=== selection_credit ===
[config.mk]
export PLATFORM = sky130hd
export DESIGN_NAME = selection_credit
export DESIGN_NICKNAME = d
export VERILOG_FILES = /design/src/rtl/selection_credit.sv
export SDC_FILE = /design/constraint.sdc
export NUM_CORES = 1
export LEC_CHECK = 0
export CAP_MARGIN = 20
export CELL_PAD_IN_SITES_DETAIL_PLACEMENT = 1
export CELL_PAD_IN_SITES_GLOBAL_PLACEMENT = 2
export CORE_UTILIZATION = 37
export CTS_CLUSTER_DIAMETER = 200
export DETAILED_ROUTE_END_ITERATION = 7
export GPL_TIMING_DRIVEN = 0
export PLACE_DENSITY = 0.84
export REMOVE_ABC_BUFFERS = 1
export SYNTH_ARGS = -nofsm -noshare
export SYNTH_HDL_FRONTEND = slang
export SYNTH_SLANG_ARGS = --single-unit
[constraint.sdc]
create_clock -name i_clk -period 4.3 [get_ports i_clk]
set_clock_uncertainty 0.05 [all_clocks]
set_input_delay 0.43 -clock i_clk [delete_from_list [all_inputs] [get_ports i_clk]]
set_output_delay 0.43 -clock i_clk [all_outputs]
set_load 0.005 [all_outputs]
[src/rtl/selection_credit.sv]
// selection_credit
//   Per-input-port selection stage that sits after the odd-even routing stage.
//   Each port captures its candidate direction list, and then picks the candidate
//   whose downstream neighbour has the most free credits. It holds that choice as
//   a one-hot switch-allocator request until the packet's tail has left.
//   The block also keeps one free-buffer credit counter for each neighbour (N/E/S/W).
//
// Ports
//   i_clk               clock
//   i_reset             synchronous active-high reset
//   i_select_neighbor   per port: candidate list valid this cycle
//   i_avail_directions  per port: candidate list; entry M-1 is the valid-entry count
//   i_flit_sent         per port: one flit left through the granted output
//   i_tail_sent         per port: that flit was the tail
//   i_credit_return     per neighbour N/E/S/W: one buffer slot freed
//   o_req_valid         per port: request to the switch allocator
//   o_output_req        per port: one-hot output [local, N, E, S, W]
//   o_busy              per port: FSM not idle
//   o_credit            per neighbour: current credit count
//
// Port FSM
//   state     | meaning
//   ----------+---------------------------------------------------------------
//   ST_IDLE   | no packet; waits for i_select_neighbor to capture a list
//   ST_SELECT | one cycle: picks a candidate from the captured list, or drops
//             | a list whose count is invalid
//   ST_HOLD   | drives the one-hot request until the tail flit is sent

module selection_credit #(
    parameter int N         = 5,
    parameter int M         = 3,
    parameter int BUF_DEPTH = 4,
    parameter int CW        = $clog2(BUF_DEPTH + 1)
) (
    input  logic                     i_clk,
    input  logic                     i_reset,
    input  logic [0:N-1]             i_select_neighbor,
    input  logic [0:N-1][0:M-1][1:0] i_avail_directions,
    input  logic [0:N-1]             i_flit_sent,
    input  logic [0:N-1]             i_tail_sent,
    input  logic [0:3]               i_credit_return,
    output logic [0:N-1]             o_req_valid,
    output logic [0:N-1][0:N-1]      o_output_req,
    output logic [0:N-1]             o_busy,
    output logic [0:3][CW-1:0]       o_credit
);

    typedef enum logic [1:0] {
        ST_IDLE   = 2'd0,
        ST_SELECT = 2'd1,
        ST_HOLD   = 2'd2
    } state_t;

    state_t                     r_state     [0:N-1];
    state_t                     w_state_nxt [0:N-1];

    logic [0:N-1][0:M-1][1:0]   r_list;
    logic [1:0]                 r_dir       [0:N-1];
    logic [0:N-1]               r_req_valid;
    logic [0:N-1][0:N-1]        r_output_req;
    logic [0:3][CW-1:0]         r_credit;

    logic [0:N-1]               w_count_ok;
    logic [1:0]                 w_pick      [0:N-1];
    logic [0:N-1][0:N-1]        w_onehot;
    logic [0:3]                 w_dec;

    // Next state plus the pick. The pick is computed every cycle, but it is only
    // consumed in ST_SELECT. By then r_credit holds the values that were
    // registered at the start of that cycle.
    always_comb begin
        int         cnt;
        logic [1:0] best;
        cnt  = 0;
        best = 2'd0;
        for (int i = 0; i < N; i++) begin
            w_state_nxt[i] = r_state[i];
            cnt            = int'(r_list[i][M-1]);
            w_count_ok[i]  = (cnt >= 1) && (cnt <= M - 1);
            best           = r_list[i][0];
            // Strictly-larger compare: on a tie, the earlier entry stays chosen.
            for (int k = 1; k < M - 1; k++) begin
                if ((k < cnt) && (r_credit[r_list[i][k]] > r_credit[best])) begin
                    best = r_list[i][k];
                end
            end
            w_pick[i]                   = best;
            w_onehot[i]                 = '0;
            w_onehot[i][int'(best) + 1] = 1'b1;

            case (r_state[i])
                ST_IDLE: begin
                    if (i_select_neighbor[i]) begin
                        w_state_nxt[i] = ST_SELECT;
                    end
                end
                ST_SELECT: begin
                    w_state_nxt[i] = w_count_ok[i] ? ST_HOLD : ST_IDLE;
                end
                ST_HOLD: begin
                    if (i_flit_sent[i] && i_tail_sent[i]) begin
                        w_state_nxt[i] = ST_IDLE;
                    end
                end
                default: begin
                    w_state_nxt[i] = ST_IDLE;
                end
            endcase
        end
    end

    // At most one holder per direction sends per cycle (the allocator guarantees
    // this), so an OR is enough here.
    always_comb begin
        w_dec = '0;
        for (int i = 0; i < N; i++) begin
            if ((r_state[i] == ST_HOLD) && i_flit_sent[i]) begin
                w_dec[r_dir[i]] = 1'b1;
            end
        end
    end

    always_ff @(posedge i_clk) begin
        if (i_reset) begin
            for (int i = 0; i < N; i++) begin
                r_state[i] <= ST_IDLE;
            end
        end else begin
            for (int i = 0; i < N; i++) begin
                r_state[i] <= w_state_nxt[i];
            end
        end
    end

    always_ff @(posedge i_clk) begin
        if (i_reset) begin
            r_req_valid  <= '0;
            r_output_req <= '0;
            for (int d = 0; d < 4; d++) begin
                r_credit[d] <= CW'(BUF_DEPTH);
            end
        end else begin
            for (int i = 0; i < N; i++) begin
                case (r_state[i])
                    ST_IDLE: begin
                        if (i_select_neighbor[i]) begin
                            r_list[i] <= i_avail_directions[i];
                        end
                    end
                    ST_SELECT: begin
                        if (w_count_ok[i]) begin
                            r_dir[i]        <= w_pick[i];
                            r_output_req[i] <= w_onehot[i];
                            r_req_valid[i]  <= (r_credit[w_pick[i]] != '0);
                        end
                    end
                    ST_HOLD: begin
                        if (i_flit_sent[i] && i_tail_sent[i]) begin
                            r_output_req[i] <= '0;
                            r_req_valid[i]  <= 1'b0;
                        end else begin
                            // Registered view of the credit, so it lags a credit change by one cycle.
                            r_req_valid[i] <= (r_credit[r_dir[i]] != '0);
                        end
                    end
                    default: begin
                    end
                endcase
            end

            // A send and a return in the same cycle cancel out. A lone send at 0,
            // or a lone return at BUF_DEPTH, is a protocol error; the counter holds.
            for (int d = 0; d < 4; d++) begin
                if (w_dec[d] && !i_credit_return[d]) begin
                    if (r_credit[d] != '0) begin
                        r_credit[d] <= r_credit[d] - CW'(1);
                    end
                end else if (!w_dec[d] && i_credit_return[d]) begin
                    if (r_credit[d] != CW'(BUF_DEPTH)) begin
                        r_credit[d] <= r_credit[d] + CW'(1);
                    end
                end
            end
        end
    end

    always_comb begin
        for (int i = 0; i < N; i++) begin
            o_busy[i] = (r_state[i] != ST_IDLE);
        end
    end

    assign o_req_valid  = r_req_valid;
    assign o_output_req = r_output_req;
    assign o_credit     = r_credit;

endmodule

=== ucsbece154b_branch_gshare ===
## src/rtl/ucsbece154b_branch_gshare_pkg.sv

```systemverilog
// Shared types and constants for the gshare branch predictor: branch type encodings,
// PHT counter width/reset value and the saturating counter update.
package ucsbece154b_branch_gshare_pkg;

    typedef enum logic [1:0] {
        BrCond = 2'b00,
        BrJump = 2'b01,
        BrCall = 2'b10,
        BrRet  = 2'b11
    } brType_t;

    localparam int unsigned CtrWidth = 2;
    localparam logic [CtrWidth-1:0] PhtResetVal = 2'b01;
    localparam logic [31:0] InstrBytes = 32'd4;

    function automatic logic [CtrWidth-1:0] ctrNext(input logic [CtrWidth-1:0] ctr,
                                                    input logic taken);
        logic [CtrWidth-1:0] res;
        res = ctr;
        if (taken) begin
            if (ctr != '1) res = ctr + 1'b1;
        end else begin
            if (ctr != '0) res = ctr - 1'b1;
        end
        return res;
    endfunction

endpackage

```

## src/rtl/ucsbece154b_ras.sv

```systemverilog
// Circular return-address stack: a push when full overwrites the oldest entry,
// a pop when empty is ignored.
module ucsbece154b_ras #(
    parameter int unsigned DEPTH = 4
) (
    input  logic        clk,
    input  logic        reset_i,
    input  logic        push_i,
    input  logic        pop_i,
    input  logic [31:0] pushData_i,
    output logic [31:0] top_o,
    output logic        empty_o
);

    localparam int unsigned PtrW = $clog2(DEPTH);
    localparam int unsigned CntW = $clog2(DEPTH + 1);

    logic [31:0]     mem [DEPTH];
    logic [PtrW-1:0] ptr;   // next free slot; top lives at ptr-1
    logic [CntW-1:0] cnt;

    always_ff @(posedge clk or negedge reset_i) begin
        if (!reset_i) begin
            ptr <= '0;
            cnt <= '0;
        end else if (push_i) begin
            ptr <= ptr + 1'b1;
            if (cnt != CntW'(DEPTH)) cnt <= cnt + 1'b1;
        end else if (pop_i && (cnt != '0)) begin
            ptr <= ptr - 1'b1;
            cnt <= cnt - 1'b1;
        end
    end

    always_ff @(posedge clk) begin
        if (push_i) mem[ptr] <= pushData_i;
    end

    assign top_o   = mem[ptr - 1'b1];
    assign empty_o = (cnt == '0);

endmodule

```

## src/rtl/ucsbece154b_branch_gshare.sv

```systemverilog
// Fetch-stage branch predictor: tagged BTB, gshare PHT of 2-bit counters,
// speculative GHR with EX-stage repair, and a return-address stack.
module ucsbece154b_branch_gshare
    import ucsbece154b_branch_gshare_pkg::*;
#(
    parameter int unsigned NUM_BTB_ENTRIES = 32,
    parameter int unsigned NUM_GHR_BITS    = 6,
    parameter int unsigned NUM_RAS_ENTRIES = 4,
    parameter int unsigned TAG_BITS        = 8
) (
    input  logic                    clk,
    input  logic                    reset_i,

    input  logic [31:0]             pc_f_i,
    input  logic                    fetch_adv_f_i,
    output logic                    pred_taken_f_o,
    output logic [31:0]             pred_target_f_o,
    output logic [NUM_GHR_BITS-1:0] pred_idx_f_o,
    output logic [NUM_GHR_BITS-1:0] pred_ghr_f_o,

    input  logic                    res_valid_e_i,
    input  logic [31:0]             res_pc_e_i,
    input  logic [1:0]              res_type_e_i,
    input  logic                    res_taken_e_i,
    input  logic [31:0]             res_target_e_i,
    input  logic [NUM_GHR_BITS-1:0] res_idx_e_i,
    input  logic [NUM_GHR_BITS-1:0] res_ghr_e_i,
    input  logic                    res_mispred_e_i
);

    localparam int unsigned BtbIdxW  = $clog2(NUM_BTB_ENTRIES);
    localparam int unsigned PhtDepth = 2 ** NUM_GHR_BITS;

    // BTB storage; only the valid bits need a reset
    logic [NUM_BTB_ENTRIES-1:0] btbValid;
    logic [TAG_BITS-1:0]        btbTag    [NUM_BTB_ENTRIES];
    brType_t                    btbType   [NUM_BTB_ENTRIES];
    logic [31:0]                btbTarget [NUM_BTB_ENTRIES];

    logic [CtrWidth-1:0]     pht [PhtDepth];
    logic [NUM_GHR_BITS-1:0] ghr, ghrNext;

    logic [BtbIdxW-1:0]      btbIdxF, btbIdxE;
    logic [TAG_BITS-1:0]     tagF, tagE;
    logic [NUM_GHR_BITS-1:0] phtIdxF;
    logic                    btbHit, fetchHit, condTaken;
    brType_t                 hitType, resType;
    logic [31:0]             hitTarget, pcPlus4;

    logic                    rasPush, rasPop, rasEmpty;
    logic [31:0]             rasTop;

    logic                    btbWe, phtWe, ghrRepair;
    logic                    unusedResPc;

    // Fetch-side lookup
    assign btbIdxF   = pc_f_i[BtbIdxW+1:2];
    assign tagF      = pc_f_i[BtbIdxW+TAG_BITS+1:BtbIdxW+2];
    assign phtIdxF   = pc_f_i[NUM_GHR_BITS+1:2] ^ ghr;
    assign pcPlus4   = pc_f_i + InstrBytes;
    assign btbHit    = btbValid[btbIdxF] && (btbTag[btbIdxF] == tagF);
    assign hitType   = btbType[btbIdxF];
    assign hitTarget = btbTarget[btbIdxF];
    assign condTaken = pht[phtIdxF][CtrWidth-1];
    assign fetchHit  = fetch_adv_f_i && btbHit;

    always_comb begin
        pred_taken_f_o  = 1'b0;
        pred_target_f_o = pcPlus4;
        if (btbHit) begin
            unique case (hitType)
                BrCond: begin
                    pred_taken_f_o = condTaken;
                    if (condTaken) pred_target_f_o = hitTarget;
                end
                BrJump, BrCall: begin
                    pred_taken_f_o  = 1'b1;
                    pred_target_f_o = hitTarget;
                end
                BrRet: begin
                    pred_taken_f_o  = 1'b1;
                    pred_target_f_o = rasEmpty ? hitTarget : rasTop;
                end
                default: ;
            endcase
        end
    end

    assign pred_idx_f_o = phtIdxF;
    assign pred_ghr_f_o = ghr;

    assign rasPush = fetchHit && (hitType == BrCall);
    assign rasPop  = fetchHit && (hitType == BrRet);

    ucsbece154b_ras #(
        .DEPTH(NUM_RAS_ENTRIES)
    ) u_ras (
        .clk        (clk),
        .reset_i    (reset_i),
        .push_i     (rasPush),
        .pop_i      (rasPop),
        .pushData_i (pcPlus4),
        .top_o      (rasTop),
        .empty_o    (rasEmpty)
    );

    // Resolve-side training
    assign btbIdxE     = res_pc_e_i[BtbIdxW+1:2];
    assign tagE        = res_pc_e_i[BtbIdxW+TAG_BITS+1:BtbIdxW+2];
    assign resType     = brType_t'(res_type_e_i);
    assign btbWe       = res_valid_e_i && res_taken_e_i;
    assign phtWe       = res_valid_e_i && (resType == BrCond);
    assign ghrRepair   = res_valid_e_i && res_mispred_e_i;
    assign unusedResPc = ^res_pc_e_i;

    always_ff @(posedge clk or negedge reset_i) begin
        if (!reset_i) begin
            btbValid <= '0;
        end else if (btbWe) begin
            btbValid[btbIdxE] <= 1'b1;
        end
    end

    always_ff @(posedge clk) begin
        if (btbWe) begin
            btbTag[btbIdxE]    <= tagE;
            btbType[btbIdxE]   <= resType;
            btbTarget[btbIdxE] <= res_target_e_i;
        end
    end

    always_ff @(posedge clk or negedge reset_i) begin
        if (!reset_i) begin
            for (int i = 0; i < PhtDepth; i++) pht[i] <= PhtResetVal;
        end else if (phtWe) begin
            pht[res_idx_e_i] <= ctrNext(pht[res_idx_e_i], res_taken_e_i);
        end
    end

    // A resolved mispredict outranks the speculative shift from this cycle's fetch
    always_comb begin
        ghrNext = ghr;
        if (ghrRepair) begin
            if (resType == BrCond) begin
                ghrNext = {res_ghr_e_i[NUM_GHR_BITS-2:0], res_taken_e_i};
            end else begin
                ghrNext = res_ghr_e_i;
            end
        end else if (fetchHit && (hitType == BrCond)) begin
            ghrNext = {ghr[NUM_GHR_BITS-2:0], condTaken};
        end
    end

    always_ff @(posedge clk or negedge reset_i) begin
        if (!reset_i) begin
            ghr <= '0;
        end else begin
            ghr <= ghrNext;
        end
    end

endmodule

```

## config.mk

```make
export PLATFORM = sky130hd
export DESIGN_NAME = ucsbece154b_branch_gshare
export DESIGN_NICKNAME = d
export VERILOG_FILES = /design/src/rtl/ucsbece154b_branch_gshare_pkg.sv /design/src/rtl/ucsbece154b_ras.sv /design/src/rtl/ucsbece154b_branch_gshare.sv
export SDC_FILE = /design/constraint.sdc
export NUM_CORES = 2
export LEC_CHECK = 0
export CORE_ASPECT_RATIO = 0.7
export CORE_MARGIN = 4
export CORE_UTILIZATION = 40
export CTS_BUF_LIST = sky130_fd_sc_hd__clkbuf_4 sky130_fd_sc_hd__clkbuf_8 sky130_fd_sc_hd__clkbuf_16
export CTS_CLUSTER_SIZE = 30
export DETAILED_ROUTE_END_ITERATION = 10
export GPL_ROUTABILITY_DRIVEN = 0
export PLACE_DENSITY = 0.54
export REMOVE_ABC_BUFFERS = 1
export SKIP_CTS_REPAIR_TIMING = 1
export SLEW_MARGIN = 5
export SYNTH_ARGS = -nofsm -noshare
export SYNTH_HDL_FRONTEND = slang
export SYNTH_SLANG_ARGS = --single-unit
```

## constraint.sdc

```tcl
create_clock -name clk -period 10.2 [get_ports clk]
set_clock_uncertainty 0.2 [all_clocks]
set_input_delay 2.04 -clock clk [delete_from_list [all_inputs] [get_ports clk]]
set_output_delay 2.04 -clock clk [all_outputs]
set_load 0.1 [all_outputs]
```

ucsbece154b_branch_gshare/wires.png
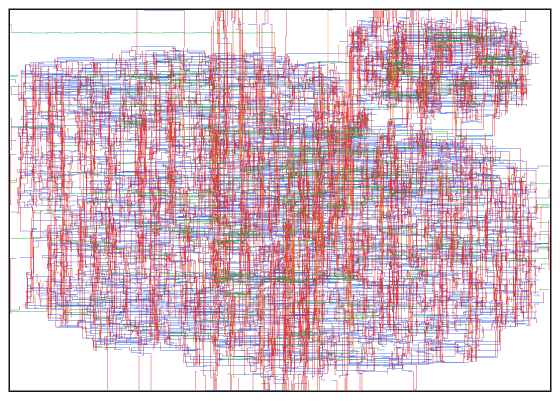
metal 2 -> red  # wire length 88.7 mm
metal 1 -> blue  # wire length 82.3 mm
metal 4 -> orange  # wire length 5580 um
metal 3 -> green  # wire length 14200 um
total track usage: 22.1%
Total Wirelength: 191 mm
WL per Instance: 32.7 um
vias: 34700

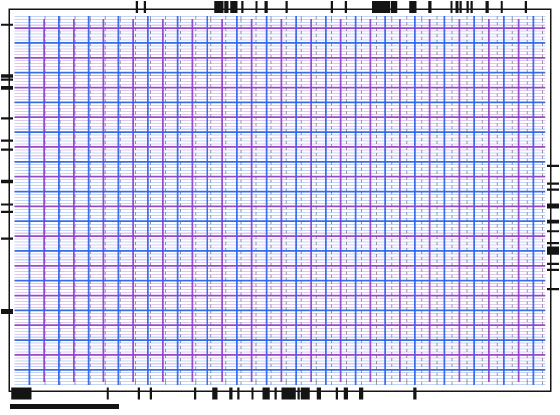
ucsbece154b_branch_gshare/power_grid.png
The bar under the picture is 100 um long. Pins as bars on the die edge. Tap cells in gray.
VDD -> purple
VSS -> blue
met1 rails = 125
rows = 124
met5 straps = 24
signal pins = 161
met4 straps = 35
worst vdd ir: 0.000123 V
DIE WIDTH: 494 um

==> impl_metrics.ini, ucsbece154b_branch_gshare <==
; physical design summary
[synth]
yosys.area.top_type = edfxtp_1
simple_gate_share_pct = 3.21
aoi_share_pct = 2.72
async_flop_share_pct = 10.4
yosysTopAreaCellShare_pct = 66.8
synth.yosys.chip_area_mm2 = 0.0662
synthAdderAreaFrac_pct = 0.219

[placed_design]
place_hpwl_mm = 109
port_buffers = 141
pre_cts_ws_ns = 0.841

[final_timing]
worst_slew_pin_slew_ns = 1.25
grt_setup_unrepaired = no
slew_headroom_pct = 16.6
worst_slack_ns = 0.822
report.final.hold_viol_count = 0

[setup_path]
cp_top_family = AND-OR/OR-AND gates
worstPathRequired_ns = 7.96
reg2reg_to = u_ras.cnt[2]
setup.worst_path.end = pred_target_f_o[31]

[outcome]
status = complete, no violations

[final_layout]
dominant_cells = registers
final-nonclk-buf-share_pct = 3.63
clock_area_share_pct = 7.11
comb_cells = 1391
nClkBuffers = 202

[detailed_routing]
top_layer = met4
postRouteAntennaNets = 0
dr_wl_met3_mm = 14.2
firstDrtPassIters = 6

[power_and_ir_drop]
leakagePower_nw = 24.9
switchingPower_mw = 3.29
p_seq_mw = 7.46

[clock_network]
clockBufferDepth = 3
numCtsBuffers = 161

[floorplanning]
core_area_mm2 = 0.164

[grt]
grt_pass1_wl_mm = 270
use_met3_pct = 3.62
grt.overflow.total = 0

[hold_path]
holdPathEnd = btbValid[14]
## ucsbece154b_branch_gshare: cell families (layout without fill, tap and decap cells)
group | count (synthesis) | after routing
flip-flops | 1643 | 1643
multiplexers | 638 | 638
AND/OR/NAND/NOR | 434 | 434
AND-OR/OR-AND | 263 | 263
buffers and inverters | 225 | 594
XOR/XNOR | 44 | 44
adder cells (fa/ha/maj) | 12 | 12
other | 0 | 4
## ucsbece154b_branch_gshare: state kept, by name, summed over array words and instances, names as in the netlist, 3 cells and up
signal and cells:
pred_ghr_f_o 6, pht 128, btbValid 32, btbTarget 1024
u_ras.mem 128, u_ras.cnt 3, btbType 64, btbTag 256
## ucsbece154b_branch_gshare: metrics by stage
stage               power, mW  util (%)  cell area, um2  setup TNS [ns]  hold WS, ns
finish                   14.7      46.8           76700               0        0.266
global route             15.2      46.8           76700               0        0.281
CTS                      14.8      46.8           76700               0        0.266
detailed placement       8.70      43.5           71200               0        0.250
global placement         8.67      43.5           71200               0        0.246
floorplan                8.15         -           65300          -38.14        0.234
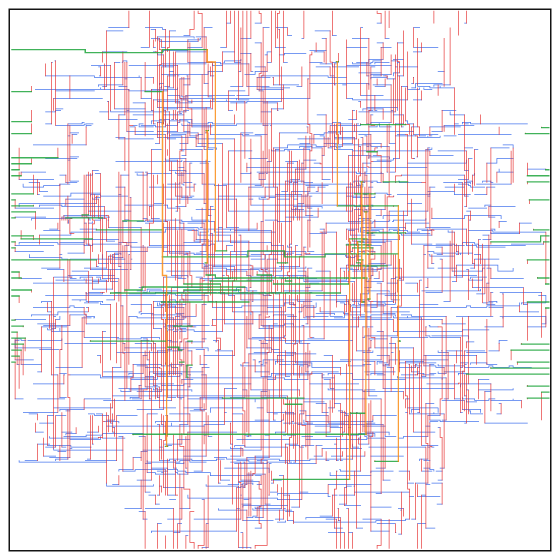
selection_credit/wires.png
metal 1 -> blue  # wire length 6220 um
metal 4 -> orange  # wire length 409 um
metal 3 -> green  # wire length 770 um
metal 2 -> red  # wire length 7280 um
vias: 4315
Total Wirelength: 14.7 mm
total track usage: 21.0%
WL per Instance: 19.1 um

==> impl_metrics.ini, selection_credit <==
; physical design summary
[final_layout]
stdcell_area_mm2 = 0.00676
seq_area_share_pct = 33.2
seq_cell_count = 92
buffers_excl_clock = 98
clock_area_share_pct = 4.57
final_common_cell = clkdlybuf4s50_1
dominant_cells = combinational gates
antenna_cells = 0

[synth]
ys_cells = 492
area_leaders = edfxtp_1 22%, dfxtp_1 19%, mux4_2 12%
top_cells_by_count = 52 x dfxtp_1, 42 x inv_1, 40 x edfxtp_1
ys_seq_share_pct = 42.0
synth_cells = 492
netlist_area_mm2 = 0.00534

[clock_network]
cts_tree = yes
numCtsBuffers = 9
ctsHoldBuffers = 0
cts.sinks = 92
cts_setup_buffers = 0

[setup_path]
crit_path_start_kind = flip-flop
setup.worst_path.end = o_credit[5]
path_buffers = 1
cp_max_fo = 6

[placed_design]
gp_congestion = 0.836
dpl_cell_area_mm2 = 0.00644

[floorplanning]
fp_util_pct = 38.2
core_area_mm2 = 0.0140

[grt]
grt.overflow.total = 0

[outcome]
status = complete, no violations

[final_timing]
tns_ns = 0
grt_setup_unrepaired = no
finalSetupViolCount = 0
worst_slack_ns = 1.12
fmax_ghz = 0.314

[power_and_ir_drop]
p_seq_share_pct = 48.7

[detailed_routing]
drt_iter0_markers = 224
selection_credit: metal layers:
layer | share of wire [%] | global-route usage [%] | routed length, um | up-vias
met5 | 0 | 0 | 0 | -
met2 | 50 | 35.7 | 7280 | 138
met1 | 42 | 24.9 | 6220 | 2139
li1 | - | - | - | 2013
met4 | 2.8 | 10.4 | 408 | 0
met3 | 5.2 | 4.73 | 770 | 25
selection_credit: cells by family (layout without fill, tap and decap cells):
group	Yosys count	count (layout)	share of synthesized area, %
AND-OR/OR-AND	101	101	12.7
XOR/XNOR	13	13	2.13
adder cells (fa/ha/maj)	23	23	5.95
buffers and inverters	61	156	4.61
flip-flops	92	92	42.0
multiplexers	43	43	16.8
AND/OR/NAND/NOR	159	159	15.9
selection_credit: how the worst min path moves through the flow:
stage,slack (ns),startpoint,depth (start not counted),to
3_5_place_dp,0.40,o_output_req[19],1,o_output_req[19]
5_1_grt,0.43,o_output_req[9],1,o_output_req[9]
4_1_cts,0.41,o_output_req[3],2,o_output_req[3]
2_1_floorplan,0.40,o_output_req[10],2,o_output_req[10]
3_3_place_gp,0.39,o_output_req[24],1,o_output_req[24]
6_report,0.41,o_output_req[13],2,o_output_req[13]

=== wb_stage ===
File: src/rtl/wb_stage.sv
// MEM/WB pipeline register with load extraction and write-back select; one cycle of latency, Stall holds and Flush inserts a bubble.
// Optional retired-instruction counter is enabled by defining WB_INSTR_CNT_EN.
module wb_stage #(
  parameter int CNT_WIDTH  = 32,
  parameter int ZERO_GUARD = 1
) (
  input  logic        Clock,
  input  logic        Reset,
  input  logic        Stall,
  input  logic        Flush,
  input  logic        M_Valid,
  input  logic        M_RegWrite,
  input  logic [4:0]  M_WA,
  input  logic [1:0]  M_WBSel,
  input  logic [2:0]  M_LdType,
  input  logic [1:0]  M_ByteOff,
  input  logic [31:0] M_ALURes,
  input  logic [31:0] M_MemRD,
  input  logic [31:0] M_PC8,
  output logic        RegWrite,
  output logic [4:0]  WA,
  output logic [31:0] WD,
  output logic        W_Valid,
  output logic        LdErr
`ifdef WB_INSTR_CNT_EN
  ,
  output logic [CNT_WIDTH-1:0] InstrCount
`endif
);

  logic        valid_q, valid_d;
  logic        regwrite_q, regwrite_d;
  logic [4:0]  wa_q, wa_d;
  logic [1:0]  wbsel_q, wbsel_d;
  logic [2:0]  ldtype_q, ldtype_d;
  logic [1:0]  byteoff_q, byteoff_d;
  logic [31:0] alures_q, alures_d;
  logic [31:0] memrd_q, memrd_d;
  logic [31:0] pc8_q, pc8_d;

  always_comb begin
    valid_d    = valid_q;
    regwrite_d = regwrite_q;
    wa_d       = wa_q;
    wbsel_d    = wbsel_q;
    ldtype_d   = ldtype_q;
    byteoff_d  = byteoff_q;
    alures_d   = alures_q;
    memrd_d    = memrd_q;
    pc8_d      = pc8_q;
    if (Flush) begin
      valid_d    = 1'b0;
      regwrite_d = 1'b0;
      wa_d       = 5'd0;
      wbsel_d    = 2'd0;
      ldtype_d   = 3'd0;
      byteoff_d  = 2'd0;
      alures_d   = 32'd0;
      memrd_d    = 32'd0;
      pc8_d      = 32'd0;
    end else if (!Stall) begin
      valid_d    = M_Valid;
      regwrite_d = M_RegWrite;
      wa_d       = M_WA;
      wbsel_d    = M_WBSel;
      ldtype_d   = M_LdType;
      byteoff_d  = M_ByteOff;
      alures_d   = M_ALURes;
      memrd_d    = M_MemRD;
      pc8_d      = M_PC8;
    end
  end

  always_ff @(posedge Clock or negedge Reset) begin
    if (!Reset) begin
      valid_q    <= 1'b0;
      regwrite_q <= 1'b0;
      wa_q       <= 5'd0;
      wbsel_q    <= 2'd0;
      ldtype_q   <= 3'd0;
      byteoff_q  <= 2'd0;
      alures_q   <= 32'd0;
      memrd_q    <= 32'd0;
      pc8_q      <= 32'd0;
    end else begin
      valid_q    <= valid_d;
      regwrite_q <= regwrite_d;
      wa_q       <= wa_d;
      wbsel_q    <= wbsel_d;
      ldtype_q   <= ldtype_d;
      byteoff_q  <= byteoff_d;
      alures_q   <= alures_d;
      memrd_q    <= memrd_d;
      pc8_q      <= pc8_d;
    end
  end

  logic [7:0]  byte_lane;
  logic [15:0] half_lane;
  logic [31:0] load_data;
  logic        is_half, is_byte, misalign, zero_dst;

  always_comb begin
    case (byteoff_q)
      2'd0:    byte_lane = memrd_q[7:0];
      2'd1:    byte_lane = memrd_q[15:8];
      2'd2:    byte_lane = memrd_q[23:16];
      default: byte_lane = memrd_q[31:24];
    endcase
    half_lane = byteoff_q[1] ? memrd_q[31:16] : memrd_q[15:0];
    is_byte   = (ldtype_q == 3'b001) || (ldtype_q == 3'b010);
    is_half   = (ldtype_q == 3'b011) || (ldtype_q == 3'b100);
    case (ldtype_q)
      3'b001:  load_data = {{24{byte_lane[7]}}, byte_lane};
      3'b010:  load_data = {24'd0, byte_lane};
      3'b011:  load_data = {{16{half_lane[15]}}, half_lane};
      3'b100:  load_data = {16'd0, half_lane};
      default: load_data = memrd_q;
    endcase
    // Any type that is neither byte nor half behaves as a word load.
    misalign = is_half ? byteoff_q[0] : (!is_byte && (byteoff_q != 2'd0));
  end

  always_comb begin
    LdErr    = valid_q && (wbsel_q == 2'b01) && misalign;
    zero_dst = (ZERO_GUARD != 0) && (wa_q == 5'd0);
    RegWrite = valid_q && regwrite_q && !LdErr && !zero_dst;
    WA       = wa_q;
    W_Valid  = valid_q;
    case (wbsel_q)
      2'b01:   WD = load_data;
      2'b10:   WD = pc8_q;
      default: WD = alures_q;
    endcase
  end

`ifdef WB_INSTR_CNT_EN
  logic [CNT_WIDTH-1:0] cnt_q, cnt_d;

  // An instruction retires when it leaves WB: any edge not holding it.
  always_comb begin
    cnt_d = cnt_q;
    if (valid_q && (Flush || !Stall))
      cnt_d = cnt_q + CNT_WIDTH'(1);
  end

  always_ff @(posedge Clock or negedge Reset) begin
    if (!Reset) cnt_q <= '0;
    else        cnt_q <= cnt_d;
  end

  assign InstrCount = cnt_q;
`else
  logic unused_cnt_width;
  assign unused_cnt_width = ^CNT_WIDTH;
`endif

endmodule

File: config.mk
export PLATFORM = sky130hd
export DESIGN_NAME = wb_stage
export DESIGN_NICKNAME = d
export VERILOG_FILES = /design/src/rtl/wb_stage.sv
export SDC_FILE = /design/constraint.sdc
export NUM_CORES = 1
export LEC_CHECK = 0
export CORE_MARGIN = 1
export CORE_UTILIZATION = 30
export DETAILED_ROUTE_END_ITERATION = 6
export PLACE_DENSITY = 0.56
export SLEW_MARGIN = 25
export SYNTH_ARGS = -nofsm -noshare
export SYNTH_HDL_FRONTEND = slang
export SYNTH_SLANG_ARGS = --single-unit
File: constraint.sdc
create_clock -name Clock -period 2.7 [get_ports Clock]
set_input_delay 0.54 -clock Clock [delete_from_list [all_inputs] [get_ports Clock]]
set_output_delay 0.54 -clock Clock [all_outputs]
set_load 0.02 [all_outputs]
=== alu_seq ===
[src/rtl/alu_seq.sv]
// rtl/alu_seq.sv - registered execute-stage ALU with iterative mul/divu/remu behind start/busy/done
module alu_seq #(
    parameter  int WIDTH = 32,
    localparam int CNT_W = $clog2(WIDTH) + 1
) (
    input  logic             clk,
    input  logic             rst,
    input  logic             start,
    input  logic [3:0]       alu_op,
    input  logic [WIDTH-1:0] alu_a,
    input  logic [WIDTH-1:0] alu_b,
    output logic             busy,
    output logic             done,
    output logic [WIDTH-1:0] alu_out,
    output logic             alu_zero,
    output logic             alu_gtz
);

    localparam int SH_W = $clog2(WIDTH);

    typedef enum logic [1:0] {
        IDLE,
        ITER,
        FIN
    } state_t;

    state_t state, state_nx;

    logic [3:0]       op_r;
    logic [WIDTH-1:0] ra;
    logic [WIDTH-1:0] rb;
    logic [WIDTH-1:0] acc;
    logic [CNT_W-1:0] cnt;

    logic             accept;
    logic             is_multi;
    logic             last;
    logic [SH_W-1:0]  shamt;
    logic [WIDTH-1:0] sc_res;
    logic [WIDTH-1:0] it_ra;
    logic [WIDTH-1:0] it_rb;
    logic [WIDTH-1:0] it_acc;
    logic [WIDTH-1:0] fin_res;
    logic [WIDTH:0]   r_shift;
    logic             r_ge;
    logic [WIDTH-1:0] res_nx;
    logic             zero_nx;
    logic             gtz_nx;

    assign is_multi = (alu_op >= 4'd12) && (alu_op <= 4'd14);
    assign last     = (cnt == CNT_W'(1));
    assign busy     = (state == ITER);
    assign shamt    = alu_b[SH_W-1:0];

    // FIN accepts a new start exactly like IDLE, which is what makes back-to-back issue work.
    always_comb begin
        state_nx = state;
        accept   = 1'b0;
        case (state)
            IDLE, FIN: begin
                state_nx = IDLE;
                if (start) begin
                    accept   = 1'b1;
                    state_nx = is_multi ? ITER : IDLE;
                end
            end
            ITER: begin
                if (last) begin
                    state_nx = FIN;
                end
            end
            default: state_nx = IDLE;
        endcase
    end

    always_comb begin
        sc_res = '0;
        case (alu_op)
            4'd1:    sc_res = alu_a + alu_b;
            4'd2:    sc_res = alu_a - alu_b;
            4'd3:    sc_res = alu_a & alu_b;
            4'd4:    sc_res = alu_a | alu_b;
            4'd5:    sc_res = alu_a ^ alu_b;
            4'd6:    sc_res = ~(alu_a | alu_b);
            4'd7:    sc_res = {{(WIDTH-1){1'b0}}, ($signed(alu_a) < $signed(alu_b))};
            4'd8:    sc_res = {{(WIDTH-1){1'b0}}, (alu_a < alu_b)};
            4'd9:    sc_res = alu_a << shamt;
            4'd10:   sc_res = alu_a >> shamt;
            4'd11:   sc_res = $signed(alu_a) >>> shamt;
            default: sc_res = '0;
        endcase
    end

    // mul: ra = shifted multiplicand, rb = multiplier consumed LSB first, acc = partial product.
    // div: ra = dividend shifting out MSB first and collecting quotient bits, rb = divisor, acc = remainder.
    // A zero divisor always compares as fitting, giving all-ones quotient and remainder = dividend.
    always_comb begin
        it_ra   = ra;
        it_rb   = rb;
        it_acc  = acc;
        r_shift = {acc, ra[WIDTH-1]};
        r_ge    = (r_shift >= {1'b0, rb});
        fin_res = '0;
        if (op_r == 4'd12) begin
            it_acc  = rb[0] ? (acc + ra) : acc;
            it_ra   = ra << 1;
            it_rb   = rb >> 1;
            fin_res = it_acc;
        end else begin
            it_acc  = r_ge ? WIDTH'(r_shift - {1'b0, rb}) : r_shift[WIDTH-1:0];
            it_ra   = {ra[WIDTH-2:0], r_ge};
            fin_res = (op_r == 4'd13) ? it_ra : it_acc;
        end
    end

    assign res_nx  = accept ? sc_res : fin_res;
    assign zero_nx = (res_nx == '0);
    assign gtz_nx  = !res_nx[WIDTH-1] && (res_nx != '0);

    always_ff @(posedge clk or posedge rst) begin
        if (rst) begin
            state    <= IDLE;
            done     <= 1'b0;
            alu_out  <= '0;
            alu_zero <= 1'b1;
            alu_gtz  <= 1'b0;
            cnt      <= '0;
            op_r     <= '0;
            ra       <= '0;
            rb       <= '0;
            acc      <= '0;
        end else begin
            state <= state_nx;
            done  <= 1'b0;
            if (accept) begin
                if (is_multi) begin
                    op_r <= alu_op;
                    ra   <= alu_a;
                    rb   <= alu_b;
                    acc  <= '0;
                    cnt  <= CNT_W'(WIDTH);
                end else begin
                    alu_out  <= res_nx;
                    alu_zero <= zero_nx;
                    alu_gtz  <= gtz_nx;
                    done     <= 1'b1;
                end
            end else if (state == ITER) begin
                ra  <= it_ra;
                rb  <= it_rb;
                acc <= it_acc;
                cnt <= cnt - CNT_W'(1);
                if (last) begin
                    alu_out  <= res_nx;
                    alu_zero <= zero_nx;
                    alu_gtz  <= gtz_nx;
                    done     <= 1'b1;
                end
            end
        end
    end

endmodule

[config.mk]
export PLATFORM = sky130hd
export DESIGN_NAME = alu_seq
export DESIGN_NICKNAME = d
export VERILOG_FILES = /design/src/rtl/alu_seq.sv
export SDC_FILE = /design/constraint.sdc
export NUM_CORES = 1
export LEC_CHECK = 0
export ABC_AREA = 1
export CAP_MARGIN = 20
export CELL_PAD_IN_SITES_DETAIL_PLACEMENT = 1
export CELL_PAD_IN_SITES_GLOBAL_PLACEMENT = 1
export CORE_ASPECT_RATIO = 0.9
export CORE_MARGIN = 2
export CORE_UTILIZATION = 40
export CTS_CLUSTER_SIZE = 16
export DETAILED_ROUTE_END_ITERATION = 10
export GPL_TIMING_DRIVEN = 1
export PLACE_DENSITY = 0.85
export SLEW_MARGIN = 20
export SYNTH_ARGS = -nofsm -noshare
export SYNTH_HDL_FRONTEND = slang
export SYNTH_SLANG_ARGS = --single-unit
[constraint.sdc]
create_clock -name clk -period 8.1 [get_ports clk]
set_input_delay 1.215 -clock clk [delete_from_list [all_inputs] [get_ports clk]]
set_output_delay 1.215 -clock clk [all_outputs]
set_load 0.01 [all_outputs]
=== hazard_sequencer ===
`src/rtl/hazard_sequencer.sv`:
```
// Pipeline sequencer for the 5-stage RV32 core: load-use stalls, taken-branch flushes
// and data-memory wait/timeout handling. Optional performance counters via PERF_CNT_EN.
module hazard_sequencer #(
    parameter int MEM_TIMEOUT = 16,
    parameter int CNT_W       = 32
) (
    input  logic             clk,
    input  logic             reset,
    input  logic [4:0]       id_rs1,
    input  logic [4:0]       id_rs2,
    input  logic [6:0]       id_opcode,
    input  logic [4:0]       ex_rd,
    input  logic             ex_memread,
    input  logic             ex_branch,
    input  logic [2:0]       ex_funct3,
    input  logic             ex_zero,
    input  logic             mem_access,
    input  logic             dmem_ready,
    output logic             dmem_req,
    output logic             pc_write,
    output logic             pc_src,
    output logic             ifid_write,
    output logic             ifid_flush,
    output logic             idex_write,
    output logic             idex_flush,
    output logic             exmem_write,
    output logic             memwb_bubble,
    output logic             mem_err,
    output logic [CNT_W-1:0] stall_cnt,
    output logic [CNT_W-1:0] flush_cnt,
    output logic [CNT_W-1:0] wait_cnt
);

    typedef enum logic [1:0] {
        RUN   = 2'd0,
        MWAIT = 2'd1,
        ABORT = 2'd2
    } state_t;

    localparam int TW = $clog2(MEM_TIMEOUT) + 1;
    localparam logic [TW-1:0] TIMER_LAST = TW'(MEM_TIMEOUT - 1);
    localparam logic [TW-1:0] TIMER_ONE  = TW'(1);
    localparam logic [TW-1:0] TIMER_ZERO = TW'(0);

    state_t          state_r;
    state_t          state_s;
    logic [TW-1:0]   timer_r;
    logic [TW-1:0]   timer_s;
    logic            mem_err_r;
    logic            uses_rs2_s;
    logic            taken_s;
    logic            lu_s;
    logic            abort_s;
    logic            hold_s;

    // Hazard conditions derived from the staged control bits
    always_comb begin
        uses_rs2_s = (id_opcode == 7'b0110011) || (id_opcode == 7'b0100011) ||
                     (id_opcode == 7'b1100011);
        case (ex_funct3)
            3'b000:  taken_s = ex_branch & ex_zero;
            3'b001:  taken_s = ex_branch & ~ex_zero;
            default: taken_s = 1'b0;
        endcase
        lu_s    = ex_memread && (ex_rd != 5'd0) &&
                  ((ex_rd == id_rs1) || (uses_rs2_s && (ex_rd == id_rs2)));
        abort_s = (state_r == ABORT);
        hold_s  = mem_access & ~dmem_ready & ~abort_s;
    end

    // Next-state and wait timer
    always_comb begin
        state_s = state_r;
        timer_s = timer_r;
        case (state_r)
            RUN: begin
                if (hold_s) begin
                    state_s = MWAIT;
                    timer_s = TIMER_ONE;
                end else begin
                    timer_s = TIMER_ZERO;
                end
            end
            MWAIT: begin
                if (dmem_ready || !mem_access) begin
                    state_s = RUN;
                    timer_s = TIMER_ZERO;
                end else if (timer_r == TIMER_LAST) begin
                    state_s = ABORT;
                    timer_s = TIMER_ZERO;
                end else begin
                    timer_s = timer_r + TIMER_ONE;
                end
            end
            ABORT: begin
                state_s = RUN;
                timer_s = TIMER_ZERO;
            end
            default: begin
                state_s = RUN;
                timer_s = TIMER_ZERO;
            end
        endcase
    end

    // State, timer and sticky error registers
    always_ff @(posedge clk or posedge reset) begin
        if (reset) begin
            state_r   <= RUN;
            timer_r   <= TIMER_ZERO;
            mem_err_r <= 1'b0;
        end else begin
            state_r <= state_s;
            timer_r <= timer_s;
            if (abort_s) begin
                mem_err_r <= 1'b1;
            end
        end
    end

    // Pipeline control, priority hold > taken > load-use; everything forced low in reset
    always_comb begin
        dmem_req     = 1'b0;
        pc_write     = 1'b0;
        pc_src       = 1'b0;
        ifid_write   = 1'b0;
        ifid_flush   = 1'b0;
        idex_write   = 1'b0;
        idex_flush   = 1'b0;
        exmem_write  = 1'b0;
        memwb_bubble = 1'b0;
        if (reset) begin
            dmem_req = 1'b0;
        end else begin
            dmem_req     = mem_access & ~abort_s;
            pc_write     = 1'b1;
            ifid_write   = 1'b1;
            idex_write   = 1'b1;
            exmem_write  = 1'b1;
            memwb_bubble = abort_s;
            if (hold_s) begin
                pc_write     = 1'b0;
                ifid_write   = 1'b0;
                idex_write   = 1'b0;
                exmem_write  = 1'b0;
                memwb_bubble = 1'b1;
            end else if (taken_s) begin
                pc_src     = 1'b1;
                ifid_flush = 1'b1;
                idex_flush = 1'b1;
            end else if (lu_s) begin
                pc_write   = 1'b0;
                ifid_write = 1'b0;
                idex_flush = 1'b1;
            end else begin
                pc_src = 1'b0;
            end
        end
    end

    assign mem_err = mem_err_r;

`ifdef PERF_CNT_EN
    logic [CNT_W-1:0] stall_r;
    logic [CNT_W-1:0] flush_r;
    logic [CNT_W-1:0] wait_r;
    localparam logic [CNT_W-1:0] CNT_ONE = {{(CNT_W-1){1'b0}}, 1'b1};

    // Performance counters, wrapping naturally at 2^CNT_W
    always_ff @(posedge clk or posedge reset) begin
        if (reset) begin
            stall_r <= {CNT_W{1'b0}};
            flush_r <= {CNT_W{1'b0}};
            wait_r  <= {CNT_W{1'b0}};
        end else begin
            if (lu_s && !taken_s && !hold_s) begin
                stall_r <= stall_r + CNT_ONE;
            end
            if (taken_s && !hold_s) begin
                flush_r <= flush_r + CNT_ONE;
            end
            if (hold_s) begin
                wait_r <= wait_r + CNT_ONE;
            end
        end
    end

    assign stall_cnt = stall_r;
    assign flush_cnt = flush_r;
    assign wait_cnt  = wait_r;
`else
    assign stall_cnt = {CNT_W{1'b0}};
    assign flush_cnt = {CNT_W{1'b0}};
    assign wait_cnt  = {CNT_W{1'b0}};
`endif

endmodule

```
`config.mk`:
```
export PLATFORM = sky130hd
export DESIGN_NAME = hazard_sequencer
export DESIGN_NICKNAME = d
export VERILOG_FILES = /design/src/rtl/hazard_sequencer.sv
export SDC_FILE = /design/constraint.sdc
export NUM_CORES = 1
export LEC_CHECK = 0
export CORE_AREA = 2 2 54 56
export DETAILED_ROUTE_END_ITERATION = 8
export DIE_AREA = 0 0 56 58
export DONT_BUFFER_PORTS = 1
export SYNTH_ARGS = -nofsm -noshare
export SYNTH_HDL_FRONTEND = slang
export SYNTH_SLANG_ARGS = --single-unit
```
`constraint.sdc`:
```
create_clock -name clk -period 2.6 [get_ports clk]
set_clock_uncertainty 0.1 [all_clocks]
set_input_delay 0.65 -clock clk [delete_from_list [all_inputs] [get_ports clk]]
set_output_delay 0.65 -clock clk [all_outputs]
set_load 0.005 [all_outputs]
```

==> gallery <==
Metal layers overlaid.
image #1
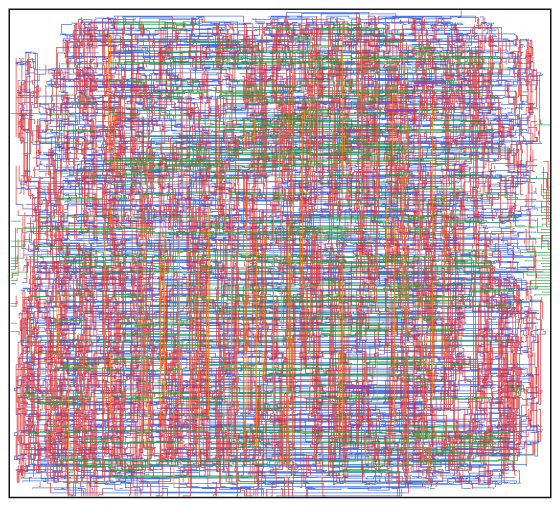
image #2
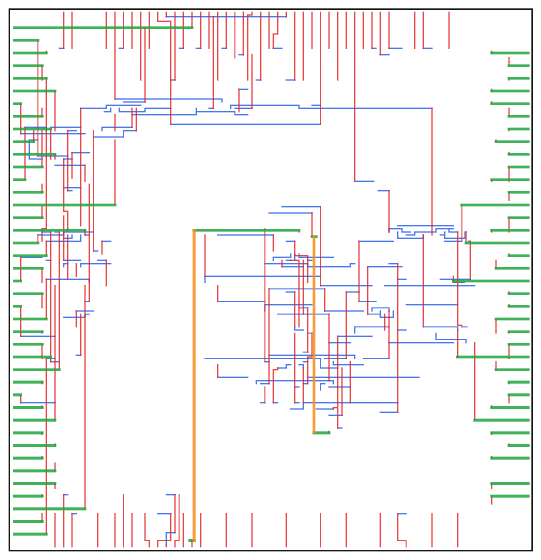
image #3
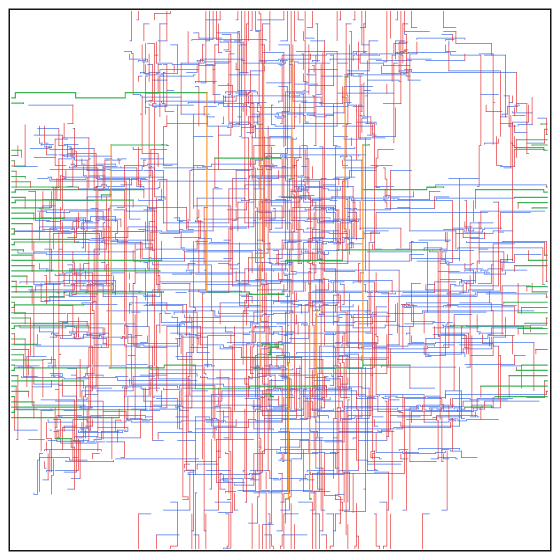
Of these, most wire: image #1
Of these, least wire: image #2
Image #2 comes from hazard_sequencer.
Image #1 comes from alu_seq.
Image #3 comes from wb_stage.

hazard_sequencer/congestion.png
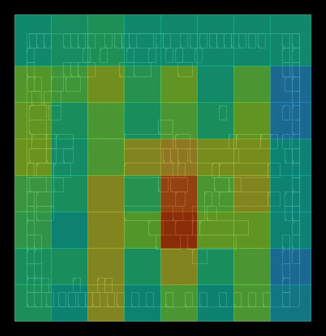
WL per Instance: 8.50 um
GR Util met3: 2.68%
utilization after layout: 36.4%
met1 Usage GRT: 9.83%
total track usage: 8.62%

==> impl_metrics.ini, hazard_sequencer <==
; physical design summary
[outcome]
status = complete, no violations

[setup_path]
crit_path_start_kind = input port
cpPeakStageDelay_ns = 0.34
worstReg2RegStart = timer_r[0]
rr_worst_depth = 5
arrival_ns = 1.67

[synth]
synthAdderAreaFrac_pct = 0.978

[floorplanning]
core_area_mm2 = 0.00266
rows = 19

[power_and_ir_drop]
power.total_uw = 291

[final_timing]
tns_ns = 0
report.final.hold_viol_count = 0

[clock_network]
cts.sinks = 8

[grt]
grt_antenna_before_repair = 0

[job]
maxCapViolations = 0

[final_layout]
nets = 196

[detailed_routing]
wirelength_mm = 1.63
## hazard_sequencer: cell type report
cell class	instances	area, um2	area share (%)
clock buffer	3	22.5	2.33
inverter	3	11.3	1.16
multi-input combinational	145	681	70.3
sequential	8	200	20.7
tap	31	38.8	4.01
timing repair buffer	2	15.0	1.55
## hazard_sequencer: power breakdown
group          internal [mW]  total [mW]  switching, mW  leakage (nW)
registers              0.126       0.128        0.00150         0.110
logic                 0.0185      0.0685         0.0500         0.440
clock network         0.0528      0.0948         0.0420        0.0138
## hazard_sequencer: sequential cells by signal, summed over array words and instances, names as in the netlist
| register | count |
|---|---|
| state_r | 2 |
| timer_r | 5 |
| mem_err | 1 |
## hazard_sequencer: routing by layer
metal  vias to the layer above  GRT usage [%]  part of all wire (%)
met5                         -              0                     0
met4                         0           8.16                   3.3
met3                         4           2.68                    18
met2                        81           12.8                    50
met1                       290           9.83                    28
li1                        313              -                     -
## hazard_sequencer: cells in the final DEF (no fill, tap or decap), drive strengths merged, types with 2 or more instances in the layout
cell and instances:
a31oi 2, buf 2, clkbuf 3, conb 96, dfrtp 8, inv 3, nand2 5, nand2b 2
nand3 5, nor2 6, nor3 3, o21ai 2, xnor2 7, xor2 6
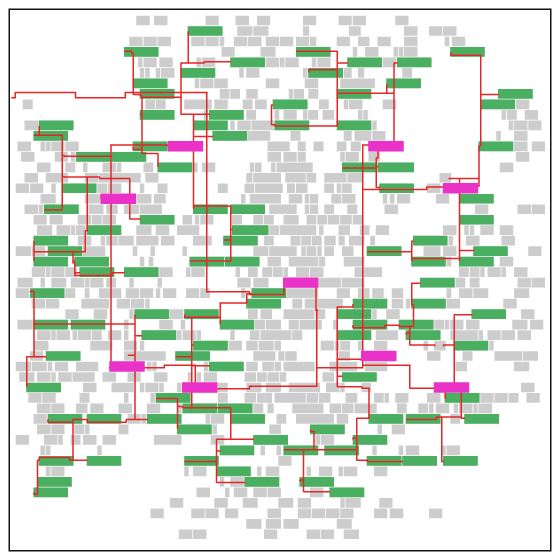
wb_stage/clk_routes.png
clock drivers -> magenta  # count 9
clock wires -> red  # length 1480 um
flip-flops -> green  # count 110
flops lie = spread over the die
routed clock nets = 10
clock group power: 1.45 mW
Clk Latency, worst-skew pair: 0.35 ns

==> impl_metrics.ini, wb_stage <==
; physical design summary
[detailed_routing]
routed_via_density = 5.01
firstDrtPassIters = 4

[setup_path]
critPathKind = flip-flop to output pin
setup.worst_path.end = WD[22]
cpPeakStageDelay_ns = 0.57
arrival_ns = 2.24
cpMostUsedCell = buf_12

[final_timing]
grt_setup_unrepaired = yes
tns_ns = -0.391
worst_slack_ns = -0.0830
finalSetupViolCount = 8

[power_and_ir_drop]
switchingPower_mw = 1.23
p_seq_share_pct = 41.9
p_int_mw = 3.09
p_comb_share_pct = 24.5
power_switching_share_pct = 28.5
power.total_mw = 4.33
maxPowerGroup = sequential cells

[clock_network]
h-tree-depth = 3

[grt]
grt.overflow.total = 0
grt_antenna_before_repair = 0

[floorplanning]
dieArea_mm2 = 0.0196
ioPinCount = 154
rows = 50
tap_cells = 234

[synth]
yosysTopAreaCellShare_pct = 48.1
ys_cells = 539
mux_area_share_pct = 24.0
ys_sh_xor_pct = 0.459

[final_layout]
sh_comb_area_pct = 36.1
clock_area_share_pct = 3.74
nFillCells = 1706
drive_gt1_share_pct = 25.4
n_all_inverters = 4

[outcome]
status = complete, but fails checks
violations = negative setup slack

[placed_design]
dpl_cell_area_mm2 = 0.00779
==> wb_stage: Yosys cell counts, drive strengths merged <==
| library cell | count |
|---|---|
| or4 | 2 |
| o221ai | 2 |
| nand2b | 2 |
| mux2 | 7 |
| or3b | 1 |
| a21o | 2 |
| a21oi | 8 |
| nor4bb | 1 |
| nor3b | 2 |
| nor2 | 128 |
| dfrtp | 110 |
| buf | 17 |
| mux4 | 8 |
| and2 | 1 |
| nor2b | 3 |
| o211ai | 2 |
| xnor2 | 3 |
| nand3b | 1 |
| a32o | 1 |
| o32ai | 7 |
| a2bb2oi | 1 |
| o311a | 1 |
| and3b | 1 |
| clkbuf | 27 |
| ha | 2 |
| inv | 4 |
| o21ai | 47 |
| a22oi | 31 |
| o22ai | 1 |
| and3 | 1 |
| nand2 | 4 |
| mux2i | 111 |
==> wb_stage: routing by layer <==
metal	wire [um]	part of all wire (%)	up-vias	track usage, %
li1	-	-	2266	-
met1	8160	44	2362	25.0
met2	8840	48	136	31.1
met3	1130	6.1	23	5.30
met4	460	2.5	0	7.58
met5	0	0	-	0
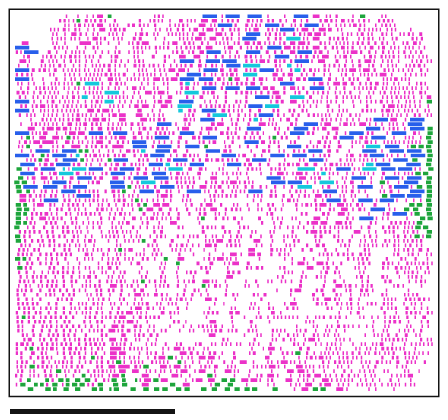
alu_seq/placement_by_type.png
The bar under the picture is 100 um long.
remaining buffers and delay cells -> green  # cells 153
clock drivers and dummy loads -> cyan  # cells 32
combinational and other logic -> magenta  # cells 4009
sequential cells -> blue  # cells 143
Core Region: 0.0581 mm2
num rows: 84
Seq area share: 13.9%

==> impl_metrics.ini, alu_seq <==
; physical design summary
[synth]
ys_ff = 143
ys_cells = 4324
ys_types = 52
synth.yosys.chip_area_mm2 = 0.0234
avgSynthCellArea_um2 = 5.42
syn-num-nets = 4566
yosysTopAreaCellShare_pct = 23.7
synth_cells = 4324
top_cells_by_count = 1482 x nand2_1, 641 x inv_1, 641 x nand3_1
most_common_cell = nand2_1
ys.flop_type = dfrtp_1
yosysWarnings = 0

[power_and_ir_drop]
leakagePower_nw = 13.8
p_int_mw = 3.87
power_density_mw_per_mm2 = 412

[outcome]
status = complete, no violations

[placed_design]
place_hpwl_mm = 114

[clock_network]
ctsHoldBuffers = 0
cts_setup_buffers = 0
clockBufferDepth = 2
cts_root_buffer = clkbuf_16

[final_timing]
layout_min_cycle_time_ns = 5.50
drv_slew = 0
fmax_ghz = 0.182
tns_ns = 0
grt_setup_unrepaired = no

[final_layout]
area_growth_pct = 9.64
logic_area_mm2 = 0.0167

[setup_path]
worstPathCellList = clkdlybuf4s50_1 -> inv_1 -> ha_1 -> nand2_1 -> nor2_1 -> nand3_1 -> nand2_1 -> nand2_1 -> nand2_1 -> a21oi_1 -> nor2_1 -> nand2_1 -> nand2_1 -> nand3_1 -> nor2_1 -> nand2_1 -> nor2_1 -> nand2_1 -> nor2_1 -> nand2_1 -> nand2_1
worstPathRequired_ns = 8.51
crit_path_start_kind = input port
cp_max_fo = 9
critPathKind = input port to flip-flop
path_buffers = 2

[floorplanning]
ioPinCount = 107
dieWidth_um = 259

[grt]
grt_max_degree = 91
grt_pass1_wl_mm = 199
grt.overflow.total = 0

[detailed_routing]
routed_via_density = 6.09
wirelength_mm = 138
wl_per_cell_um = 27.0
alu_seq: layer usage:
metal  track usage (%)  wire (um)
met1              64.4      60200
met4              15.3       5480
met5                 0         37
met3              13.4      18300
met2              63.1      54100
alu_seq: per-stage QoR:
step                std cells  utilization [%]  total power [mW]
floorplan                4324                -              6.31
detailed placement       5079             43.1              9.26
global route             5111             44.2              11.2
global placement         5079             43.1              9.07
finish                   5113             44.2              10.6
CTS                      5111             44.2              10.2
alu_seq: cell type report:
| type | instances | share of cell area (%) |
|---|---|---|
| multi-input cells | 3357 | 64.9 |
| well taps | 774 | 3.77 |
| clock inverters | 14 | 0.672 |
| clock buffers | 18 | 1.71 |
| diodes | 2 | 0.0195 |
| inverters | 652 | 9.55 |
| flip-flops and latches | 143 | 13.9 |
| repair buffers | 153 | 5.46 |
alu_seq: final timing paths:
path	end	cells past startpoint	start	slack [ns]
hold reg to reg	alu_zero	2	alu_zero	0.49
setup / recovery	alu_zero	21	alu_a[6]	2.60
hold / removal	alu_zero	2	alu_zero	0.49
max in group asynchronous	cnt[1]	3	rst	5.44
setup reg to reg	alu_zero	22	acc[10]	3.63
min in group asynchronous	alu_out[8]	2	rst	1.28

=== acf_frame_controller ===
--- src/rtl/acf_frame_controller.sv ---
// Frames the incoming sample stream into fixed-size ACF blocks and collects the
// per-block ACF lag sums into a readable bank with full/release handshaking.
module acf_frame_controller #(
    parameter int unsigned BLOCK_SIZE = 4096,
    parameter int unsigned ORDER      = 12,
    parameter int unsigned ACF_WIDTH  = 43
) (
    input  logic                 iClock,
    input  logic                 iReset,
    input  logic                 iEnable,
    input  logic [15:0]          iSample,
    input  logic                 iValid,
    output logic [15:0]          oSample,
    output logic                 oValid,
    output logic                 oBlockStart,
    output logic                 oBlockEnd,
    input  logic [ACF_WIDTH-1:0] iACF,
    input  logic                 iACFValid,
    input  logic [3:0]           iLagSel,
    output logic [ACF_WIDTH-1:0] oACF,
    output logic                 oBankFull,
    input  logic                 iBankRelease,
    output logic                 oOverflow,
    output logic [15:0]          oBlockCount
);

    localparam int unsigned CNT_W      = $clog2(BLOCK_SIZE);
    localparam int unsigned LAG_W      = 4;
    localparam int unsigned BANK_DEPTH = 16;
    localparam logic [CNT_W-1:0] LAST_SAMPLE = CNT_W'(BLOCK_SIZE - 1);
    localparam logic [LAG_W-1:0] LAST_LAG    = LAG_W'(ORDER - 1);
    localparam logic [LAG_W:0]   ORDER_L     = (LAG_W + 1)'(ORDER);

    typedef enum logic {
        SF_IDLE,
        SF_RUN
    } sf_state_t;

    sf_state_t              state_q, state_nxt;
    logic [CNT_W-1:0]       cnt_q, cnt_nxt;
    logic [15:0]            sample_nxt;
    logic                   valid_nxt;
    logic                   start_nxt;
    logic                   end_nxt;
    logic [15:0]            block_cnt_nxt;

    logic [ACF_WIDTH-1:0]   bank [BANK_DEPTH];
    logic [LAG_W-1:0]       lag_idx_q, lag_idx_nxt;
    logic [LAG_W-1:0]       write_idx;
    logic                   bank_we;
    logic                   release_ok;
    logic                   full_nxt;
    logic                   overflow_nxt;
    logic [ACF_WIDTH-1:0]   acf_nxt;

    // Sample framing: next-state and registered-output values
    always_comb begin
        state_nxt     = state_q;
        cnt_nxt       = cnt_q;
        sample_nxt    = oSample;
        valid_nxt     = 1'b0;
        start_nxt     = 1'b0;
        end_nxt       = 1'b0;
        block_cnt_nxt = oBlockCount;
        case (state_q)
            SF_IDLE: begin
                if (iValid && iEnable) begin
                    sample_nxt = iSample;
                    valid_nxt  = 1'b1;
                    start_nxt  = 1'b1;
                    cnt_nxt    = CNT_W'(1);
                    state_nxt  = SF_RUN;
                end
            end
            SF_RUN: begin
                if (iValid) begin
                    sample_nxt = iSample;
                    valid_nxt  = 1'b1;
                    if (cnt_q == LAST_SAMPLE) begin
                        end_nxt       = 1'b1;
                        block_cnt_nxt = oBlockCount + 16'd1;
                        cnt_nxt       = '0;
                        state_nxt     = SF_IDLE;
                    end else begin
                        cnt_nxt = cnt_q + CNT_W'(1);
                    end
                end
            end
            default: state_nxt = SF_IDLE;
        endcase
    end

    // Lag collector: a release frees the bank in the same cycle a new value lands
    always_comb begin
        release_ok   = iBankRelease && oBankFull;
        bank_we      = iACFValid && (!oBankFull || release_ok);
        write_idx    = release_ok ? '0 : lag_idx_q;
        lag_idx_nxt  = lag_idx_q;
        full_nxt     = oBankFull;
        overflow_nxt = oOverflow;
        if (release_ok) begin
            full_nxt = 1'b0;
        end
        if (bank_we) begin
            if (write_idx == LAST_LAG) begin
                lag_idx_nxt = '0;
                full_nxt    = 1'b1;
            end else begin
                lag_idx_nxt = write_idx + LAG_W'(1);
            end
        end
        if (iACFValid && oBankFull && !iBankRelease) begin
            overflow_nxt = 1'b1;
        end
        acf_nxt = ({1'b0, iLagSel} < ORDER_L) ? bank[iLagSel] : '0;
    end

    always_ff @(posedge iClock) begin
        if (!iReset) begin
            state_q     <= SF_IDLE;
            cnt_q       <= '0;
            oSample     <= '0;
            oValid      <= 1'b0;
            oBlockStart <= 1'b0;
            oBlockEnd   <= 1'b0;
            oBlockCount <= '0;
            lag_idx_q   <= '0;
            oBankFull   <= 1'b0;
            oOverflow   <= 1'b0;
            oACF        <= '0;
            for (int i = 0; i < BANK_DEPTH; i++) begin
                bank[i] <= '0;
            end
        end else begin
            state_q     <= state_nxt;
            cnt_q       <= cnt_nxt;
            oSample     <= sample_nxt;
            oValid      <= valid_nxt;
            oBlockStart <= start_nxt;
            oBlockEnd   <= end_nxt;
            oBlockCount <= block_cnt_nxt;
            lag_idx_q   <= lag_idx_nxt;
            oBankFull   <= full_nxt;
            oOverflow   <= overflow_nxt;
            oACF        <= acf_nxt;
            if (bank_we) begin
                bank[write_idx] <= iACF;
            end
        end
    end

endmodule

--- config.mk ---
export PLATFORM = sky130hd
export DESIGN_NAME = acf_frame_controller
export DESIGN_NICKNAME = d
export VERILOG_FILES = /design/src/rtl/acf_frame_controller.sv
export SDC_FILE = /design/constraint.sdc
export NUM_CORES = 1
export LEC_CHECK = 0
export ABC_CLOCK_PERIOD_IN_PS = 6900
export CAP_MARGIN = 10
export CORE_ASPECT_RATIO = 0.75
export CORE_UTILIZATION = 30
export CTS_BUF_LIST = sky130_fd_sc_hd__clkbuf_4 sky130_fd_sc_hd__clkbuf_8
export DETAILED_ROUTE_END_ITERATION = 7
export SYNTH_ARGS = -nofsm -noshare
export SYNTH_HDL_FRONTEND = slang
export SYNTH_SLANG_ARGS = --single-unit
--- constraint.sdc ---
create_clock -name iClock -period 6.9 [get_ports iClock]
set_input_delay 1.035 -clock iClock [delete_from_list [all_inputs] [get_ports iClock]]
set_output_delay 1.035 -clock iClock [all_outputs]
set_load 0.02 [all_outputs]
=== router_pkt_rx_flat ===
==> src/rtl/router_pkt_rx_if.sv <==
// Byte-stream bus between the network source, the receive stage and the three output FIFOs.
// A byte moves on a rising edge where pkt_valid && !busy; the source holds data_in while busy.
interface router_pkt_rx_if;
    logic       pkt_valid;
    logic [7:0] data_in;
    logic [2:0] fifo_full;
    logic       busy;
    logic [2:0] write_enb;
    logic [7:0] fifo_data;

    modport master (
        output pkt_valid,
        output data_in,
        output fifo_full,
        input  busy,
        input  write_enb,
        input  fifo_data
    );

    modport slave (
        input  pkt_valid,
        input  data_in,
        input  fifo_full,
        output busy,
        output write_enb,
        output fifo_data
    );
endinterface

==> src/rtl/router_pkt_rx.sv <==
// Router receive stage: decodes the header, steers bytes into the addressed FIFO,
// checks packet parity, drops packets for the invalid port and keeps status counters.
module router_pkt_rx #(
    parameter int NUM_PORTS = 3
) (
    input  logic              clk,
    input  logic              reset,
    router_pkt_rx_if.slave    bus,
    output logic              err,
    output logic              pkt_done,
    output logic [15:0]       pkt_cnt,
    output logic [7:0]        err_cnt,
    output logic [7:0]        drop_cnt,
    output logic [1:0]        dbg_state
);

    typedef enum logic [1:0] {
        IDLE    = 2'd0,
        PAYLOAD = 2'd1,
        PARITY  = 2'd2,
        DROP    = 2'd3
    } state_t;

    localparam logic [1:0] BAD_ADDR = 2'(NUM_PORTS);

    state_t      state_q, state_d;
    logic [1:0]  sel_q, sel_d;
    logic [5:0]  rem_q, rem_d;
    logic [7:0]  par_q, par_d;
    logic        err_q, err_d;
    logic        pkt_done_q, pkt_done_d;
    logic [15:0] pkt_cnt_q, pkt_cnt_d;
    logic [7:0]  err_cnt_q, err_cnt_d;
    logic [7:0]  drop_cnt_q, drop_cnt_d;

    logic        busy_c;
    logic        accept_c;
    logic [2:0]  write_enb_c;
    logic [1:0]  hdr_addr;
    logic [5:0]  hdr_len;

    assign hdr_addr = bus.data_in[1:0];
    assign hdr_len  = bus.data_in[7:2];

    // Port code 3 has no FIFO, so it never reports full.
    function automatic logic port_full(input logic [1:0] a, input logic [2:0] f);
        case (a)
            2'd0:    port_full = f[0];
            2'd1:    port_full = f[1];
            2'd2:    port_full = f[2];
            default: port_full = 1'b0;
        endcase
    endfunction

    always_comb begin
        state_d     = state_q;
        sel_d       = sel_q;
        rem_d       = rem_q;
        par_d       = par_q;
        err_d       = err_q;
        pkt_done_d  = 1'b0;
        pkt_cnt_d   = pkt_cnt_q;
        err_cnt_d   = err_cnt_q;
        drop_cnt_d  = drop_cnt_q;
        busy_c      = 1'b0;
        write_enb_c = 3'b000;

        case (state_q)
            IDLE:            busy_c = bus.pkt_valid && (hdr_addr != BAD_ADDR) &&
                                      port_full(hdr_addr, bus.fifo_full);
            PAYLOAD, PARITY: busy_c = port_full(sel_q, bus.fifo_full);
            default:         busy_c = 1'b0;
        endcase

        accept_c = bus.pkt_valid && !busy_c;

        if (accept_c) begin
            case (state_q)
                IDLE: begin
                    rem_d = hdr_len;
                    if (hdr_addr != BAD_ADDR) begin
                        write_enb_c = 3'(3'b001 << hdr_addr);
                        sel_d       = hdr_addr;
                        par_d       = bus.data_in;
                        err_d       = 1'b0;
                        state_d     = (hdr_len != 6'd0) ? PAYLOAD : PARITY;
                    end else begin
                        if (drop_cnt_q != 8'hFF) drop_cnt_d = drop_cnt_q + 8'd1;
                        state_d = DROP;
                    end
                end
                PAYLOAD: begin
                    write_enb_c = 3'(3'b001 << sel_q);
                    par_d       = par_q ^ bus.data_in;
                    rem_d       = rem_q - 6'd1;
                    if (rem_q == 6'd1) state_d = PARITY;
                end
                PARITY: begin
                    write_enb_c = 3'(3'b001 << sel_q);
                    err_d       = (par_q != bus.data_in);
                    pkt_done_d  = 1'b1;
                    pkt_cnt_d   = pkt_cnt_q + 16'd1;
                    if ((par_q != bus.data_in) && (err_cnt_q != 8'hFF))
                        err_cnt_d = err_cnt_q + 8'd1;
                    state_d = IDLE;
                end
                default: begin
                    // rem reaching zero means this byte is the dropped packet's parity.
                    if (rem_q == 6'd0) state_d = IDLE;
                    else               rem_d   = rem_q - 6'd1;
                end
            endcase
        end
    end

    always_ff @(posedge clk or posedge reset) begin
        if (reset) begin
            state_q    <= IDLE;
            sel_q      <= 2'd0;
            rem_q      <= 6'd0;
            par_q      <= 8'd0;
            err_q      <= 1'b0;
            pkt_done_q <= 1'b0;
            pkt_cnt_q  <= 16'd0;
            err_cnt_q  <= 8'd0;
            drop_cnt_q <= 8'd0;
        end else begin
            state_q    <= state_d;
            sel_q      <= sel_d;
            rem_q      <= rem_d;
            par_q      <= par_d;
            err_q      <= err_d;
            pkt_done_q <= pkt_done_d;
            pkt_cnt_q  <= pkt_cnt_d;
            err_cnt_q  <= err_cnt_d;
            drop_cnt_q <= drop_cnt_d;
        end
    end

    assign bus.busy      = busy_c;
    assign bus.write_enb = write_enb_c;
    assign bus.fifo_data = bus.data_in;

    assign err       = err_q;
    assign pkt_done  = pkt_done_q;
    assign pkt_cnt   = pkt_cnt_q;
    assign err_cnt   = err_cnt_q;
    assign drop_cnt  = drop_cnt_q;
    assign dbg_state = state_q;

endmodule

==> src/flat_wrapper.sv <==
// flat-port wrapper written by rule: the top's interface ports become plain ports
module router_pkt_rx_flat 
#(
    parameter int NUM_PORTS = 3
)
  (clk, reset, err, pkt_done, pkt_cnt, err_cnt, drop_cnt, dbg_state, bus_pkt_valid, bus_data_in, bus_fifo_full, bus_busy, bus_write_enb, bus_fifo_data);
  router_pkt_rx_if bus_i ();
  input  logic clk;
  input  logic reset;
  output logic err;
  output logic pkt_done;
  output logic [15:0] pkt_cnt;
  output logic [7:0] err_cnt;
  output logic [7:0] drop_cnt;
  output logic [1:0] dbg_state;
  input wire logic [$bits(bus_i.pkt_valid)-1:0] bus_pkt_valid;
  input wire logic [$bits(bus_i.data_in)-1:0] bus_data_in;
  input wire logic [$bits(bus_i.fifo_full)-1:0] bus_fifo_full;
  output wire logic [$bits(bus_i.busy)-1:0] bus_busy;
  output wire logic [$bits(bus_i.write_enb)-1:0] bus_write_enb;
  output wire logic [$bits(bus_i.fifo_data)-1:0] bus_fifo_data;
  assign bus_i.pkt_valid = bus_pkt_valid;
  assign bus_i.data_in = bus_data_in;
  assign bus_i.fifo_full = bus_fifo_full;
  assign bus_busy = bus_i.busy;
  assign bus_write_enb = bus_i.write_enb;
  assign bus_fifo_data = bus_i.fifo_data;
  router_pkt_rx #(.NUM_PORTS(NUM_PORTS)) u_core (.clk(clk), .reset(reset), .bus(bus_i), .err(err), .pkt_done(pkt_done), .pkt_cnt(pkt_cnt), .err_cnt(err_cnt), .drop_cnt(drop_cnt), .dbg_state(dbg_state));
endmodule
==> config.mk <==
export PLATFORM = sky130hd
export DESIGN_NAME = router_pkt_rx_flat
export DESIGN_NICKNAME = d
export VERILOG_FILES = /design/src/rtl/router_pkt_rx_if.sv /design/src/rtl/router_pkt_rx.sv /design/src/flat_wrapper.sv
export SDC_FILE = /design/constraint.sdc
export NUM_CORES = 1
export LEC_CHECK = 0
export CAP_MARGIN = 0
export CORE_ASPECT_RATIO = 0.8
export CORE_MARGIN = 2
export CORE_UTILIZATION = 35
export DETAILED_ROUTE_END_ITERATION = 8
export GPL_ROUTABILITY_DRIVEN = 0
export GPL_TIMING_DRIVEN = 0
export PLACE_DENSITY = 0.69
export SLEW_MARGIN = 20
export SYNTH_ARGS = -nofsm -noshare
export SYNTH_HDL_FRONTEND = slang
export SYNTH_SLANG_ARGS = --single-unit
==> constraint.sdc <==
create_clock -name clk -period 4.3 [get_ports clk]
set_input_delay 0.645 -clock clk [delete_from_list [all_inputs] [get_ports clk]]
set_output_delay 0.645 -clock clk [all_outputs]
set_load 0.05 [all_outputs]
=== irrigation_countdown_timer ===
[config.mk]
export PLATFORM = sky130hd
export DESIGN_NAME = irrigation_countdown_timer
export DESIGN_NICKNAME = d
export VERILOG_FILES = /design/src/rtl/irrigation_timer_pkg.sv /design/src/rtl/bcd_mmss_down_counter.sv /design/src/rtl/irrigation_countdown_timer.sv
export SDC_FILE = /design/constraint.sdc
export NUM_CORES = 1
export LEC_CHECK = 0
export ABC_CLOCK_PERIOD_IN_PS = 3350
export CORE_MARGIN = 2
export CORE_UTILIZATION = 55
export DETAILED_ROUTE_END_ITERATION = 10
export PLACE_DENSITY = 0.76
export SLEW_MARGIN = 20
export SYNTH_ARGS = -nofsm -noshare
export SYNTH_HDL_FRONTEND = slang
export SYNTH_SLANG_ARGS = --single-unit
[constraint.sdc]
create_clock -name clock -period 3.35 [get_ports clock]
set_input_delay 0.335 -clock clock [delete_from_list [all_inputs] [get_ports clock]]
set_output_delay 0.335 -clock clock [all_outputs]
set_load 0.02 [all_outputs]
[src/rtl/irrigation_timer_pkg.sv]
// Shared types, digit widths and preset helpers for the irrigation countdown timer.
package irrigation_timer_pkg;

  localparam int unsigned MIN_D_W = 4;
  localparam int unsigned MIN_U_W = 4;
  localparam int unsigned SEC_D_W = 3;
  localparam int unsigned SEC_U_W = 4;

  typedef enum logic [1:0] {
    IDLE = 2'd0,
    RUN  = 2'd1,
    DONE = 2'd2
  } state_t;

  typedef struct packed {
    logic [MIN_D_W-1:0] min_d;
    logic [MIN_U_W-1:0] min_u;
    logic [SEC_D_W-1:0] sec_d;
    logic [SEC_U_W-1:0] sec_u;
  } mmss_t;

  // Binary minutes/seconds to packed BCD digits.
  function automatic mmss_t to_mmss(input int unsigned mins, input int unsigned secs);
    mmss_t r;
    r.min_d = MIN_D_W'(mins / 10);
    r.min_u = MIN_U_W'(mins % 10);
    r.sec_d = SEC_D_W'(secs / 10);
    r.sec_u = SEC_U_W'(secs % 10);
    return r;
  endfunction

  // A preset must fit MM:SS and must not be 00:00.
  function automatic bit preset_ok(input int unsigned mins, input int unsigned secs);
    return (mins <= 99) && (secs <= 59) && ((mins != 0) || (secs != 0));
  endfunction

endpackage

[src/rtl/bcd_mmss_down_counter.sv]
// MM:SS BCD down counter with load, clear and borrow-chained decrement.
module bcd_mmss_down_counter
  import irrigation_timer_pkg::*;
(
  input  logic  clock,
  input  logic  reset,
  input  logic  i_clear,
  input  logic  i_load,
  input  mmss_t i_load_val,
  input  logic  i_dec,
  output mmss_t o_digits,
  output logic  o_zero_c
);

  mmss_t r_digits;

  // Clear beats load beats decrement.
  always_ff @(posedge clock or posedge reset) begin
    if (reset) begin
      r_digits <= '0;
    end else if (i_clear) begin
      r_digits <= '0;
    end else if (i_load) begin
      r_digits <= i_load_val;
    end else if (i_dec) begin
      if (r_digits.sec_u != '0) begin
        r_digits.sec_u <= r_digits.sec_u - SEC_U_W'(1);
      end else begin
        r_digits.sec_u <= SEC_U_W'(9);
        if (r_digits.sec_d != '0) begin
          r_digits.sec_d <= r_digits.sec_d - SEC_D_W'(1);
        end else begin
          r_digits.sec_d <= SEC_D_W'(5);
          if (r_digits.min_u != '0) begin
            r_digits.min_u <= r_digits.min_u - MIN_U_W'(1);
          end else begin
            r_digits.min_u <= MIN_U_W'(9);
            r_digits.min_d <= r_digits.min_d - MIN_D_W'(1);
          end
        end
      end
    end
  end

  assign o_digits = r_digits;
  assign o_zero_c = (r_digits == '0);

  a_sec_d_range: assert property (@(posedge clock) disable iff (reset) r_digits.sec_d <= SEC_D_W'(5));
  a_sec_u_range: assert property (@(posedge clock) disable iff (reset) r_digits.sec_u <= SEC_U_W'(9));
  a_min_u_range: assert property (@(posedge clock) disable iff (reset) r_digits.min_u <= MIN_U_W'(9));
  a_min_d_range: assert property (@(posedge clock) disable iff (reset) r_digits.min_d <= MIN_D_W'(9));

endmodule

[src/rtl/irrigation_countdown_timer.sv]
// Irrigation countdown: loads a mode preset, counts down once per second, reports done/abort.
module irrigation_countdown_timer
  import irrigation_timer_pkg::*;
#(
  parameter int unsigned TICKS_PER_SECOND = 50_000_000,
  parameter int unsigned SPRINKLER_MIN    = 15,
  parameter int unsigned SPRINKLER_SEC    = 0,
  parameter int unsigned DRIPPER_MIN      = 30,
  parameter int unsigned DRIPPER_SEC      = 0
) (
  input  logic               clock,
  input  logic               reset,
  input  logic               irrigation_on,
  input  logic               conflicting_values,
  input  logic               sprinkler_mode_on,
  input  logic               stop_button,
  output logic [MIN_D_W-1:0] minutes_d,
  output logic [MIN_U_W-1:0] minutes_u,
  output logic [SEC_D_W-1:0] seconds_d,
  output logic [SEC_U_W-1:0] seconds_u,
  output logic               running,
  output logic               done,
  output logic               aborted
);

  localparam int unsigned PRESCALE_W = 32;
  localparam logic [PRESCALE_W-1:0] TICK_LAST = PRESCALE_W'(TICKS_PER_SECOND - 1);
  localparam mmss_t SPRINKLER_PRESET = to_mmss(SPRINKLER_MIN, SPRINKLER_SEC);
  localparam mmss_t DRIPPER_PRESET   = to_mmss(DRIPPER_MIN, DRIPPER_SEC);
  localparam mmss_t ONE_SECOND       = to_mmss(0, 1);

  if (TICKS_PER_SECOND == 0) begin : g_bad_ticks
    $error("TICKS_PER_SECOND must be at least 1");
  end
  if (!preset_ok(SPRINKLER_MIN, SPRINKLER_SEC)) begin : g_bad_sprinkler
    $error("sprinkler preset out of range or zero");
  end
  if (!preset_ok(DRIPPER_MIN, DRIPPER_SEC)) begin : g_bad_dripper
    $error("dripper preset out of range or zero");
  end

  state_t                r_state;
  state_t                w_state_next;
  logic [PRESCALE_W-1:0] r_prescale;
  logic                  r_running;
  logic                  r_done;
  logic                  r_aborted;
  logic                  w_running_next;
  logic                  w_done_next;
  logic                  w_aborted_next;
  logic                  w_abort;
  logic                  w_go;
  logic                  w_tick;
  logic                  w_load;
  logic                  w_clear;
  logic                  w_dec;
  logic                  w_zero_c;
  mmss_t                 w_load_val;
  mmss_t                 w_digits;

  assign w_abort    = conflicting_values | stop_button | ~irrigation_on;
  assign w_go       = irrigation_on & ~conflicting_values & ~stop_button;
  assign w_tick     = (r_state == RUN) && (r_prescale == TICK_LAST);
  assign w_load_val = sprinkler_mode_on ? SPRINKLER_PRESET : DRIPPER_PRESET;

  // Prescaler idles at 0 outside RUN, so every load starts a full second.
  always_ff @(posedge clock or posedge reset) begin
    if (reset) begin
      r_prescale <= '0;
    end else if ((r_state != RUN) || w_tick) begin
      r_prescale <= '0;
    end else begin
      r_prescale <= r_prescale + PRESCALE_W'(1);
    end
  end

  always_ff @(posedge clock or posedge reset) begin
    if (reset) begin
      r_state   <= IDLE;
      r_running <= 1'b0;
      r_done    <= 1'b0;
      r_aborted <= 1'b0;
    end else begin
      r_state   <= w_state_next;
      r_running <= w_running_next;
      r_done    <= w_done_next;
      r_aborted <= w_aborted_next;
    end
  end

  // Abort outranks a same-cycle tick.
  always_comb begin
    w_state_next   = r_state;
    w_running_next = 1'b0;
    w_done_next    = 1'b0;
    w_aborted_next = 1'b0;
    w_load         = 1'b0;
    w_clear        = 1'b0;
    w_dec          = 1'b0;
    case (r_state)
      IDLE: begin
        if (w_go) begin
          w_state_next   = RUN;
          w_load         = 1'b1;
          w_running_next = 1'b1;
        end
      end
      RUN: begin
        if (w_abort) begin
          w_state_next   = IDLE;
          w_clear        = 1'b1;
          w_aborted_next = 1'b1;
        end else begin
          w_running_next = 1'b1;
          if (w_tick) begin
            w_dec = 1'b1;
            if (w_digits == ONE_SECOND) begin
              w_state_next   = DONE;
              w_running_next = 1'b0;
              w_done_next    = 1'b1;
            end
          end
        end
      end
      DONE: begin
        if (!irrigation_on) begin
          w_state_next = IDLE;
        end
      end
      default: begin
        w_state_next = IDLE;
        w_clear      = 1'b1;
      end
    endcase
  end

  bcd_mmss_down_counter u_counter (
    .clock      (clock),
    .reset      (reset),
    .i_clear    (w_clear),
    .i_load     (w_load),
    .i_load_val (w_load_val),
    .i_dec      (w_dec),
    .o_digits   (w_digits),
    .o_zero_c   (w_zero_c)
  );

  assign minutes_d = w_digits.min_d;
  assign minutes_u = w_digits.min_u;
  assign seconds_d = w_digits.sec_d;
  assign seconds_u = w_digits.sec_u;
  assign running   = r_running;
  assign done      = r_done;
  assign aborted   = r_aborted;

  a_pulses_exclusive: assert property (@(posedge clock) disable iff (reset) !(r_done && r_aborted));
  a_done_is_zero:     assert property (@(posedge clock) disable iff (reset) (r_state != DONE) || w_zero_c);

endmodule

router_pkt_rx_flat/congestion.png
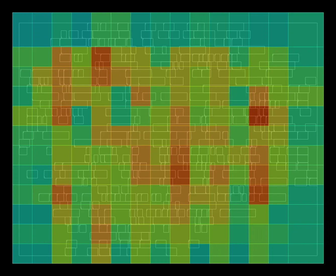
met1 Usage GRT: 22.2%
WL per Instance: 14.6 um
total track usage: 15.3%
GRT Max-Usage Layer: met2

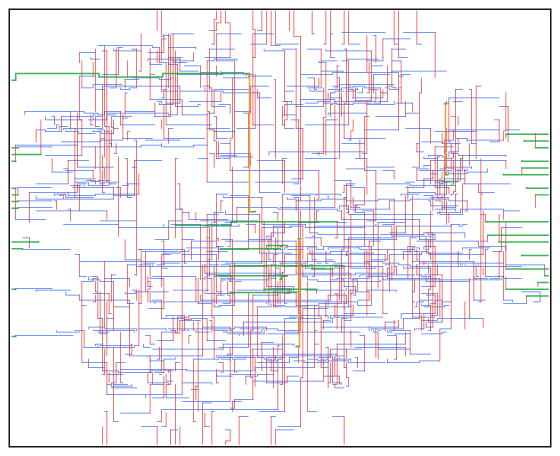
router_pkt_rx_flat/wires.png
metal 1 -> blue  # wire length 3630 um
metal 4 -> orange  # wire length 63.9 um
metal 3 -> green  # wire length 298 um
metal 2 -> red  # wire length 3260 um
Total Wirelength: 7.24 mm
vias: 2536

==> impl_metrics.ini, router_pkt_rx_flat <==
; physical design summary
[setup_path]
path_buffers = 2
cpPeakStageDelay_ns = 0.86
rr_worst_depth = 6
worstPathCellList = clkdlybuf4s50_1 -> mux2i_1 -> o21ai_2 -> a22oi_4 -> o21ai_0 -> nor3_1 -> clkdlybuf4s50_1

[power_and_ir_drop]
power_switching_share_pct = 46.9
ir_drop_v = 0.000265
power_density_mw_per_mm2 = 618
p_comb_share_pct = 52.5

[hold_path]
hp-class = flip-flop to flip-flop
hold_start = u_core.err_cnt[4]
holdPathEnd = u_core.err_cnt[4]

[placed_design]
place_hpwl_mm = 5.25
port_buffers = 58

[grt]
grt_max_degree = 53
grt_antenna_before_repair = 0
grt.overflow.total = 0

[floorplanning]
core_area_mm2 = 0.00852
fp_util_pct = 36.2

[synth]
netlist_area_mm2 = 0.00308
yosysTopAreaCellShare_pct = 42.2
area_leaders = dfrtp_1 42%, xor2_1 8.8%, ha_1 4.1%
syn-num-nets = 342
ys_top_logic_family = simple AND/OR/NAND/NOR gates

[job]
maxCapViolations = 0

[detailed_routing]
routed_via_density = 5.11
wirelength_met1_mm = 3.63

[final_layout]
final-nonclk-buf-share_pct = 17.8
area_growth_pct = 27.4
seq_area_share_pct = 33.1
n_all_inverters = 15
flop_area_mm2 = 0.00130

[clock_network]
cts_tree = yes
ctsResizeCount = 0

[outcome]
status = complete, no violations
router_pkt_rx_flat: power by group through the flow:
stage	registers [mW]	clock network (mW)	logic (mW)
2_1_floorplan	0.962	0	0.744
3_3_place_gp	0.788	0	1.24
3_5_place_dp	0.800	0	1.28
4_1_cts	0.791	0.374	1.28
5_1_grt	0.819	0.389	1.39
6_report	0.791	0.362	1.27
router_pkt_rx_flat: sequential cells by signal, summed over array words and instances (netlist names):
register          count
u_core.par_q          8
u_core.rem_q          6
u_core.dbg_state      2
u_core.pkt_done       1
u_core.err            1
u_core.err_cnt        8
u_core.pkt_cnt       16
u_core.drop_cnt       8
u_core.sel_q          2
router_pkt_rx_flat: through the flow:
step | total power, mW | setup WS, ns | instances | cell area (um2)
after global routing | 2.60 | 0.310 | 496 | 3930
after global placement | 2.03 | 0.520 | 488 | 3800
after detailed placement | 2.08 | 0.470 | 488 | 3810
after CTS | 2.45 | 0.464 | 496 | 3930
final | 2.43 | 0.447 | 496 | 3930
after floorplan | 1.71 | 0.810 | 318 | 3080
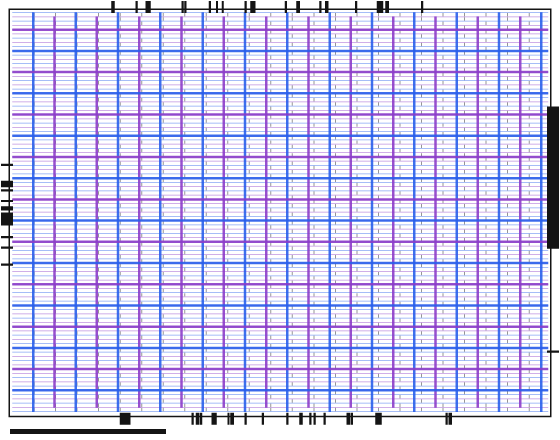
acf_frame_controller/power_grid.png
The bar under the picture is 100 um long. Pins as bars on the die edge. Tap cells in gray.
VSS -> blue
VDD -> purple
met5 straps = 18
tap cells = 1152
met1 rails = 95
Core Region: 0.0879 mm2
Die Y-Extent: 260 um

==> impl_metrics.ini, acf_frame_controller <==
; physical design summary
[outcome]
status = complete, no violations

[final_layout]
buffers_excl_clock = 183
final-nonclk-buf-share_pct = 5.66
area_growth_pct = 18.0
nClkBuffers = 142
drive_gt1_share_pct = 18.2
nFillCells = 8221

[grt]
grtUsageMet2_pct = 25.0
grt_max_degree = 74
grt_pass1_wl_mm = 107
grt.busiest_layer = met2
globalRouteTotalUtil_pct = 15.9

[clock_network]
clockBufferDepth = 3
ctsResizeCount = 0

[synth]
netlist_area_mm2 = 0.0267
ys_types = 51
area_leaders = edfxtp_1 58%, mux4_2 11%, and2_1 9.2%
syn-num-nets = 1894
yosys.area.top_type = edfxtp_1
ys_seq_share_pct = 65.4

[power_and_ir_drop]
clock_net_power_mw = 3.26
maxPowerGroup = sequential cells
power.total_mw = 8.10

[final_timing]
finalCritPeriodShare_pct = 55.9
report.final.hold_viol_count = 0
worst_slew_pin_slew_ns = 1.06

[floorplanning]
dieWidth_um = 346

[setup_path]
arrival_ns = 4.19
cp-end-kind = flip-flop

[detailed_routing]
wirelength_mm = 72.3
wl_per_cell_um = 22.8

[job]
maxCapViolations = 0

[hold_path]
hp-class = flip-flop to flip-flop
==> acf_frame_controller: worst max-delay path by stage <==
stage,startpoint,endpoint,slack (ns),depth (start not counted)
after floorplan,iReset,bank[7][0],1.50,4
final,iReset,bank[11][3],3.04,5
after global placement,iReset,bank[8][31],2.40,7
after detailed placement,iReset,bank[4][18],2.35,7
after CTS,iReset,bank[0][14],3.11,7
after global routing,iReset,bank[0][14],2.91,7
==> acf_frame_controller: stage by stage <==
step	std cells	hold slack (ns)	cell area, um2	setup slack, ns
final	3166	0.455	31500	3.04
after global routing	3166	0.469	31500	2.91
after CTS	3165	0.457	31500	3.11
after detailed placement	2982	0.449	29400	2.35
after global placement	2979	0.442	29400	2.40
after floorplan	1822	0.433	26700	1.50
==> acf_frame_controller: kinds of logic (layout without fill, tap and decap cells) <==
group,count (synthesis),after routing,share of synthesized area [%]
and+or+nand+nor,719,719,15.7
adders and majority gates,3,3,0.141
muxes,176,176,12.7
DFF,613,613,65.4
AOI/OAI and AO/OA,129,129,3.37
buffers and inverters,179,370,2.58
other,0,1,0
xor gates and xnor gates,3,3,0.0986
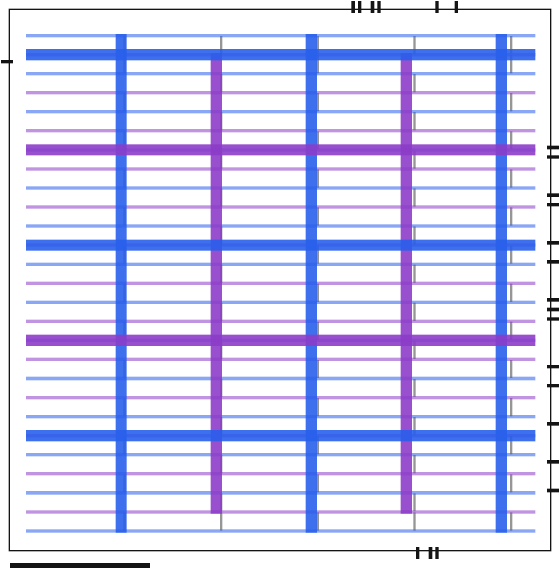
irrigation_countdown_timer/power_grid.png
The bar under the picture is 20 um long. Pins as bars on the die edge. Tap cells in gray.
VSS -> blue
VDD -> purple
met1 rails = 27
met4 straps = 5
signal pins = 24
tap cells = 70
rows = 26
Die Y-Extent: 77.1 um
worst vdd ir: 0.000270 V
Core Region: 0.00514 mm2
DIE WIDTH: 77.1 um

==> impl_metrics.ini, irrigation_countdown_timer <==
; physical design summary
[final_timing]
worst_slack_ns = 0.864
slew_headroom_pct = 51.3
skew_ns = 0.00862
drv_slew = 0
report.final.hold_viol_count = 0
finalCritPeriodShare_pct = 74.2
worst_slew_pin_slew_ns = 0.729

[clock_network]
worstSkewPairLatency_ns = 0.30
cts_root_buffer = clkbuf_8
numCtsBuffers = 5
ctsResizeCount = 0

[setup_path]
path_buffers = 1
cp-end-kind = flip-flop
critical_path_cell_count = 7
cp_slowest_cell = or4_1
worstPathRequired_ns = 3.58
crit_path_start_kind = flip-flop
cp_top_family = simple AND/OR/NAND/NOR gates

[synth]
mux_area_share_pct = 1.75
yosysWarnings = 0
ys_types = 46
async_flop_share_pct = 100
syn-num-nets = 323
ys_sh_xor_pct = 8.65
aoi_share_pct = 6.86

[placed_design]
place_hpwl_mm = 4.36
gp_congestion = 0.864

[grt]
first_global_vias = 2241
grt_antenna_before_repair = 0
grt_pass1_wl_mm = 10.6
grt.overflow.total = 0

[final_layout]
final_common_cell = dfrtp_1
drive_gt1_share_pct = 7.27
final_cell_mix = 52 x dfrtp_1, 43 x nor2_1, 23 x clkdlybuf4s50_1
final-nonclk-buf-share_pct = 7.90
flop_area_mm2 = 0.00130
nClkBuffers = 5

[outcome]
status = complete, no violations

[job]
maxCapViolations = 0

[floorplanning]
tap_cells = 70

[detailed_routing]
postRouteAntennaNets = 0
wl_per_cell_um = 15.1
drt_iter0_markers = 99
==> irrigation_countdown_timer: sequential cells by signal (all words and copies together) (netlist names) <==
register	count
aborted	1
done	1
r_prescale	32
r_state	2
running	1
u_counter.o_digits	15
==> irrigation_countdown_timer: per-layer routing <==
layer | up-vias | routed length (um) | track usage [%] | part of all wire, %
met3 | 10 | 146 | 3.65 | 2.4
li1 | 1133 | - | - | -
met4 | 0 | 96 | 5.18 | 1.6
met2 | 42 | 3000 | 37.0 | 50
met1 | 1141 | 2790 | 29.2 | 46
met5 | - | 0 | 0 | 0
==> irrigation_countdown_timer: final timing paths <==
check	from	endpoint
min in group clock	r_prescale[0]	r_prescale[0]
worst max register to register	u_counter.o_digits[7]	u_counter.o_digits[13]
worst min-delay path	reset	r_prescale[14]
max in group asynchronous	reset	u_counter.o_digits[1]
worst min register to register	r_prescale[0]	r_prescale[0]
worst max-delay path	u_counter.o_digits[7]	u_counter.o_digits[13]
==> irrigation_countdown_timer: where the power goes <==
group | total, mW | internal, mW | switching, mW
Clock | 0.358 | 0.146 | 0.212
Sequential | 0.649 | 0.637 | 0.0120
Combinational | 0.117 | 0.0484 | 0.0684
Total | 1.12 | 0.831 | 0.292

=== sr_pulse_ctrl ===
sr_pulse_ctrl/clk_routes.png
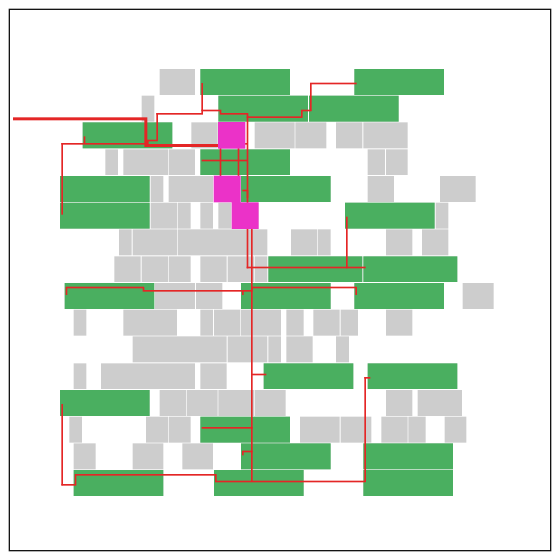

## config.mk

```make
export PLATFORM = sky130hd
export DESIGN_NAME = sr_pulse_ctrl
export DESIGN_NICKNAME = d
export VERILOG_FILES = /design/src/rtl/sr_pulse_ctrl.sv
export SDC_FILE = /design/constraint.sdc
export NUM_CORES = 1
export LEC_CHECK = 0
export CAP_MARGIN = 20
export CORE_MARGIN = 5
export CORE_UTILIZATION = 49
export CTS_CLUSTER_DIAMETER = 40
export CTS_CLUSTER_SIZE = 40
export DETAILED_ROUTE_END_ITERATION = 8
export PLACE_DENSITY_LB_ADDON = 0.2
export SLEW_MARGIN = 20
export SYNTH_ARGS = -nofsm -noshare
export SYNTH_HDL_FRONTEND = slang
export SYNTH_SLANG_ARGS = --single-unit
```

## constraint.sdc

```tcl
create_clock -name clk -period 1.7 [get_ports clk]
set_clock_uncertainty 0.15 [all_clocks]
set_input_delay 0.425 -clock clk [delete_from_list [all_inputs] [get_ports clk]]
set_output_delay 0.425 -clock clk [all_outputs]
set_load 0.02 [all_outputs]
```

## src/rtl/sr_pulse_ctrl.sv

```systemverilog
// sr_pulse_ctrl: front end for an SR latch. Two raw push buttons (set, clear)
// are synchronised and debounced, and each press becomes one fixed-width
// pulse on s or r. After every pulse an all-low gap gives the latch time to
// settle. s and r are never high in the same cycle.
//
// Handshake: there is no valid/ready pair. A request is the single-cycle
// rising edge of a debounced button level. If the FSM is busy, the request
// is parked in a one-deep pending bit and served on the first IDLE cycle.
module sr_pulse_ctrl #(
    parameter int DB_CYCLES = 4,
    parameter int PULSE_W   = 2,
    parameter int GAP_W     = 1
) (
    input  logic clk,
    input  logic rst,
    input  logic set_btn,
    input  logic clr_btn,
    output logic s,
    output logic r,
    output logic busy,
    output logic conflict
);

    localparam int DB_W   = $clog2(DB_CYCLES + 1);
    localparam int PC_MAX = (PULSE_W > GAP_W) ? PULSE_W : GAP_W;
    localparam int PC_W   = $clog2(PC_MAX + 1);

    localparam logic [DB_W-1:0] DB_LAST    = DB_W'(DB_CYCLES - 1);
    localparam logic [PC_W-1:0] PULSE_LAST = PC_W'(PULSE_W - 1);
    localparam logic [PC_W-1:0] GAP_LAST   = PC_W'(GAP_W - 1);

    typedef enum logic [1:0] {
        IDLE  = 2'd0,
        SET_P = 2'd1,
        CLR_P = 2'd2,
        GAP   = 2'd3
    } state_t;

    // Synchroniser flops
    logic r_set_meta, r_set_sync;
    logic r_clr_meta, r_clr_sync;

    // Debounce state
    logic [DB_W-1:0] r_set_cnt, r_clr_cnt;
    logic            r_set_db, r_clr_db;
    logic            r_set_db_prev, r_clr_db_prev;

    // Control state
    state_t          r_state;
    logic [PC_W-1:0] r_pcnt;
    logic            r_set_pend, r_clr_pend;
    logic            r_s, r_r, r_busy, r_conflict;

    // Combinational signals
    logic            w_set_req, w_clr_req;
    logic            w_set_eff, w_clr_eff;
    state_t          w_next_state;
    logic [PC_W-1:0] w_next_pcnt;
    logic            w_next_set_pend, w_next_clr_pend;
    logic            w_conflict;

    // Two-flop synchronisers bring both raw buttons into the clk domain
    always_ff @(posedge clk or posedge rst) begin
        if (rst) begin
            r_set_meta <= 1'b0;
            r_set_sync <= 1'b0;
            r_clr_meta <= 1'b0;
            r_clr_sync <= 1'b0;
        end else begin
            r_set_meta <= set_btn;
            r_set_sync <= r_set_meta;
            r_clr_meta <= clr_btn;
            r_clr_sync <= r_clr_meta;
        end
    end

    // Set debounce: the level flips only after DB_CYCLES consecutive disagreeing cycles
    always_ff @(posedge clk or posedge rst) begin
        if (rst) begin
            r_set_cnt <= '0;
            r_set_db  <= 1'b0;
        end else if (r_set_sync == r_set_db) begin
            r_set_cnt <= '0;
        end else if (r_set_cnt == DB_LAST) begin
            r_set_cnt <= '0;
            r_set_db  <= ~r_set_db;
        end else begin
            r_set_cnt <= r_set_cnt + DB_W'(1);
        end
    end

    // Clear debounce: same filter as the set channel
    always_ff @(posedge clk or posedge rst) begin
        if (rst) begin
            r_clr_cnt <= '0;
            r_clr_db  <= 1'b0;
        end else if (r_clr_sync == r_clr_db) begin
            r_clr_cnt <= '0;
        end else if (r_clr_cnt == DB_LAST) begin
            r_clr_cnt <= '0;
            r_clr_db  <= ~r_clr_db;
        end else begin
            r_clr_cnt <= r_clr_cnt + DB_W'(1);
        end
    end

    // Delayed debounced levels for press (rising-edge) detection
    always_ff @(posedge clk or posedge rst) begin
        if (rst) begin
            r_set_db_prev <= 1'b0;
            r_clr_db_prev <= 1'b0;
        end else begin
            r_set_db_prev <= r_set_db;
            r_clr_db_prev <= r_clr_db;
        end
    end

    assign w_set_req = r_set_db & ~r_set_db_prev;
    assign w_clr_req = r_clr_db & ~r_clr_db_prev;
    assign w_set_eff = w_set_req | r_set_pend;
    assign w_clr_eff = w_clr_req | r_clr_pend;

    // Next-state, counter, pending-bit and conflict decode
    always_comb begin
        w_next_state    = r_state;
        w_next_pcnt     = '0;
        w_next_set_pend = r_set_pend | w_set_req;
        w_next_clr_pend = r_clr_pend | w_clr_req;
        w_conflict      = 1'b0;
        case (r_state)
            IDLE: begin
                w_next_set_pend = r_set_pend;
                w_next_clr_pend = r_clr_pend;
                if (w_set_eff && w_clr_eff) begin
                    w_conflict      = 1'b1;
                    w_next_set_pend = 1'b0;
                    w_next_clr_pend = 1'b0;
                end else if (w_set_eff) begin
                    w_next_state    = SET_P;
                    w_next_set_pend = 1'b0;
                end else if (w_clr_eff) begin
                    w_next_state    = CLR_P;
                    w_next_clr_pend = 1'b0;
                end
            end
            SET_P, CLR_P: begin
                if (r_pcnt == PULSE_LAST) begin
                    w_next_state = GAP;
                end else begin
                    w_next_pcnt = r_pcnt + PC_W'(1);
                end
            end
            GAP: begin
                if (r_pcnt == GAP_LAST) begin
                    w_next_state = IDLE;
                end else begin
                    w_next_pcnt = r_pcnt + PC_W'(1);
                end
            end
            default: begin
                w_next_state = IDLE;
            end
        endcase
    end

    // State, counter and pending registers; outputs registered from next-state
    always_ff @(posedge clk or posedge rst) begin
        if (rst) begin
            r_state    <= IDLE;
            r_pcnt     <= '0;
            r_set_pend <= 1'b0;
            r_clr_pend <= 1'b0;
            r_s        <= 1'b0;
            r_r        <= 1'b0;
            r_busy     <= 1'b0;
            r_conflict <= 1'b0;
        end else begin
            r_state    <= w_next_state;
            r_pcnt     <= w_next_pcnt;
            r_set_pend <= w_next_set_pend;
            r_clr_pend <= w_next_clr_pend;
            r_s        <= (w_next_state == SET_P);
            r_r        <= (w_next_state == CLR_P);
            r_busy     <= (w_next_state != IDLE);
            r_conflict <= w_conflict;
        end
    end

    assign s        = r_s;
    assign r        = r_r;
    assign busy     = r_busy;
    assign conflict = r_conflict;

endmodule

```

=== ras_stack ===
**config.mk**
```make
export PLATFORM = sky130hd
export DESIGN_NAME = ras_stack
export DESIGN_NICKNAME = d
export VERILOG_FILES = /design/src/rtl/ras_stack.sv
export SDC_FILE = /design/constraint.sdc
export NUM_CORES = 1
export LEC_CHECK = 0
export CORE_ASPECT_RATIO = 0.8
export CORE_MARGIN = 4
export CORE_UTILIZATION = 50
export DETAILED_ROUTE_END_ITERATION = 8
export PLACE_DENSITY = 0.7
export SLEW_MARGIN = 20
export SYNTH_ARGS = -nofsm -noshare
export SYNTH_HDL_FRONTEND = slang
export SYNTH_SLANG_ARGS = --single-unit
```
**constraint.sdc**
```tcl
create_clock -name CLK -period 19.9 [get_ports CLK]
set_input_delay 2.985 -clock CLK [delete_from_list [all_inputs] [get_ports CLK]]
set_output_delay 2.985 -clock CLK [all_outputs]
set_load 0.02 [all_outputs]
```
**src/rtl/ras_stack.sv**
```systemverilog
// Return address stack for fetch prediction: push on call, pop on return,
// checkpoint restore (with optional push) on backend mispredict recovery.
module ras_stack #(
    parameter int unsigned RAS_ENTRIES     = 16,
    parameter int unsigned LOG_RAS_ENTRIES = 4,
    parameter int unsigned PC_WIDTH        = 38
) (
    input  logic                       CLK,
    input  logic                       RST,
    input  logic                       pop_valid,
    input  logic                       push_valid,
    input  logic [PC_WIDTH-1:0]        push_pc38,
    output logic                       ret_valid,
    output logic [PC_WIDTH-1:0]        ret_pc38,
    output logic [LOG_RAS_ENTRIES-1:0] ras_index,
    output logic [LOG_RAS_ENTRIES:0]   ras_count,
    input  logic                       restore_valid,
    input  logic [LOG_RAS_ENTRIES-1:0] restore_index,
    input  logic [LOG_RAS_ENTRIES:0]   restore_count,
    input  logic                       restore_push_valid,
    input  logic [PC_WIDTH-1:0]        restore_push_pc38
);

    localparam int unsigned CW = LOG_RAS_ENTRIES + 1;
    localparam logic [CW-1:0]              CNT_FULL = CW'(RAS_ENTRIES);
    localparam logic [LOG_RAS_ENTRIES-1:0] IDX_ONE  = LOG_RAS_ENTRIES'(1);
    localparam logic [CW-1:0]              CNT_ONE  = CW'(1);

    logic [PC_WIDTH-1:0]        r_entry [RAS_ENTRIES];
    logic [LOG_RAS_ENTRIES-1:0] r_top_idx;
    logic [CW-1:0]              r_count;

    logic [LOG_RAS_ENTRIES-1:0] w_top_nxt;
    logic [CW-1:0]              w_count_nxt;
    logic [CW-1:0]              w_rst_cnt;
    logic                       w_wr_en;
    logic [LOG_RAS_ENTRIES-1:0] w_wr_idx;
    logic [PC_WIDTH-1:0]        w_wr_data;

    assign ret_pc38  = r_entry[r_top_idx];
    assign ret_valid = (r_count != '0);
    assign ras_index = r_top_idx;
    assign ras_count = r_count;

    assign w_rst_cnt = (restore_count > CNT_FULL) ? CNT_FULL : restore_count;

    always_comb begin
        w_top_nxt   = r_top_idx;
        w_count_nxt = r_count;
        w_wr_en     = 1'b0;
        w_wr_idx    = r_top_idx;
        w_wr_data   = push_pc38;
        if (restore_valid) begin
            if (restore_push_valid) begin
                w_top_nxt   = restore_index + IDX_ONE;
                w_wr_en     = 1'b1;
                w_wr_idx    = restore_index + IDX_ONE;
                w_wr_data   = restore_push_pc38;
                w_count_nxt = (w_rst_cnt == CNT_FULL) ? CNT_FULL : w_rst_cnt + CNT_ONE;
            end else begin
                w_top_nxt   = restore_index;
                w_count_nxt = w_rst_cnt;
            end
        end else if (push_valid && pop_valid) begin
            // return+call: overwrite the current top in place
            w_wr_en = 1'b1;
        end else if (push_valid) begin
            w_top_nxt   = r_top_idx + IDX_ONE;
            w_wr_en     = 1'b1;
            w_wr_idx    = r_top_idx + IDX_ONE;
            w_count_nxt = (r_count == CNT_FULL) ? CNT_FULL : r_count + CNT_ONE;
        end else if (pop_valid) begin
            // pointer wraps even on underflow so checkpoints stay consistent
            w_top_nxt   = r_top_idx - IDX_ONE;
            w_count_nxt = (r_count == '0) ? '0 : r_count - CNT_ONE;
        end
    end

    always_ff @(posedge CLK or posedge RST) begin
        if (RST) begin
            for (int unsigned i = 0; i < RAS_ENTRIES; i++) begin
                r_entry[i] <= '0;
            end
            r_top_idx <= '0;
            r_count   <= '0;
        end else begin
            if (w_wr_en) begin
                r_entry[w_wr_idx] <= w_wr_data;
            end
            r_top_idx <= w_top_nxt;
            r_count   <= w_count_nxt;
        end
    end

endmodule

```
=== seven_seg_scan_ctrl ===
--- src/rtl/seven_seg_pkg.sv ---
// rtl/seven_seg_pkg.sv - shared types, constants and hex segment table for the seven-segment scanner
package seven_seg_pkg;

  typedef enum logic {S_OFF, S_SCAN} state_e;

  localparam logic [6:0] SEG_BLANK = 7'h7F;
  localparam logic [7:0] AN_OFF    = 8'hFF;

  // Active-low {g,f,e,d,c,b,a}; entry 15 (F) is listed first.
  localparam logic [15:0][6:0] HEX_SEG = {
    7'h0E, 7'h06, 7'h21, 7'h46, 7'h03, 7'h08, 7'h10, 7'h00,
    7'h78, 7'h02, 7'h12, 7'h19, 7'h30, 7'h24, 7'h79, 7'h40
  };

  function automatic logic [6:0] hex_to_seg(input logic [3:0] nib);
    return HEX_SEG[nib];
  endfunction

endpackage

--- src/rtl/seg7_hex_decoder.sv ---
// rtl/seg7_hex_decoder.sv - combinational nibble to active-low seven-segment pattern
module seg7_hex_decoder
  import seven_seg_pkg::*;
(
  input  logic [3:0] nibble_i,
  output logic [6:0] seg_o
);

  assign seg_o = hex_to_seg(nibble_i);

endmodule

--- src/rtl/seven_seg_scan_ctrl.sv ---
// rtl/seven_seg_scan_ctrl.sv - 8-digit multiplexed display scanner with frame-synchronous double-buffered writes
module seven_seg_scan_ctrl
  import seven_seg_pkg::*;
#(
  parameter int CLK_DIV_BITS = 3,
  parameter int NUM_DIGITS   = 8
)(
  input  logic                    CLK,
  input  logic                    Reset,
  input  logic                    Enable,
  input  logic                    WrEn,
  input  logic [4*NUM_DIGITS-1:0] WrData,
  output logic                    WrReady,
  input  logic                    LzBlank,
  input  logic [NUM_DIGITS-1:0]   BlankMask,
  output logic [NUM_DIGITS-1:0]   SevenSegAn,
  output logic [6:0]              SevenSegCat,
  output logic                    FrameDone
);

  localparam int IDX_W  = $clog2(NUM_DIGITS);
  localparam int DATA_W = 4 * NUM_DIGITS;
  localparam logic [IDX_W-1:0] LAST_IDX = IDX_W'(NUM_DIGITS - 1);

  state_e                  state_q, state_d;
  logic [CLK_DIV_BITS-1:0] presc_q;
  logic [IDX_W-1:0]        idx_q;
  logic [DATA_W-1:0]       disp_q;
  logic [DATA_W-1:0]       pend_data_q;
  logic                    pend_valid_q;
  logic                    wr_ready_q;
  logic                    frame_done_q;
  logic [NUM_DIGITS-1:0]   an_q;
  logic [6:0]              cat_q;

  logic [DATA_W-1:0]       disp_shift;
  logic [6:0]              digit_seg;
  logic [NUM_DIGITS-1:0]   digit_an;
  logic                    digit_blank;
  logic                    tick;
  logic                    wr_accept;

  // Shifting the current digit to the bottom gives both its nibble and the leading-zero test.
  assign disp_shift  = disp_q >> {idx_q, 2'b00};
  assign digit_blank = BlankMask[idx_q] | (LzBlank & (idx_q != '0) & (disp_shift == '0));
  assign digit_an    = ~(NUM_DIGITS'(1) << idx_q);
  assign tick        = (presc_q == '1);
  assign wr_accept   = WrEn & wr_ready_q;

  seg7_hex_decoder u_hex_decoder (
    .nibble_i (disp_shift[3:0]),
    .seg_o    (digit_seg)
  );

  always_comb begin
    state_d = state_q;
    case (state_q)
      S_OFF:   if (Enable)  state_d = S_SCAN;
      S_SCAN:  if (!Enable) state_d = S_OFF;
      default: state_d = S_OFF;
    endcase
  end

  always_ff @(posedge CLK or negedge Reset) begin
    if (!Reset) begin
      state_q      <= S_OFF;
      presc_q      <= '0;
      idx_q        <= '0;
      disp_q       <= '0;
      pend_data_q  <= '0;
      pend_valid_q <= 1'b0;
      wr_ready_q   <= 1'b1;
      frame_done_q <= 1'b0;
      an_q         <= NUM_DIGITS'(AN_OFF);
      cat_q        <= SEG_BLANK;
    end else begin
      state_q      <= state_d;
      frame_done_q <= 1'b0;

      if (state_q == S_SCAN && Enable) begin
        an_q  <= digit_blank ? NUM_DIGITS'(AN_OFF) : digit_an;
        cat_q <= digit_blank ? SEG_BLANK : digit_seg;
      end else begin
        an_q  <= NUM_DIGITS'(AN_OFF);
        cat_q <= SEG_BLANK;
      end

      case (state_q)
        S_OFF: begin
          presc_q <= '0;
          idx_q   <= '0;
          // No scanning means no tearing risk, so a pending value is shown right away.
          if (pend_valid_q) begin
            disp_q       <= pend_data_q;
            pend_valid_q <= 1'b0;
            wr_ready_q   <= 1'b1;
          end
        end
        S_SCAN: begin
          if (!Enable) begin
            presc_q <= '0;
            idx_q   <= '0;
          end else begin
            presc_q <= presc_q + CLK_DIV_BITS'(1);
            if (tick) begin
              if (idx_q == LAST_IDX) begin
                idx_q        <= '0;
                frame_done_q <= 1'b1;
                if (pend_valid_q) begin
                  disp_q       <= pend_data_q;
                  pend_valid_q <= 1'b0;
                  wr_ready_q   <= 1'b1;
                end
              end else begin
                idx_q <= idx_q + IDX_W'(1);
              end
            end
          end
        end
        default: begin
          presc_q <= '0;
          idx_q   <= '0;
        end
      endcase

      // Apply and accept are exclusive: accept needs wr_ready_q, apply needs pend_valid_q.
      if (wr_accept) begin
        pend_data_q  <= WrData;
        pend_valid_q <= 1'b1;
        wr_ready_q   <= 1'b0;
      end
    end
  end

  assign WrReady     = wr_ready_q;
  assign FrameDone   = frame_done_q;
  assign SevenSegAn  = an_q;
  assign SevenSegCat = cat_q;

endmodule
--- config.mk ---
export PLATFORM = sky130hd
export DESIGN_NAME = seven_seg_scan_ctrl
export DESIGN_NICKNAME = d
export VERILOG_FILES = /design/src/rtl/seven_seg_pkg.sv /design/src/rtl/seg7_hex_decoder.sv /design/src/rtl/seven_seg_scan_ctrl.sv
export SDC_FILE = /design/constraint.sdc
export NUM_CORES = 1
export LEC_CHECK = 0
export CAP_MARGIN = 0
export CORE_UTILIZATION = 55
export CTS_CLUSTER_DIAMETER = 150
export DETAILED_ROUTE_END_ITERATION = 10
export GPL_TIMING_DRIVEN = 0
export PLACE_DENSITY = 0.77
export SKIP_LAST_GASP = 1
export SYNTH_ARGS = -nofsm -noshare
export SYNTH_HDL_FRONTEND = slang
export SYNTH_HIERARCHICAL = 1
export SYNTH_SLANG_ARGS = --single-unit
--- constraint.sdc ---
create_clock -name CLK -period 4.4 [get_ports CLK]
set_input_delay 0.44 -clock CLK [delete_from_list [all_inputs] [get_ports CLK]]
set_output_delay 0.44 -clock CLK [all_outputs]
set_load 0.005 [all_outputs]

==> notes/layouts.md <==
Pictures saved along the way, in no particular order.

Track usage over the die.
(a)
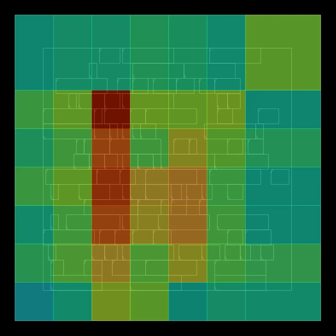
(b)
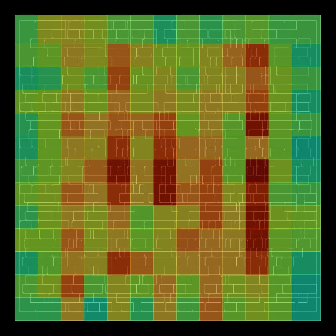
(c)
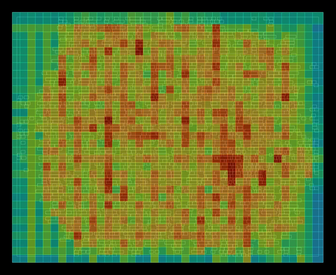
For ras_stack, see (c).
For sr_pulse_ctrl, see (a).
For seven_seg_scan_ctrl, see (b).
The one with the least wire per cell is (a).

ras_stack/placement_by_type.png
The bar under the picture is 100 um long.
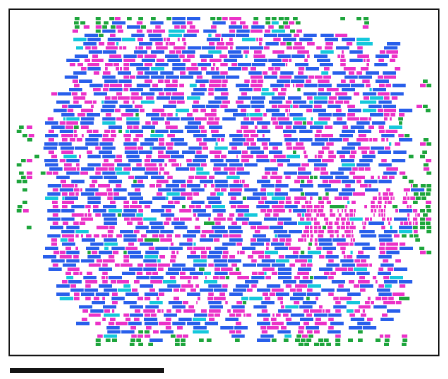
combinational and other logic -> magenta  # cells 1092
clock drivers and dummy loads -> cyan  # cells 111
sequential cells -> blue  # cells 617
remaining buffers and delay cells -> green  # cells 171
post-route cell area: 0.0333 mm2
num rows: 79
Seq area share: 46.5%

==> impl_metrics.ini, ras_stack <==
; physical design summary
[outcome]
status = complete, no violations

[clock_network]
cts_tree = yes
clk_pin_slew_worst_paths_ns = 0.06
cts_setup_buffers = 0
h-tree-depth = 2
clockBufferDepth = 3

[synth]
synth_cells = 1880
synth-edff-count = 0
avgSynthCellArea_um2 = 15.6

[power_and_ir_drop]
p_comb_share_pct = 31.2
p_int_mw = 3.54

[grt]
grt_max_degree = 192

[detailed_routing]
route.detailed.drc = 0

[setup_path]
cp_top_family = buffers and inverters
path_buffers = 3

[final_layout]
n_all_inverters = 7
area_growth_pct = 13.4
dominant_cells = registers
layoutNonFillerInstCount = 2760

[floorplanning]
fp_util_pct = 50.4
tap_cells = 769
[ras_stack: power groups by stage]
stage          Clock [mW]  Sequential [mW]  Combinational, mW
2_1_floorplan           0             2.08               1.24
3_3_place_gp            0             2.17               1.50
3_5_place_dp            0             2.21               1.55
4_1_cts              1.21             2.19               1.56
5_1_grt              1.26             2.27               1.66
6_report             1.18             2.20               1.54
[ras_stack: registers in the layout (all words and copies together) (netlist names)]
register   count
r_entry      608
ras_index      4
ras_count      5
[ras_stack: cell usage after synthesis, types with 2 or more instances]
library cell,n
a211oi_1,41
a31oi_1,5
mux4_2,152
buf_1,6
mux2_1,17
ha_1,5
nand3b_1,2
a22o_1,2
buf_2,44
xor2_1,7
nand3_1,4
nor2b_1,10
nor2_1,14
nor4_2,2
buf_4,31
mux2_2,551
a21oi_1,46
o21ai_0,10
and2_1,34
xnor2_1,7
mux2_4,80
o22ai_1,2
and3_1,2
buf_6,10
nand2_1,23
nor4_1,2
o211ai_1,6
mux2i_1,36
clkbuf_1,80
nor3_1,2
inv_1,7
nand2b_1,2
dfrtp_1,617
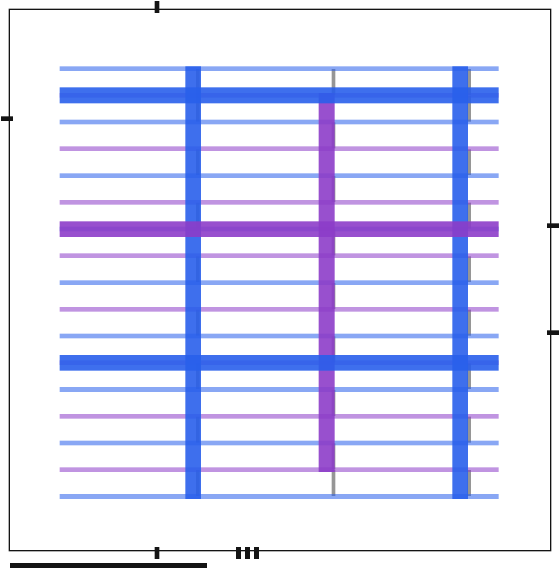
sr_pulse_ctrl/power_grid.png
The bar under the picture is 20 um long. Pins as bars on the die edge. Tap cells in gray.
VDD -> purple
VSS -> blue
met4 straps = 3
tap cells = 27
met5 straps = 3
DIE WIDTH: 54.9 um
worst vdd ir: 0.00101 V
Die Y-Extent: 54.9 um
Core Region: 0.00194 mm2

About sr_pulse_ctrl/clk_routes.png:
clock wires -> red  # length 242 um
clock drivers -> magenta  # count 3
flip-flops -> green  # count 24
routed clock nets = 4
Clk Latency, worst-skew pair: 0.30 ns
clock share of power: 10.4%
clock group power: 232 uW

==> impl_metrics.ini, sr_pulse_ctrl <==
; physical design summary
[synth]
ys_sh_xor_pct = 1.77
netlist_area_um2 = 988
most_common_cell = dfrtp_1
synth.yosys.chip_area_um2 = 988
syn-num-nets = 88
yosysTopAreaCellShare_pct = 60.8

[grt]
grt.overflow.total = 0
grt_max_degree = 25

[clock_network]
ctsHoldBuffers = 0
cts_tree = yes

[final_timing]
finalCritPeriodShare_pct = 94.7
timing.hold.ws_ns = 0.219

[setup_path]
rr_worst_depth = 6
cp_max_fo = 4
rrSetupSlack_ns = 0.09
critPathKind = flip-flop to flip-flop

[power_and_ir_drop]
p_seq_uw = 870

[final_layout]
final_cell_mix = 22 x dfrtp_1, 12 x buf_4, 8 x inv_1
area_growth_pct = 25.2

[outcome]
status = complete, no violations

[job]
maxCapViolations = 0
warnings = 30

[placed_design]
place_hpwl_mm = 1.06
port_buffers = 7
==> sr_pulse_ctrl: per-layer routing <==
layer / part of all wire (%) / global-route usage, % / vias to the layer above
li1: - / - / 295
met1: 43 / 14.3 / 297
met2: 55 / 26.2 / 3
met3: 2.0 / 2.41 / 0
met4: 0 / 3.64 / 0
met5: 0 / 0 / -
==> sr_pulse_ctrl: state kept, by name, summed over array words and instances, names as in the netlist, 2 cells and up <==
name,cells
r_clr_cnt,3
r_set_cnt,3
r_state,2
r_pcnt,2
==> sr_pulse_ctrl: per-stage QoR <==
| stage | setup TNS, ns | utilization [%] | cells | setup slack (ns) |
|---|---|---|---|---|
| after detailed placement | -0.166 | 58.2 | 116 | -0.0643 |
| after global routing | -0.0598 | 63.7 | 125 | -0.0388 |
| after floorplan | 0 | - | 77 | 0.00513 |
| after CTS | 0 | 62.2 | 123 | 0.00272 |
| final | 0 | 63.7 | 125 | 0.0903 |
| after global placement | 0 | 58.2 | 116 | 0.0226 |
==> sr_pulse_ctrl: area by class of cell <==
class,instances,area (um2),area share (%)
flip-flops and latches,24,603,48.7
multi-input cells,42,385,31.1
repair buffers,19,155,12.5
inverters,10,37.5,3.03
well taps,27,33.8,2.73
clock buffers,3,22.5,1.82
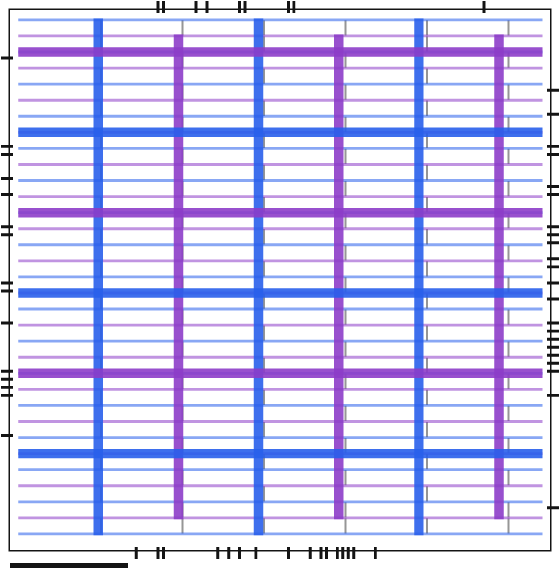
seven_seg_scan_ctrl/power_grid.png
The bar under the picture is 20 um long. Pins as bars on the die edge. Tap cells in gray.
VSS -> blue
VDD -> purple
met1 rails = 33
rows = 32
met4 straps = 6
signal pins = 62
Core Region: 0.00773 mm2
DIE WIDTH: 91.4 um
Die Y-Extent: 91.4 um

==> impl_metrics.ini, seven_seg_scan_ctrl <==
; physical design summary
[final_timing]
finalCritPeriodShare_pct = 68.1
drv_slew = 0
worst_slack_ns = 1.40
worst_slew_pin_slew_ns = 0.792

[synth]
syn-num-nets = 399
simple_gate_share_pct = 9.22
most_common_cell = dfrtp_1
yosysTopAreaCellShare_pct = 41.5
avgSynthCellArea_um2 = 13.0
yosysWarnings = 6
ys_top_logic_family = multiplexers
top_cells_by_count = 73 x dfrtp_1, 70 x mux2_2, 37 x nor2_1
ys_ff = 89
async_flop_share_pct = 100

[outcome]
status = complete, no violations

[setup_path]
startpoint = idx_q[2]
worstReg2RegStart = idx_q[2]
setup.worst_path.end = SevenSegCat[0]
rr_worst_depth = 10
path_buffers = 2

[clock_network]
cts.sinks = 89
worstSkewPairLatency_ns = 0.36
h-tree-depth = 3
clockBufferDepth = 2
ctsResizeCount = 0
cts_root_buffer = clkbuf_8

[final_layout]
flop_area_mm2 = 0.00225
layoutNonFillerInstCount = 519
final_common_cell = dfrtp_1
fin_util_pct = 69.3

[detailed_routing]
routed-via-count = 2992
wirelength_mm = 8.81
firstDrtPassIters = 4

[power_and_ir_drop]
power_density_mw_per_mm2 = 272
ir_drop_v = 0.000210

[placed_design]
dpl_cell_area_mm2 = 0.00516
dp.cells = 503

[floorplanning]
dieArea_mm2 = 0.00836

[grt]
first_global_vias = 3182
==> seven_seg_scan_ctrl: final cells by class <==
type / count / area share (%)
plain buffers: 18 / 1.82
clock buffers: 11 / 2.45
clock inverters: 5 / 1.19
inverters: 10 / 0.701
multi-input cells: 222 / 37.6
flip-flops and latches: 89 / 41.9
well taps: 102 / 2.38
repair buffers: 62 / 11.9
==> seven_seg_scan_ctrl: power breakdown <==
| group | total [mW] | internal [mW] | switching [mW] |
|---|---|---|---|
| Clock | 0.557 | 0.267 | 0.290 |
| Combinational | 0.0749 | 0.0459 | 0.0290 |
| Sequential | 0.825 | 0.823 | 0.00160 |
| Total | 1.46 | 1.14 | 0.321 |
==> seven_seg_scan_ctrl: layer usage <==
metal,routed length (um),global-route usage [%],up-vias
li1,-,-,1381
met2,4430,39.4,82
met3,332,3.69,21
met5,0,0,-
met4,256,12.7,0
met1,3790,29.4,1508
==> seven_seg_scan_ctrl: state kept, by name (all words and copies together) (netlist names) <==
| register | count |
|---|---|
| pend_data_q | 32 |
| FrameDone | 1 |
| SevenSegAn | 8 |
| disp_q | 32 |
| idx_q | 3 |
| state_q | 1 |
| presc_q | 3 |
| SevenSegCat | 7 |
| WrReady | 1 |
| pend_valid_q | 1 |


## Gallery

Placed cells, one color a class.
Plate I
The bar under the picture is 20 um long.
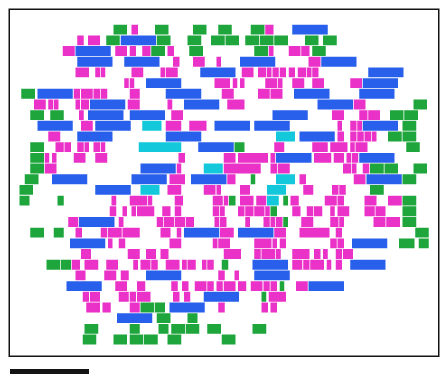
Plate II
The bar under the picture is 100 um long.
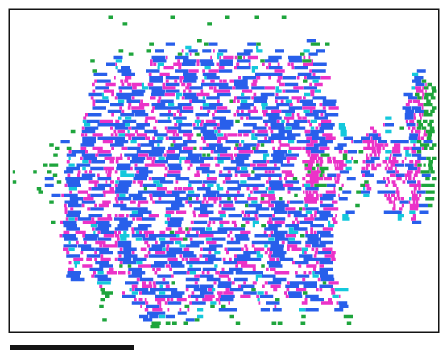
Plate III
The bar under the picture is 100 um long.
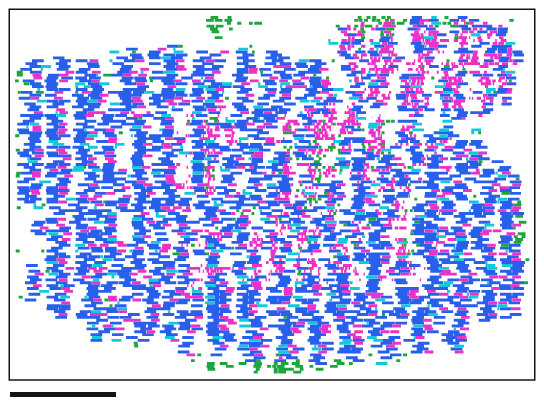
Plate IV
The bar under the picture is 20 um long.
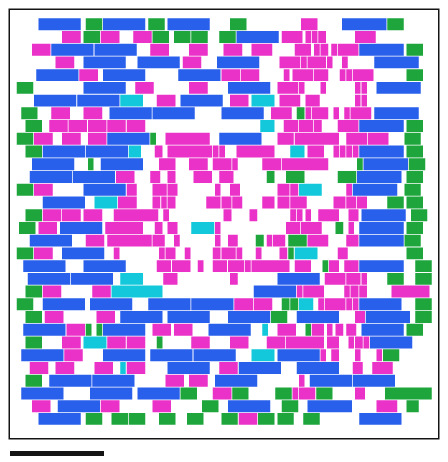
Plate V
The bar under the picture is 50 um long.
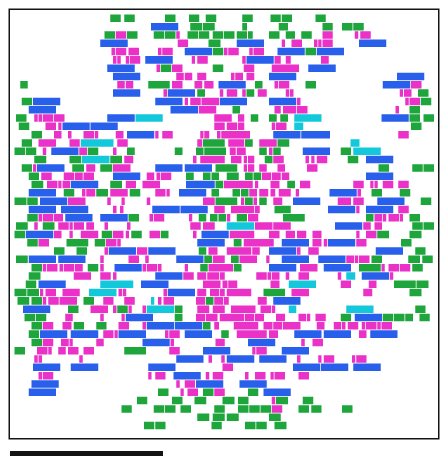
Plate VI
The bar under the picture is 20 um long.
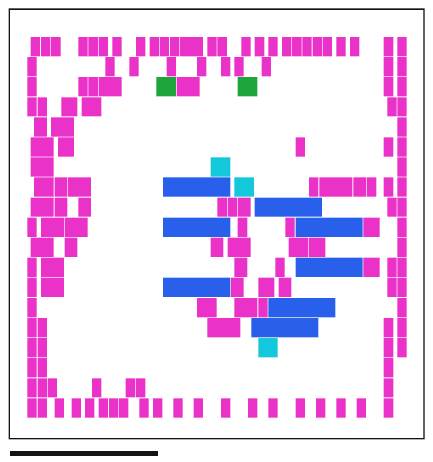
For seven_seg_scan_ctrl, see Plate IV.
For acf_frame_controller, see Plate II.
For ucsbece154b_branch_gshare, see Plate III.
For router_pkt_rx_flat, see Plate I.
For hazard_sequencer, see Plate VI.
For wb_stage, see Plate V.
- highest utilization: Plate IV


==> gallery <==
Clock distribution.
shot_01.png
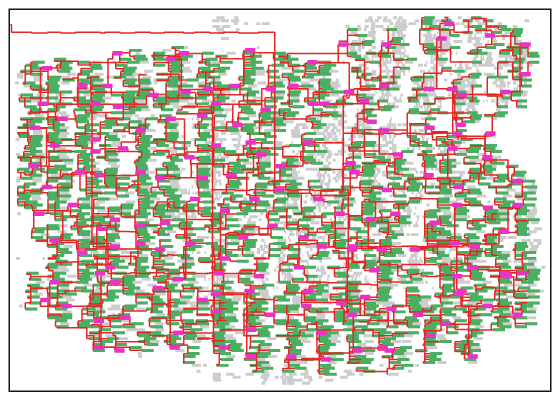
shot_02.png
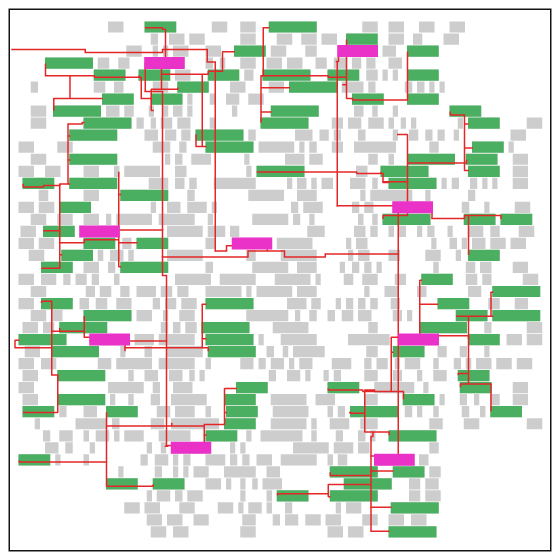
shot_03.png
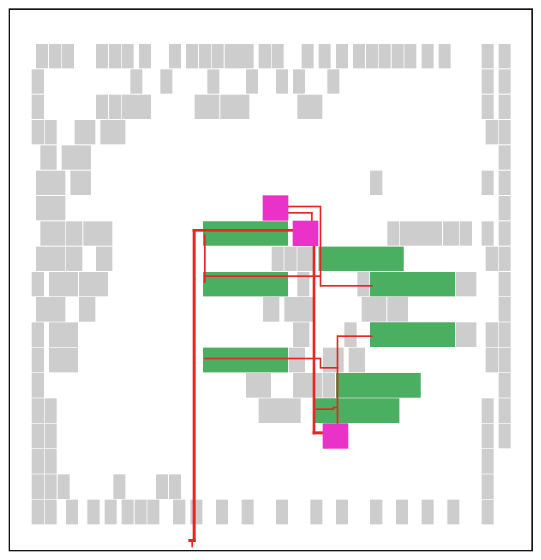
shot_04.png
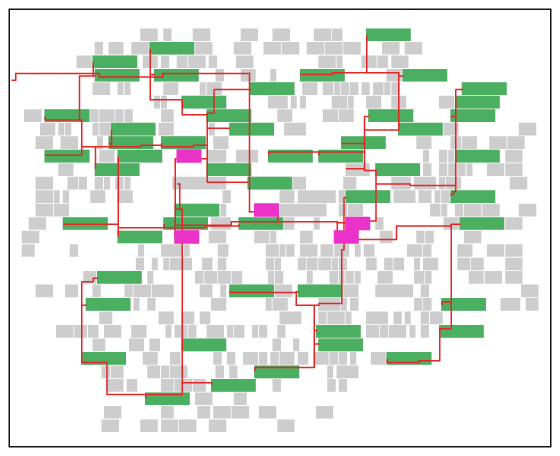
shot_05.png
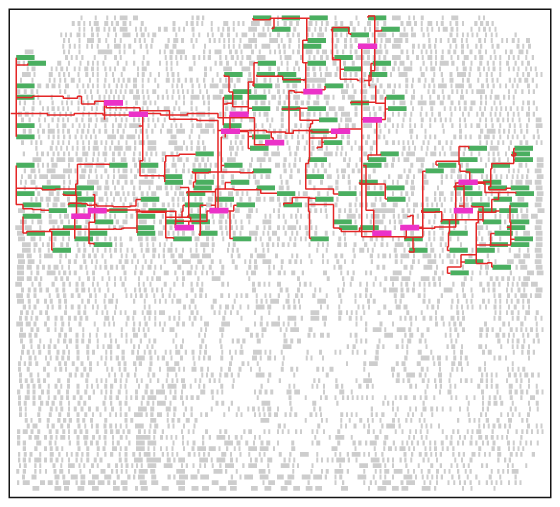
shot_06.png
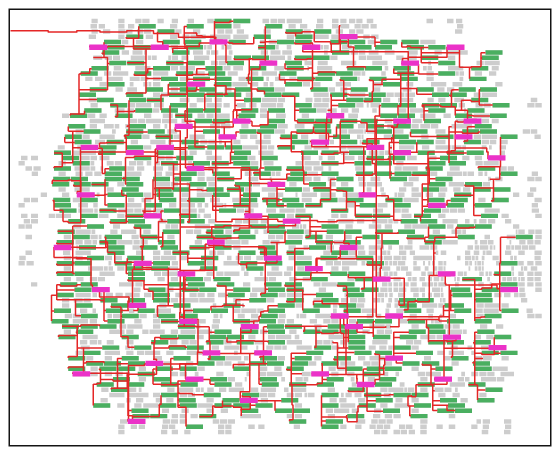
For selection_credit, see shot_02.png.
For hazard_sequencer, see shot_03.png.
For alu_seq, see shot_05.png.
For ras_stack, see shot_06.png.
For router_pkt_rx_flat, see shot_04.png.
For ucsbece154b_branch_gshare, see shot_01.png.
- most sequential cells: shot_01.png

Key to shot_02.png:
clock wires -> red  # length 1260 um
flip-flops -> green  # count 92
clock drivers -> magenta  # count 9
routed clock nets = 10

Power is estimated from default activity; no workload was simulated.
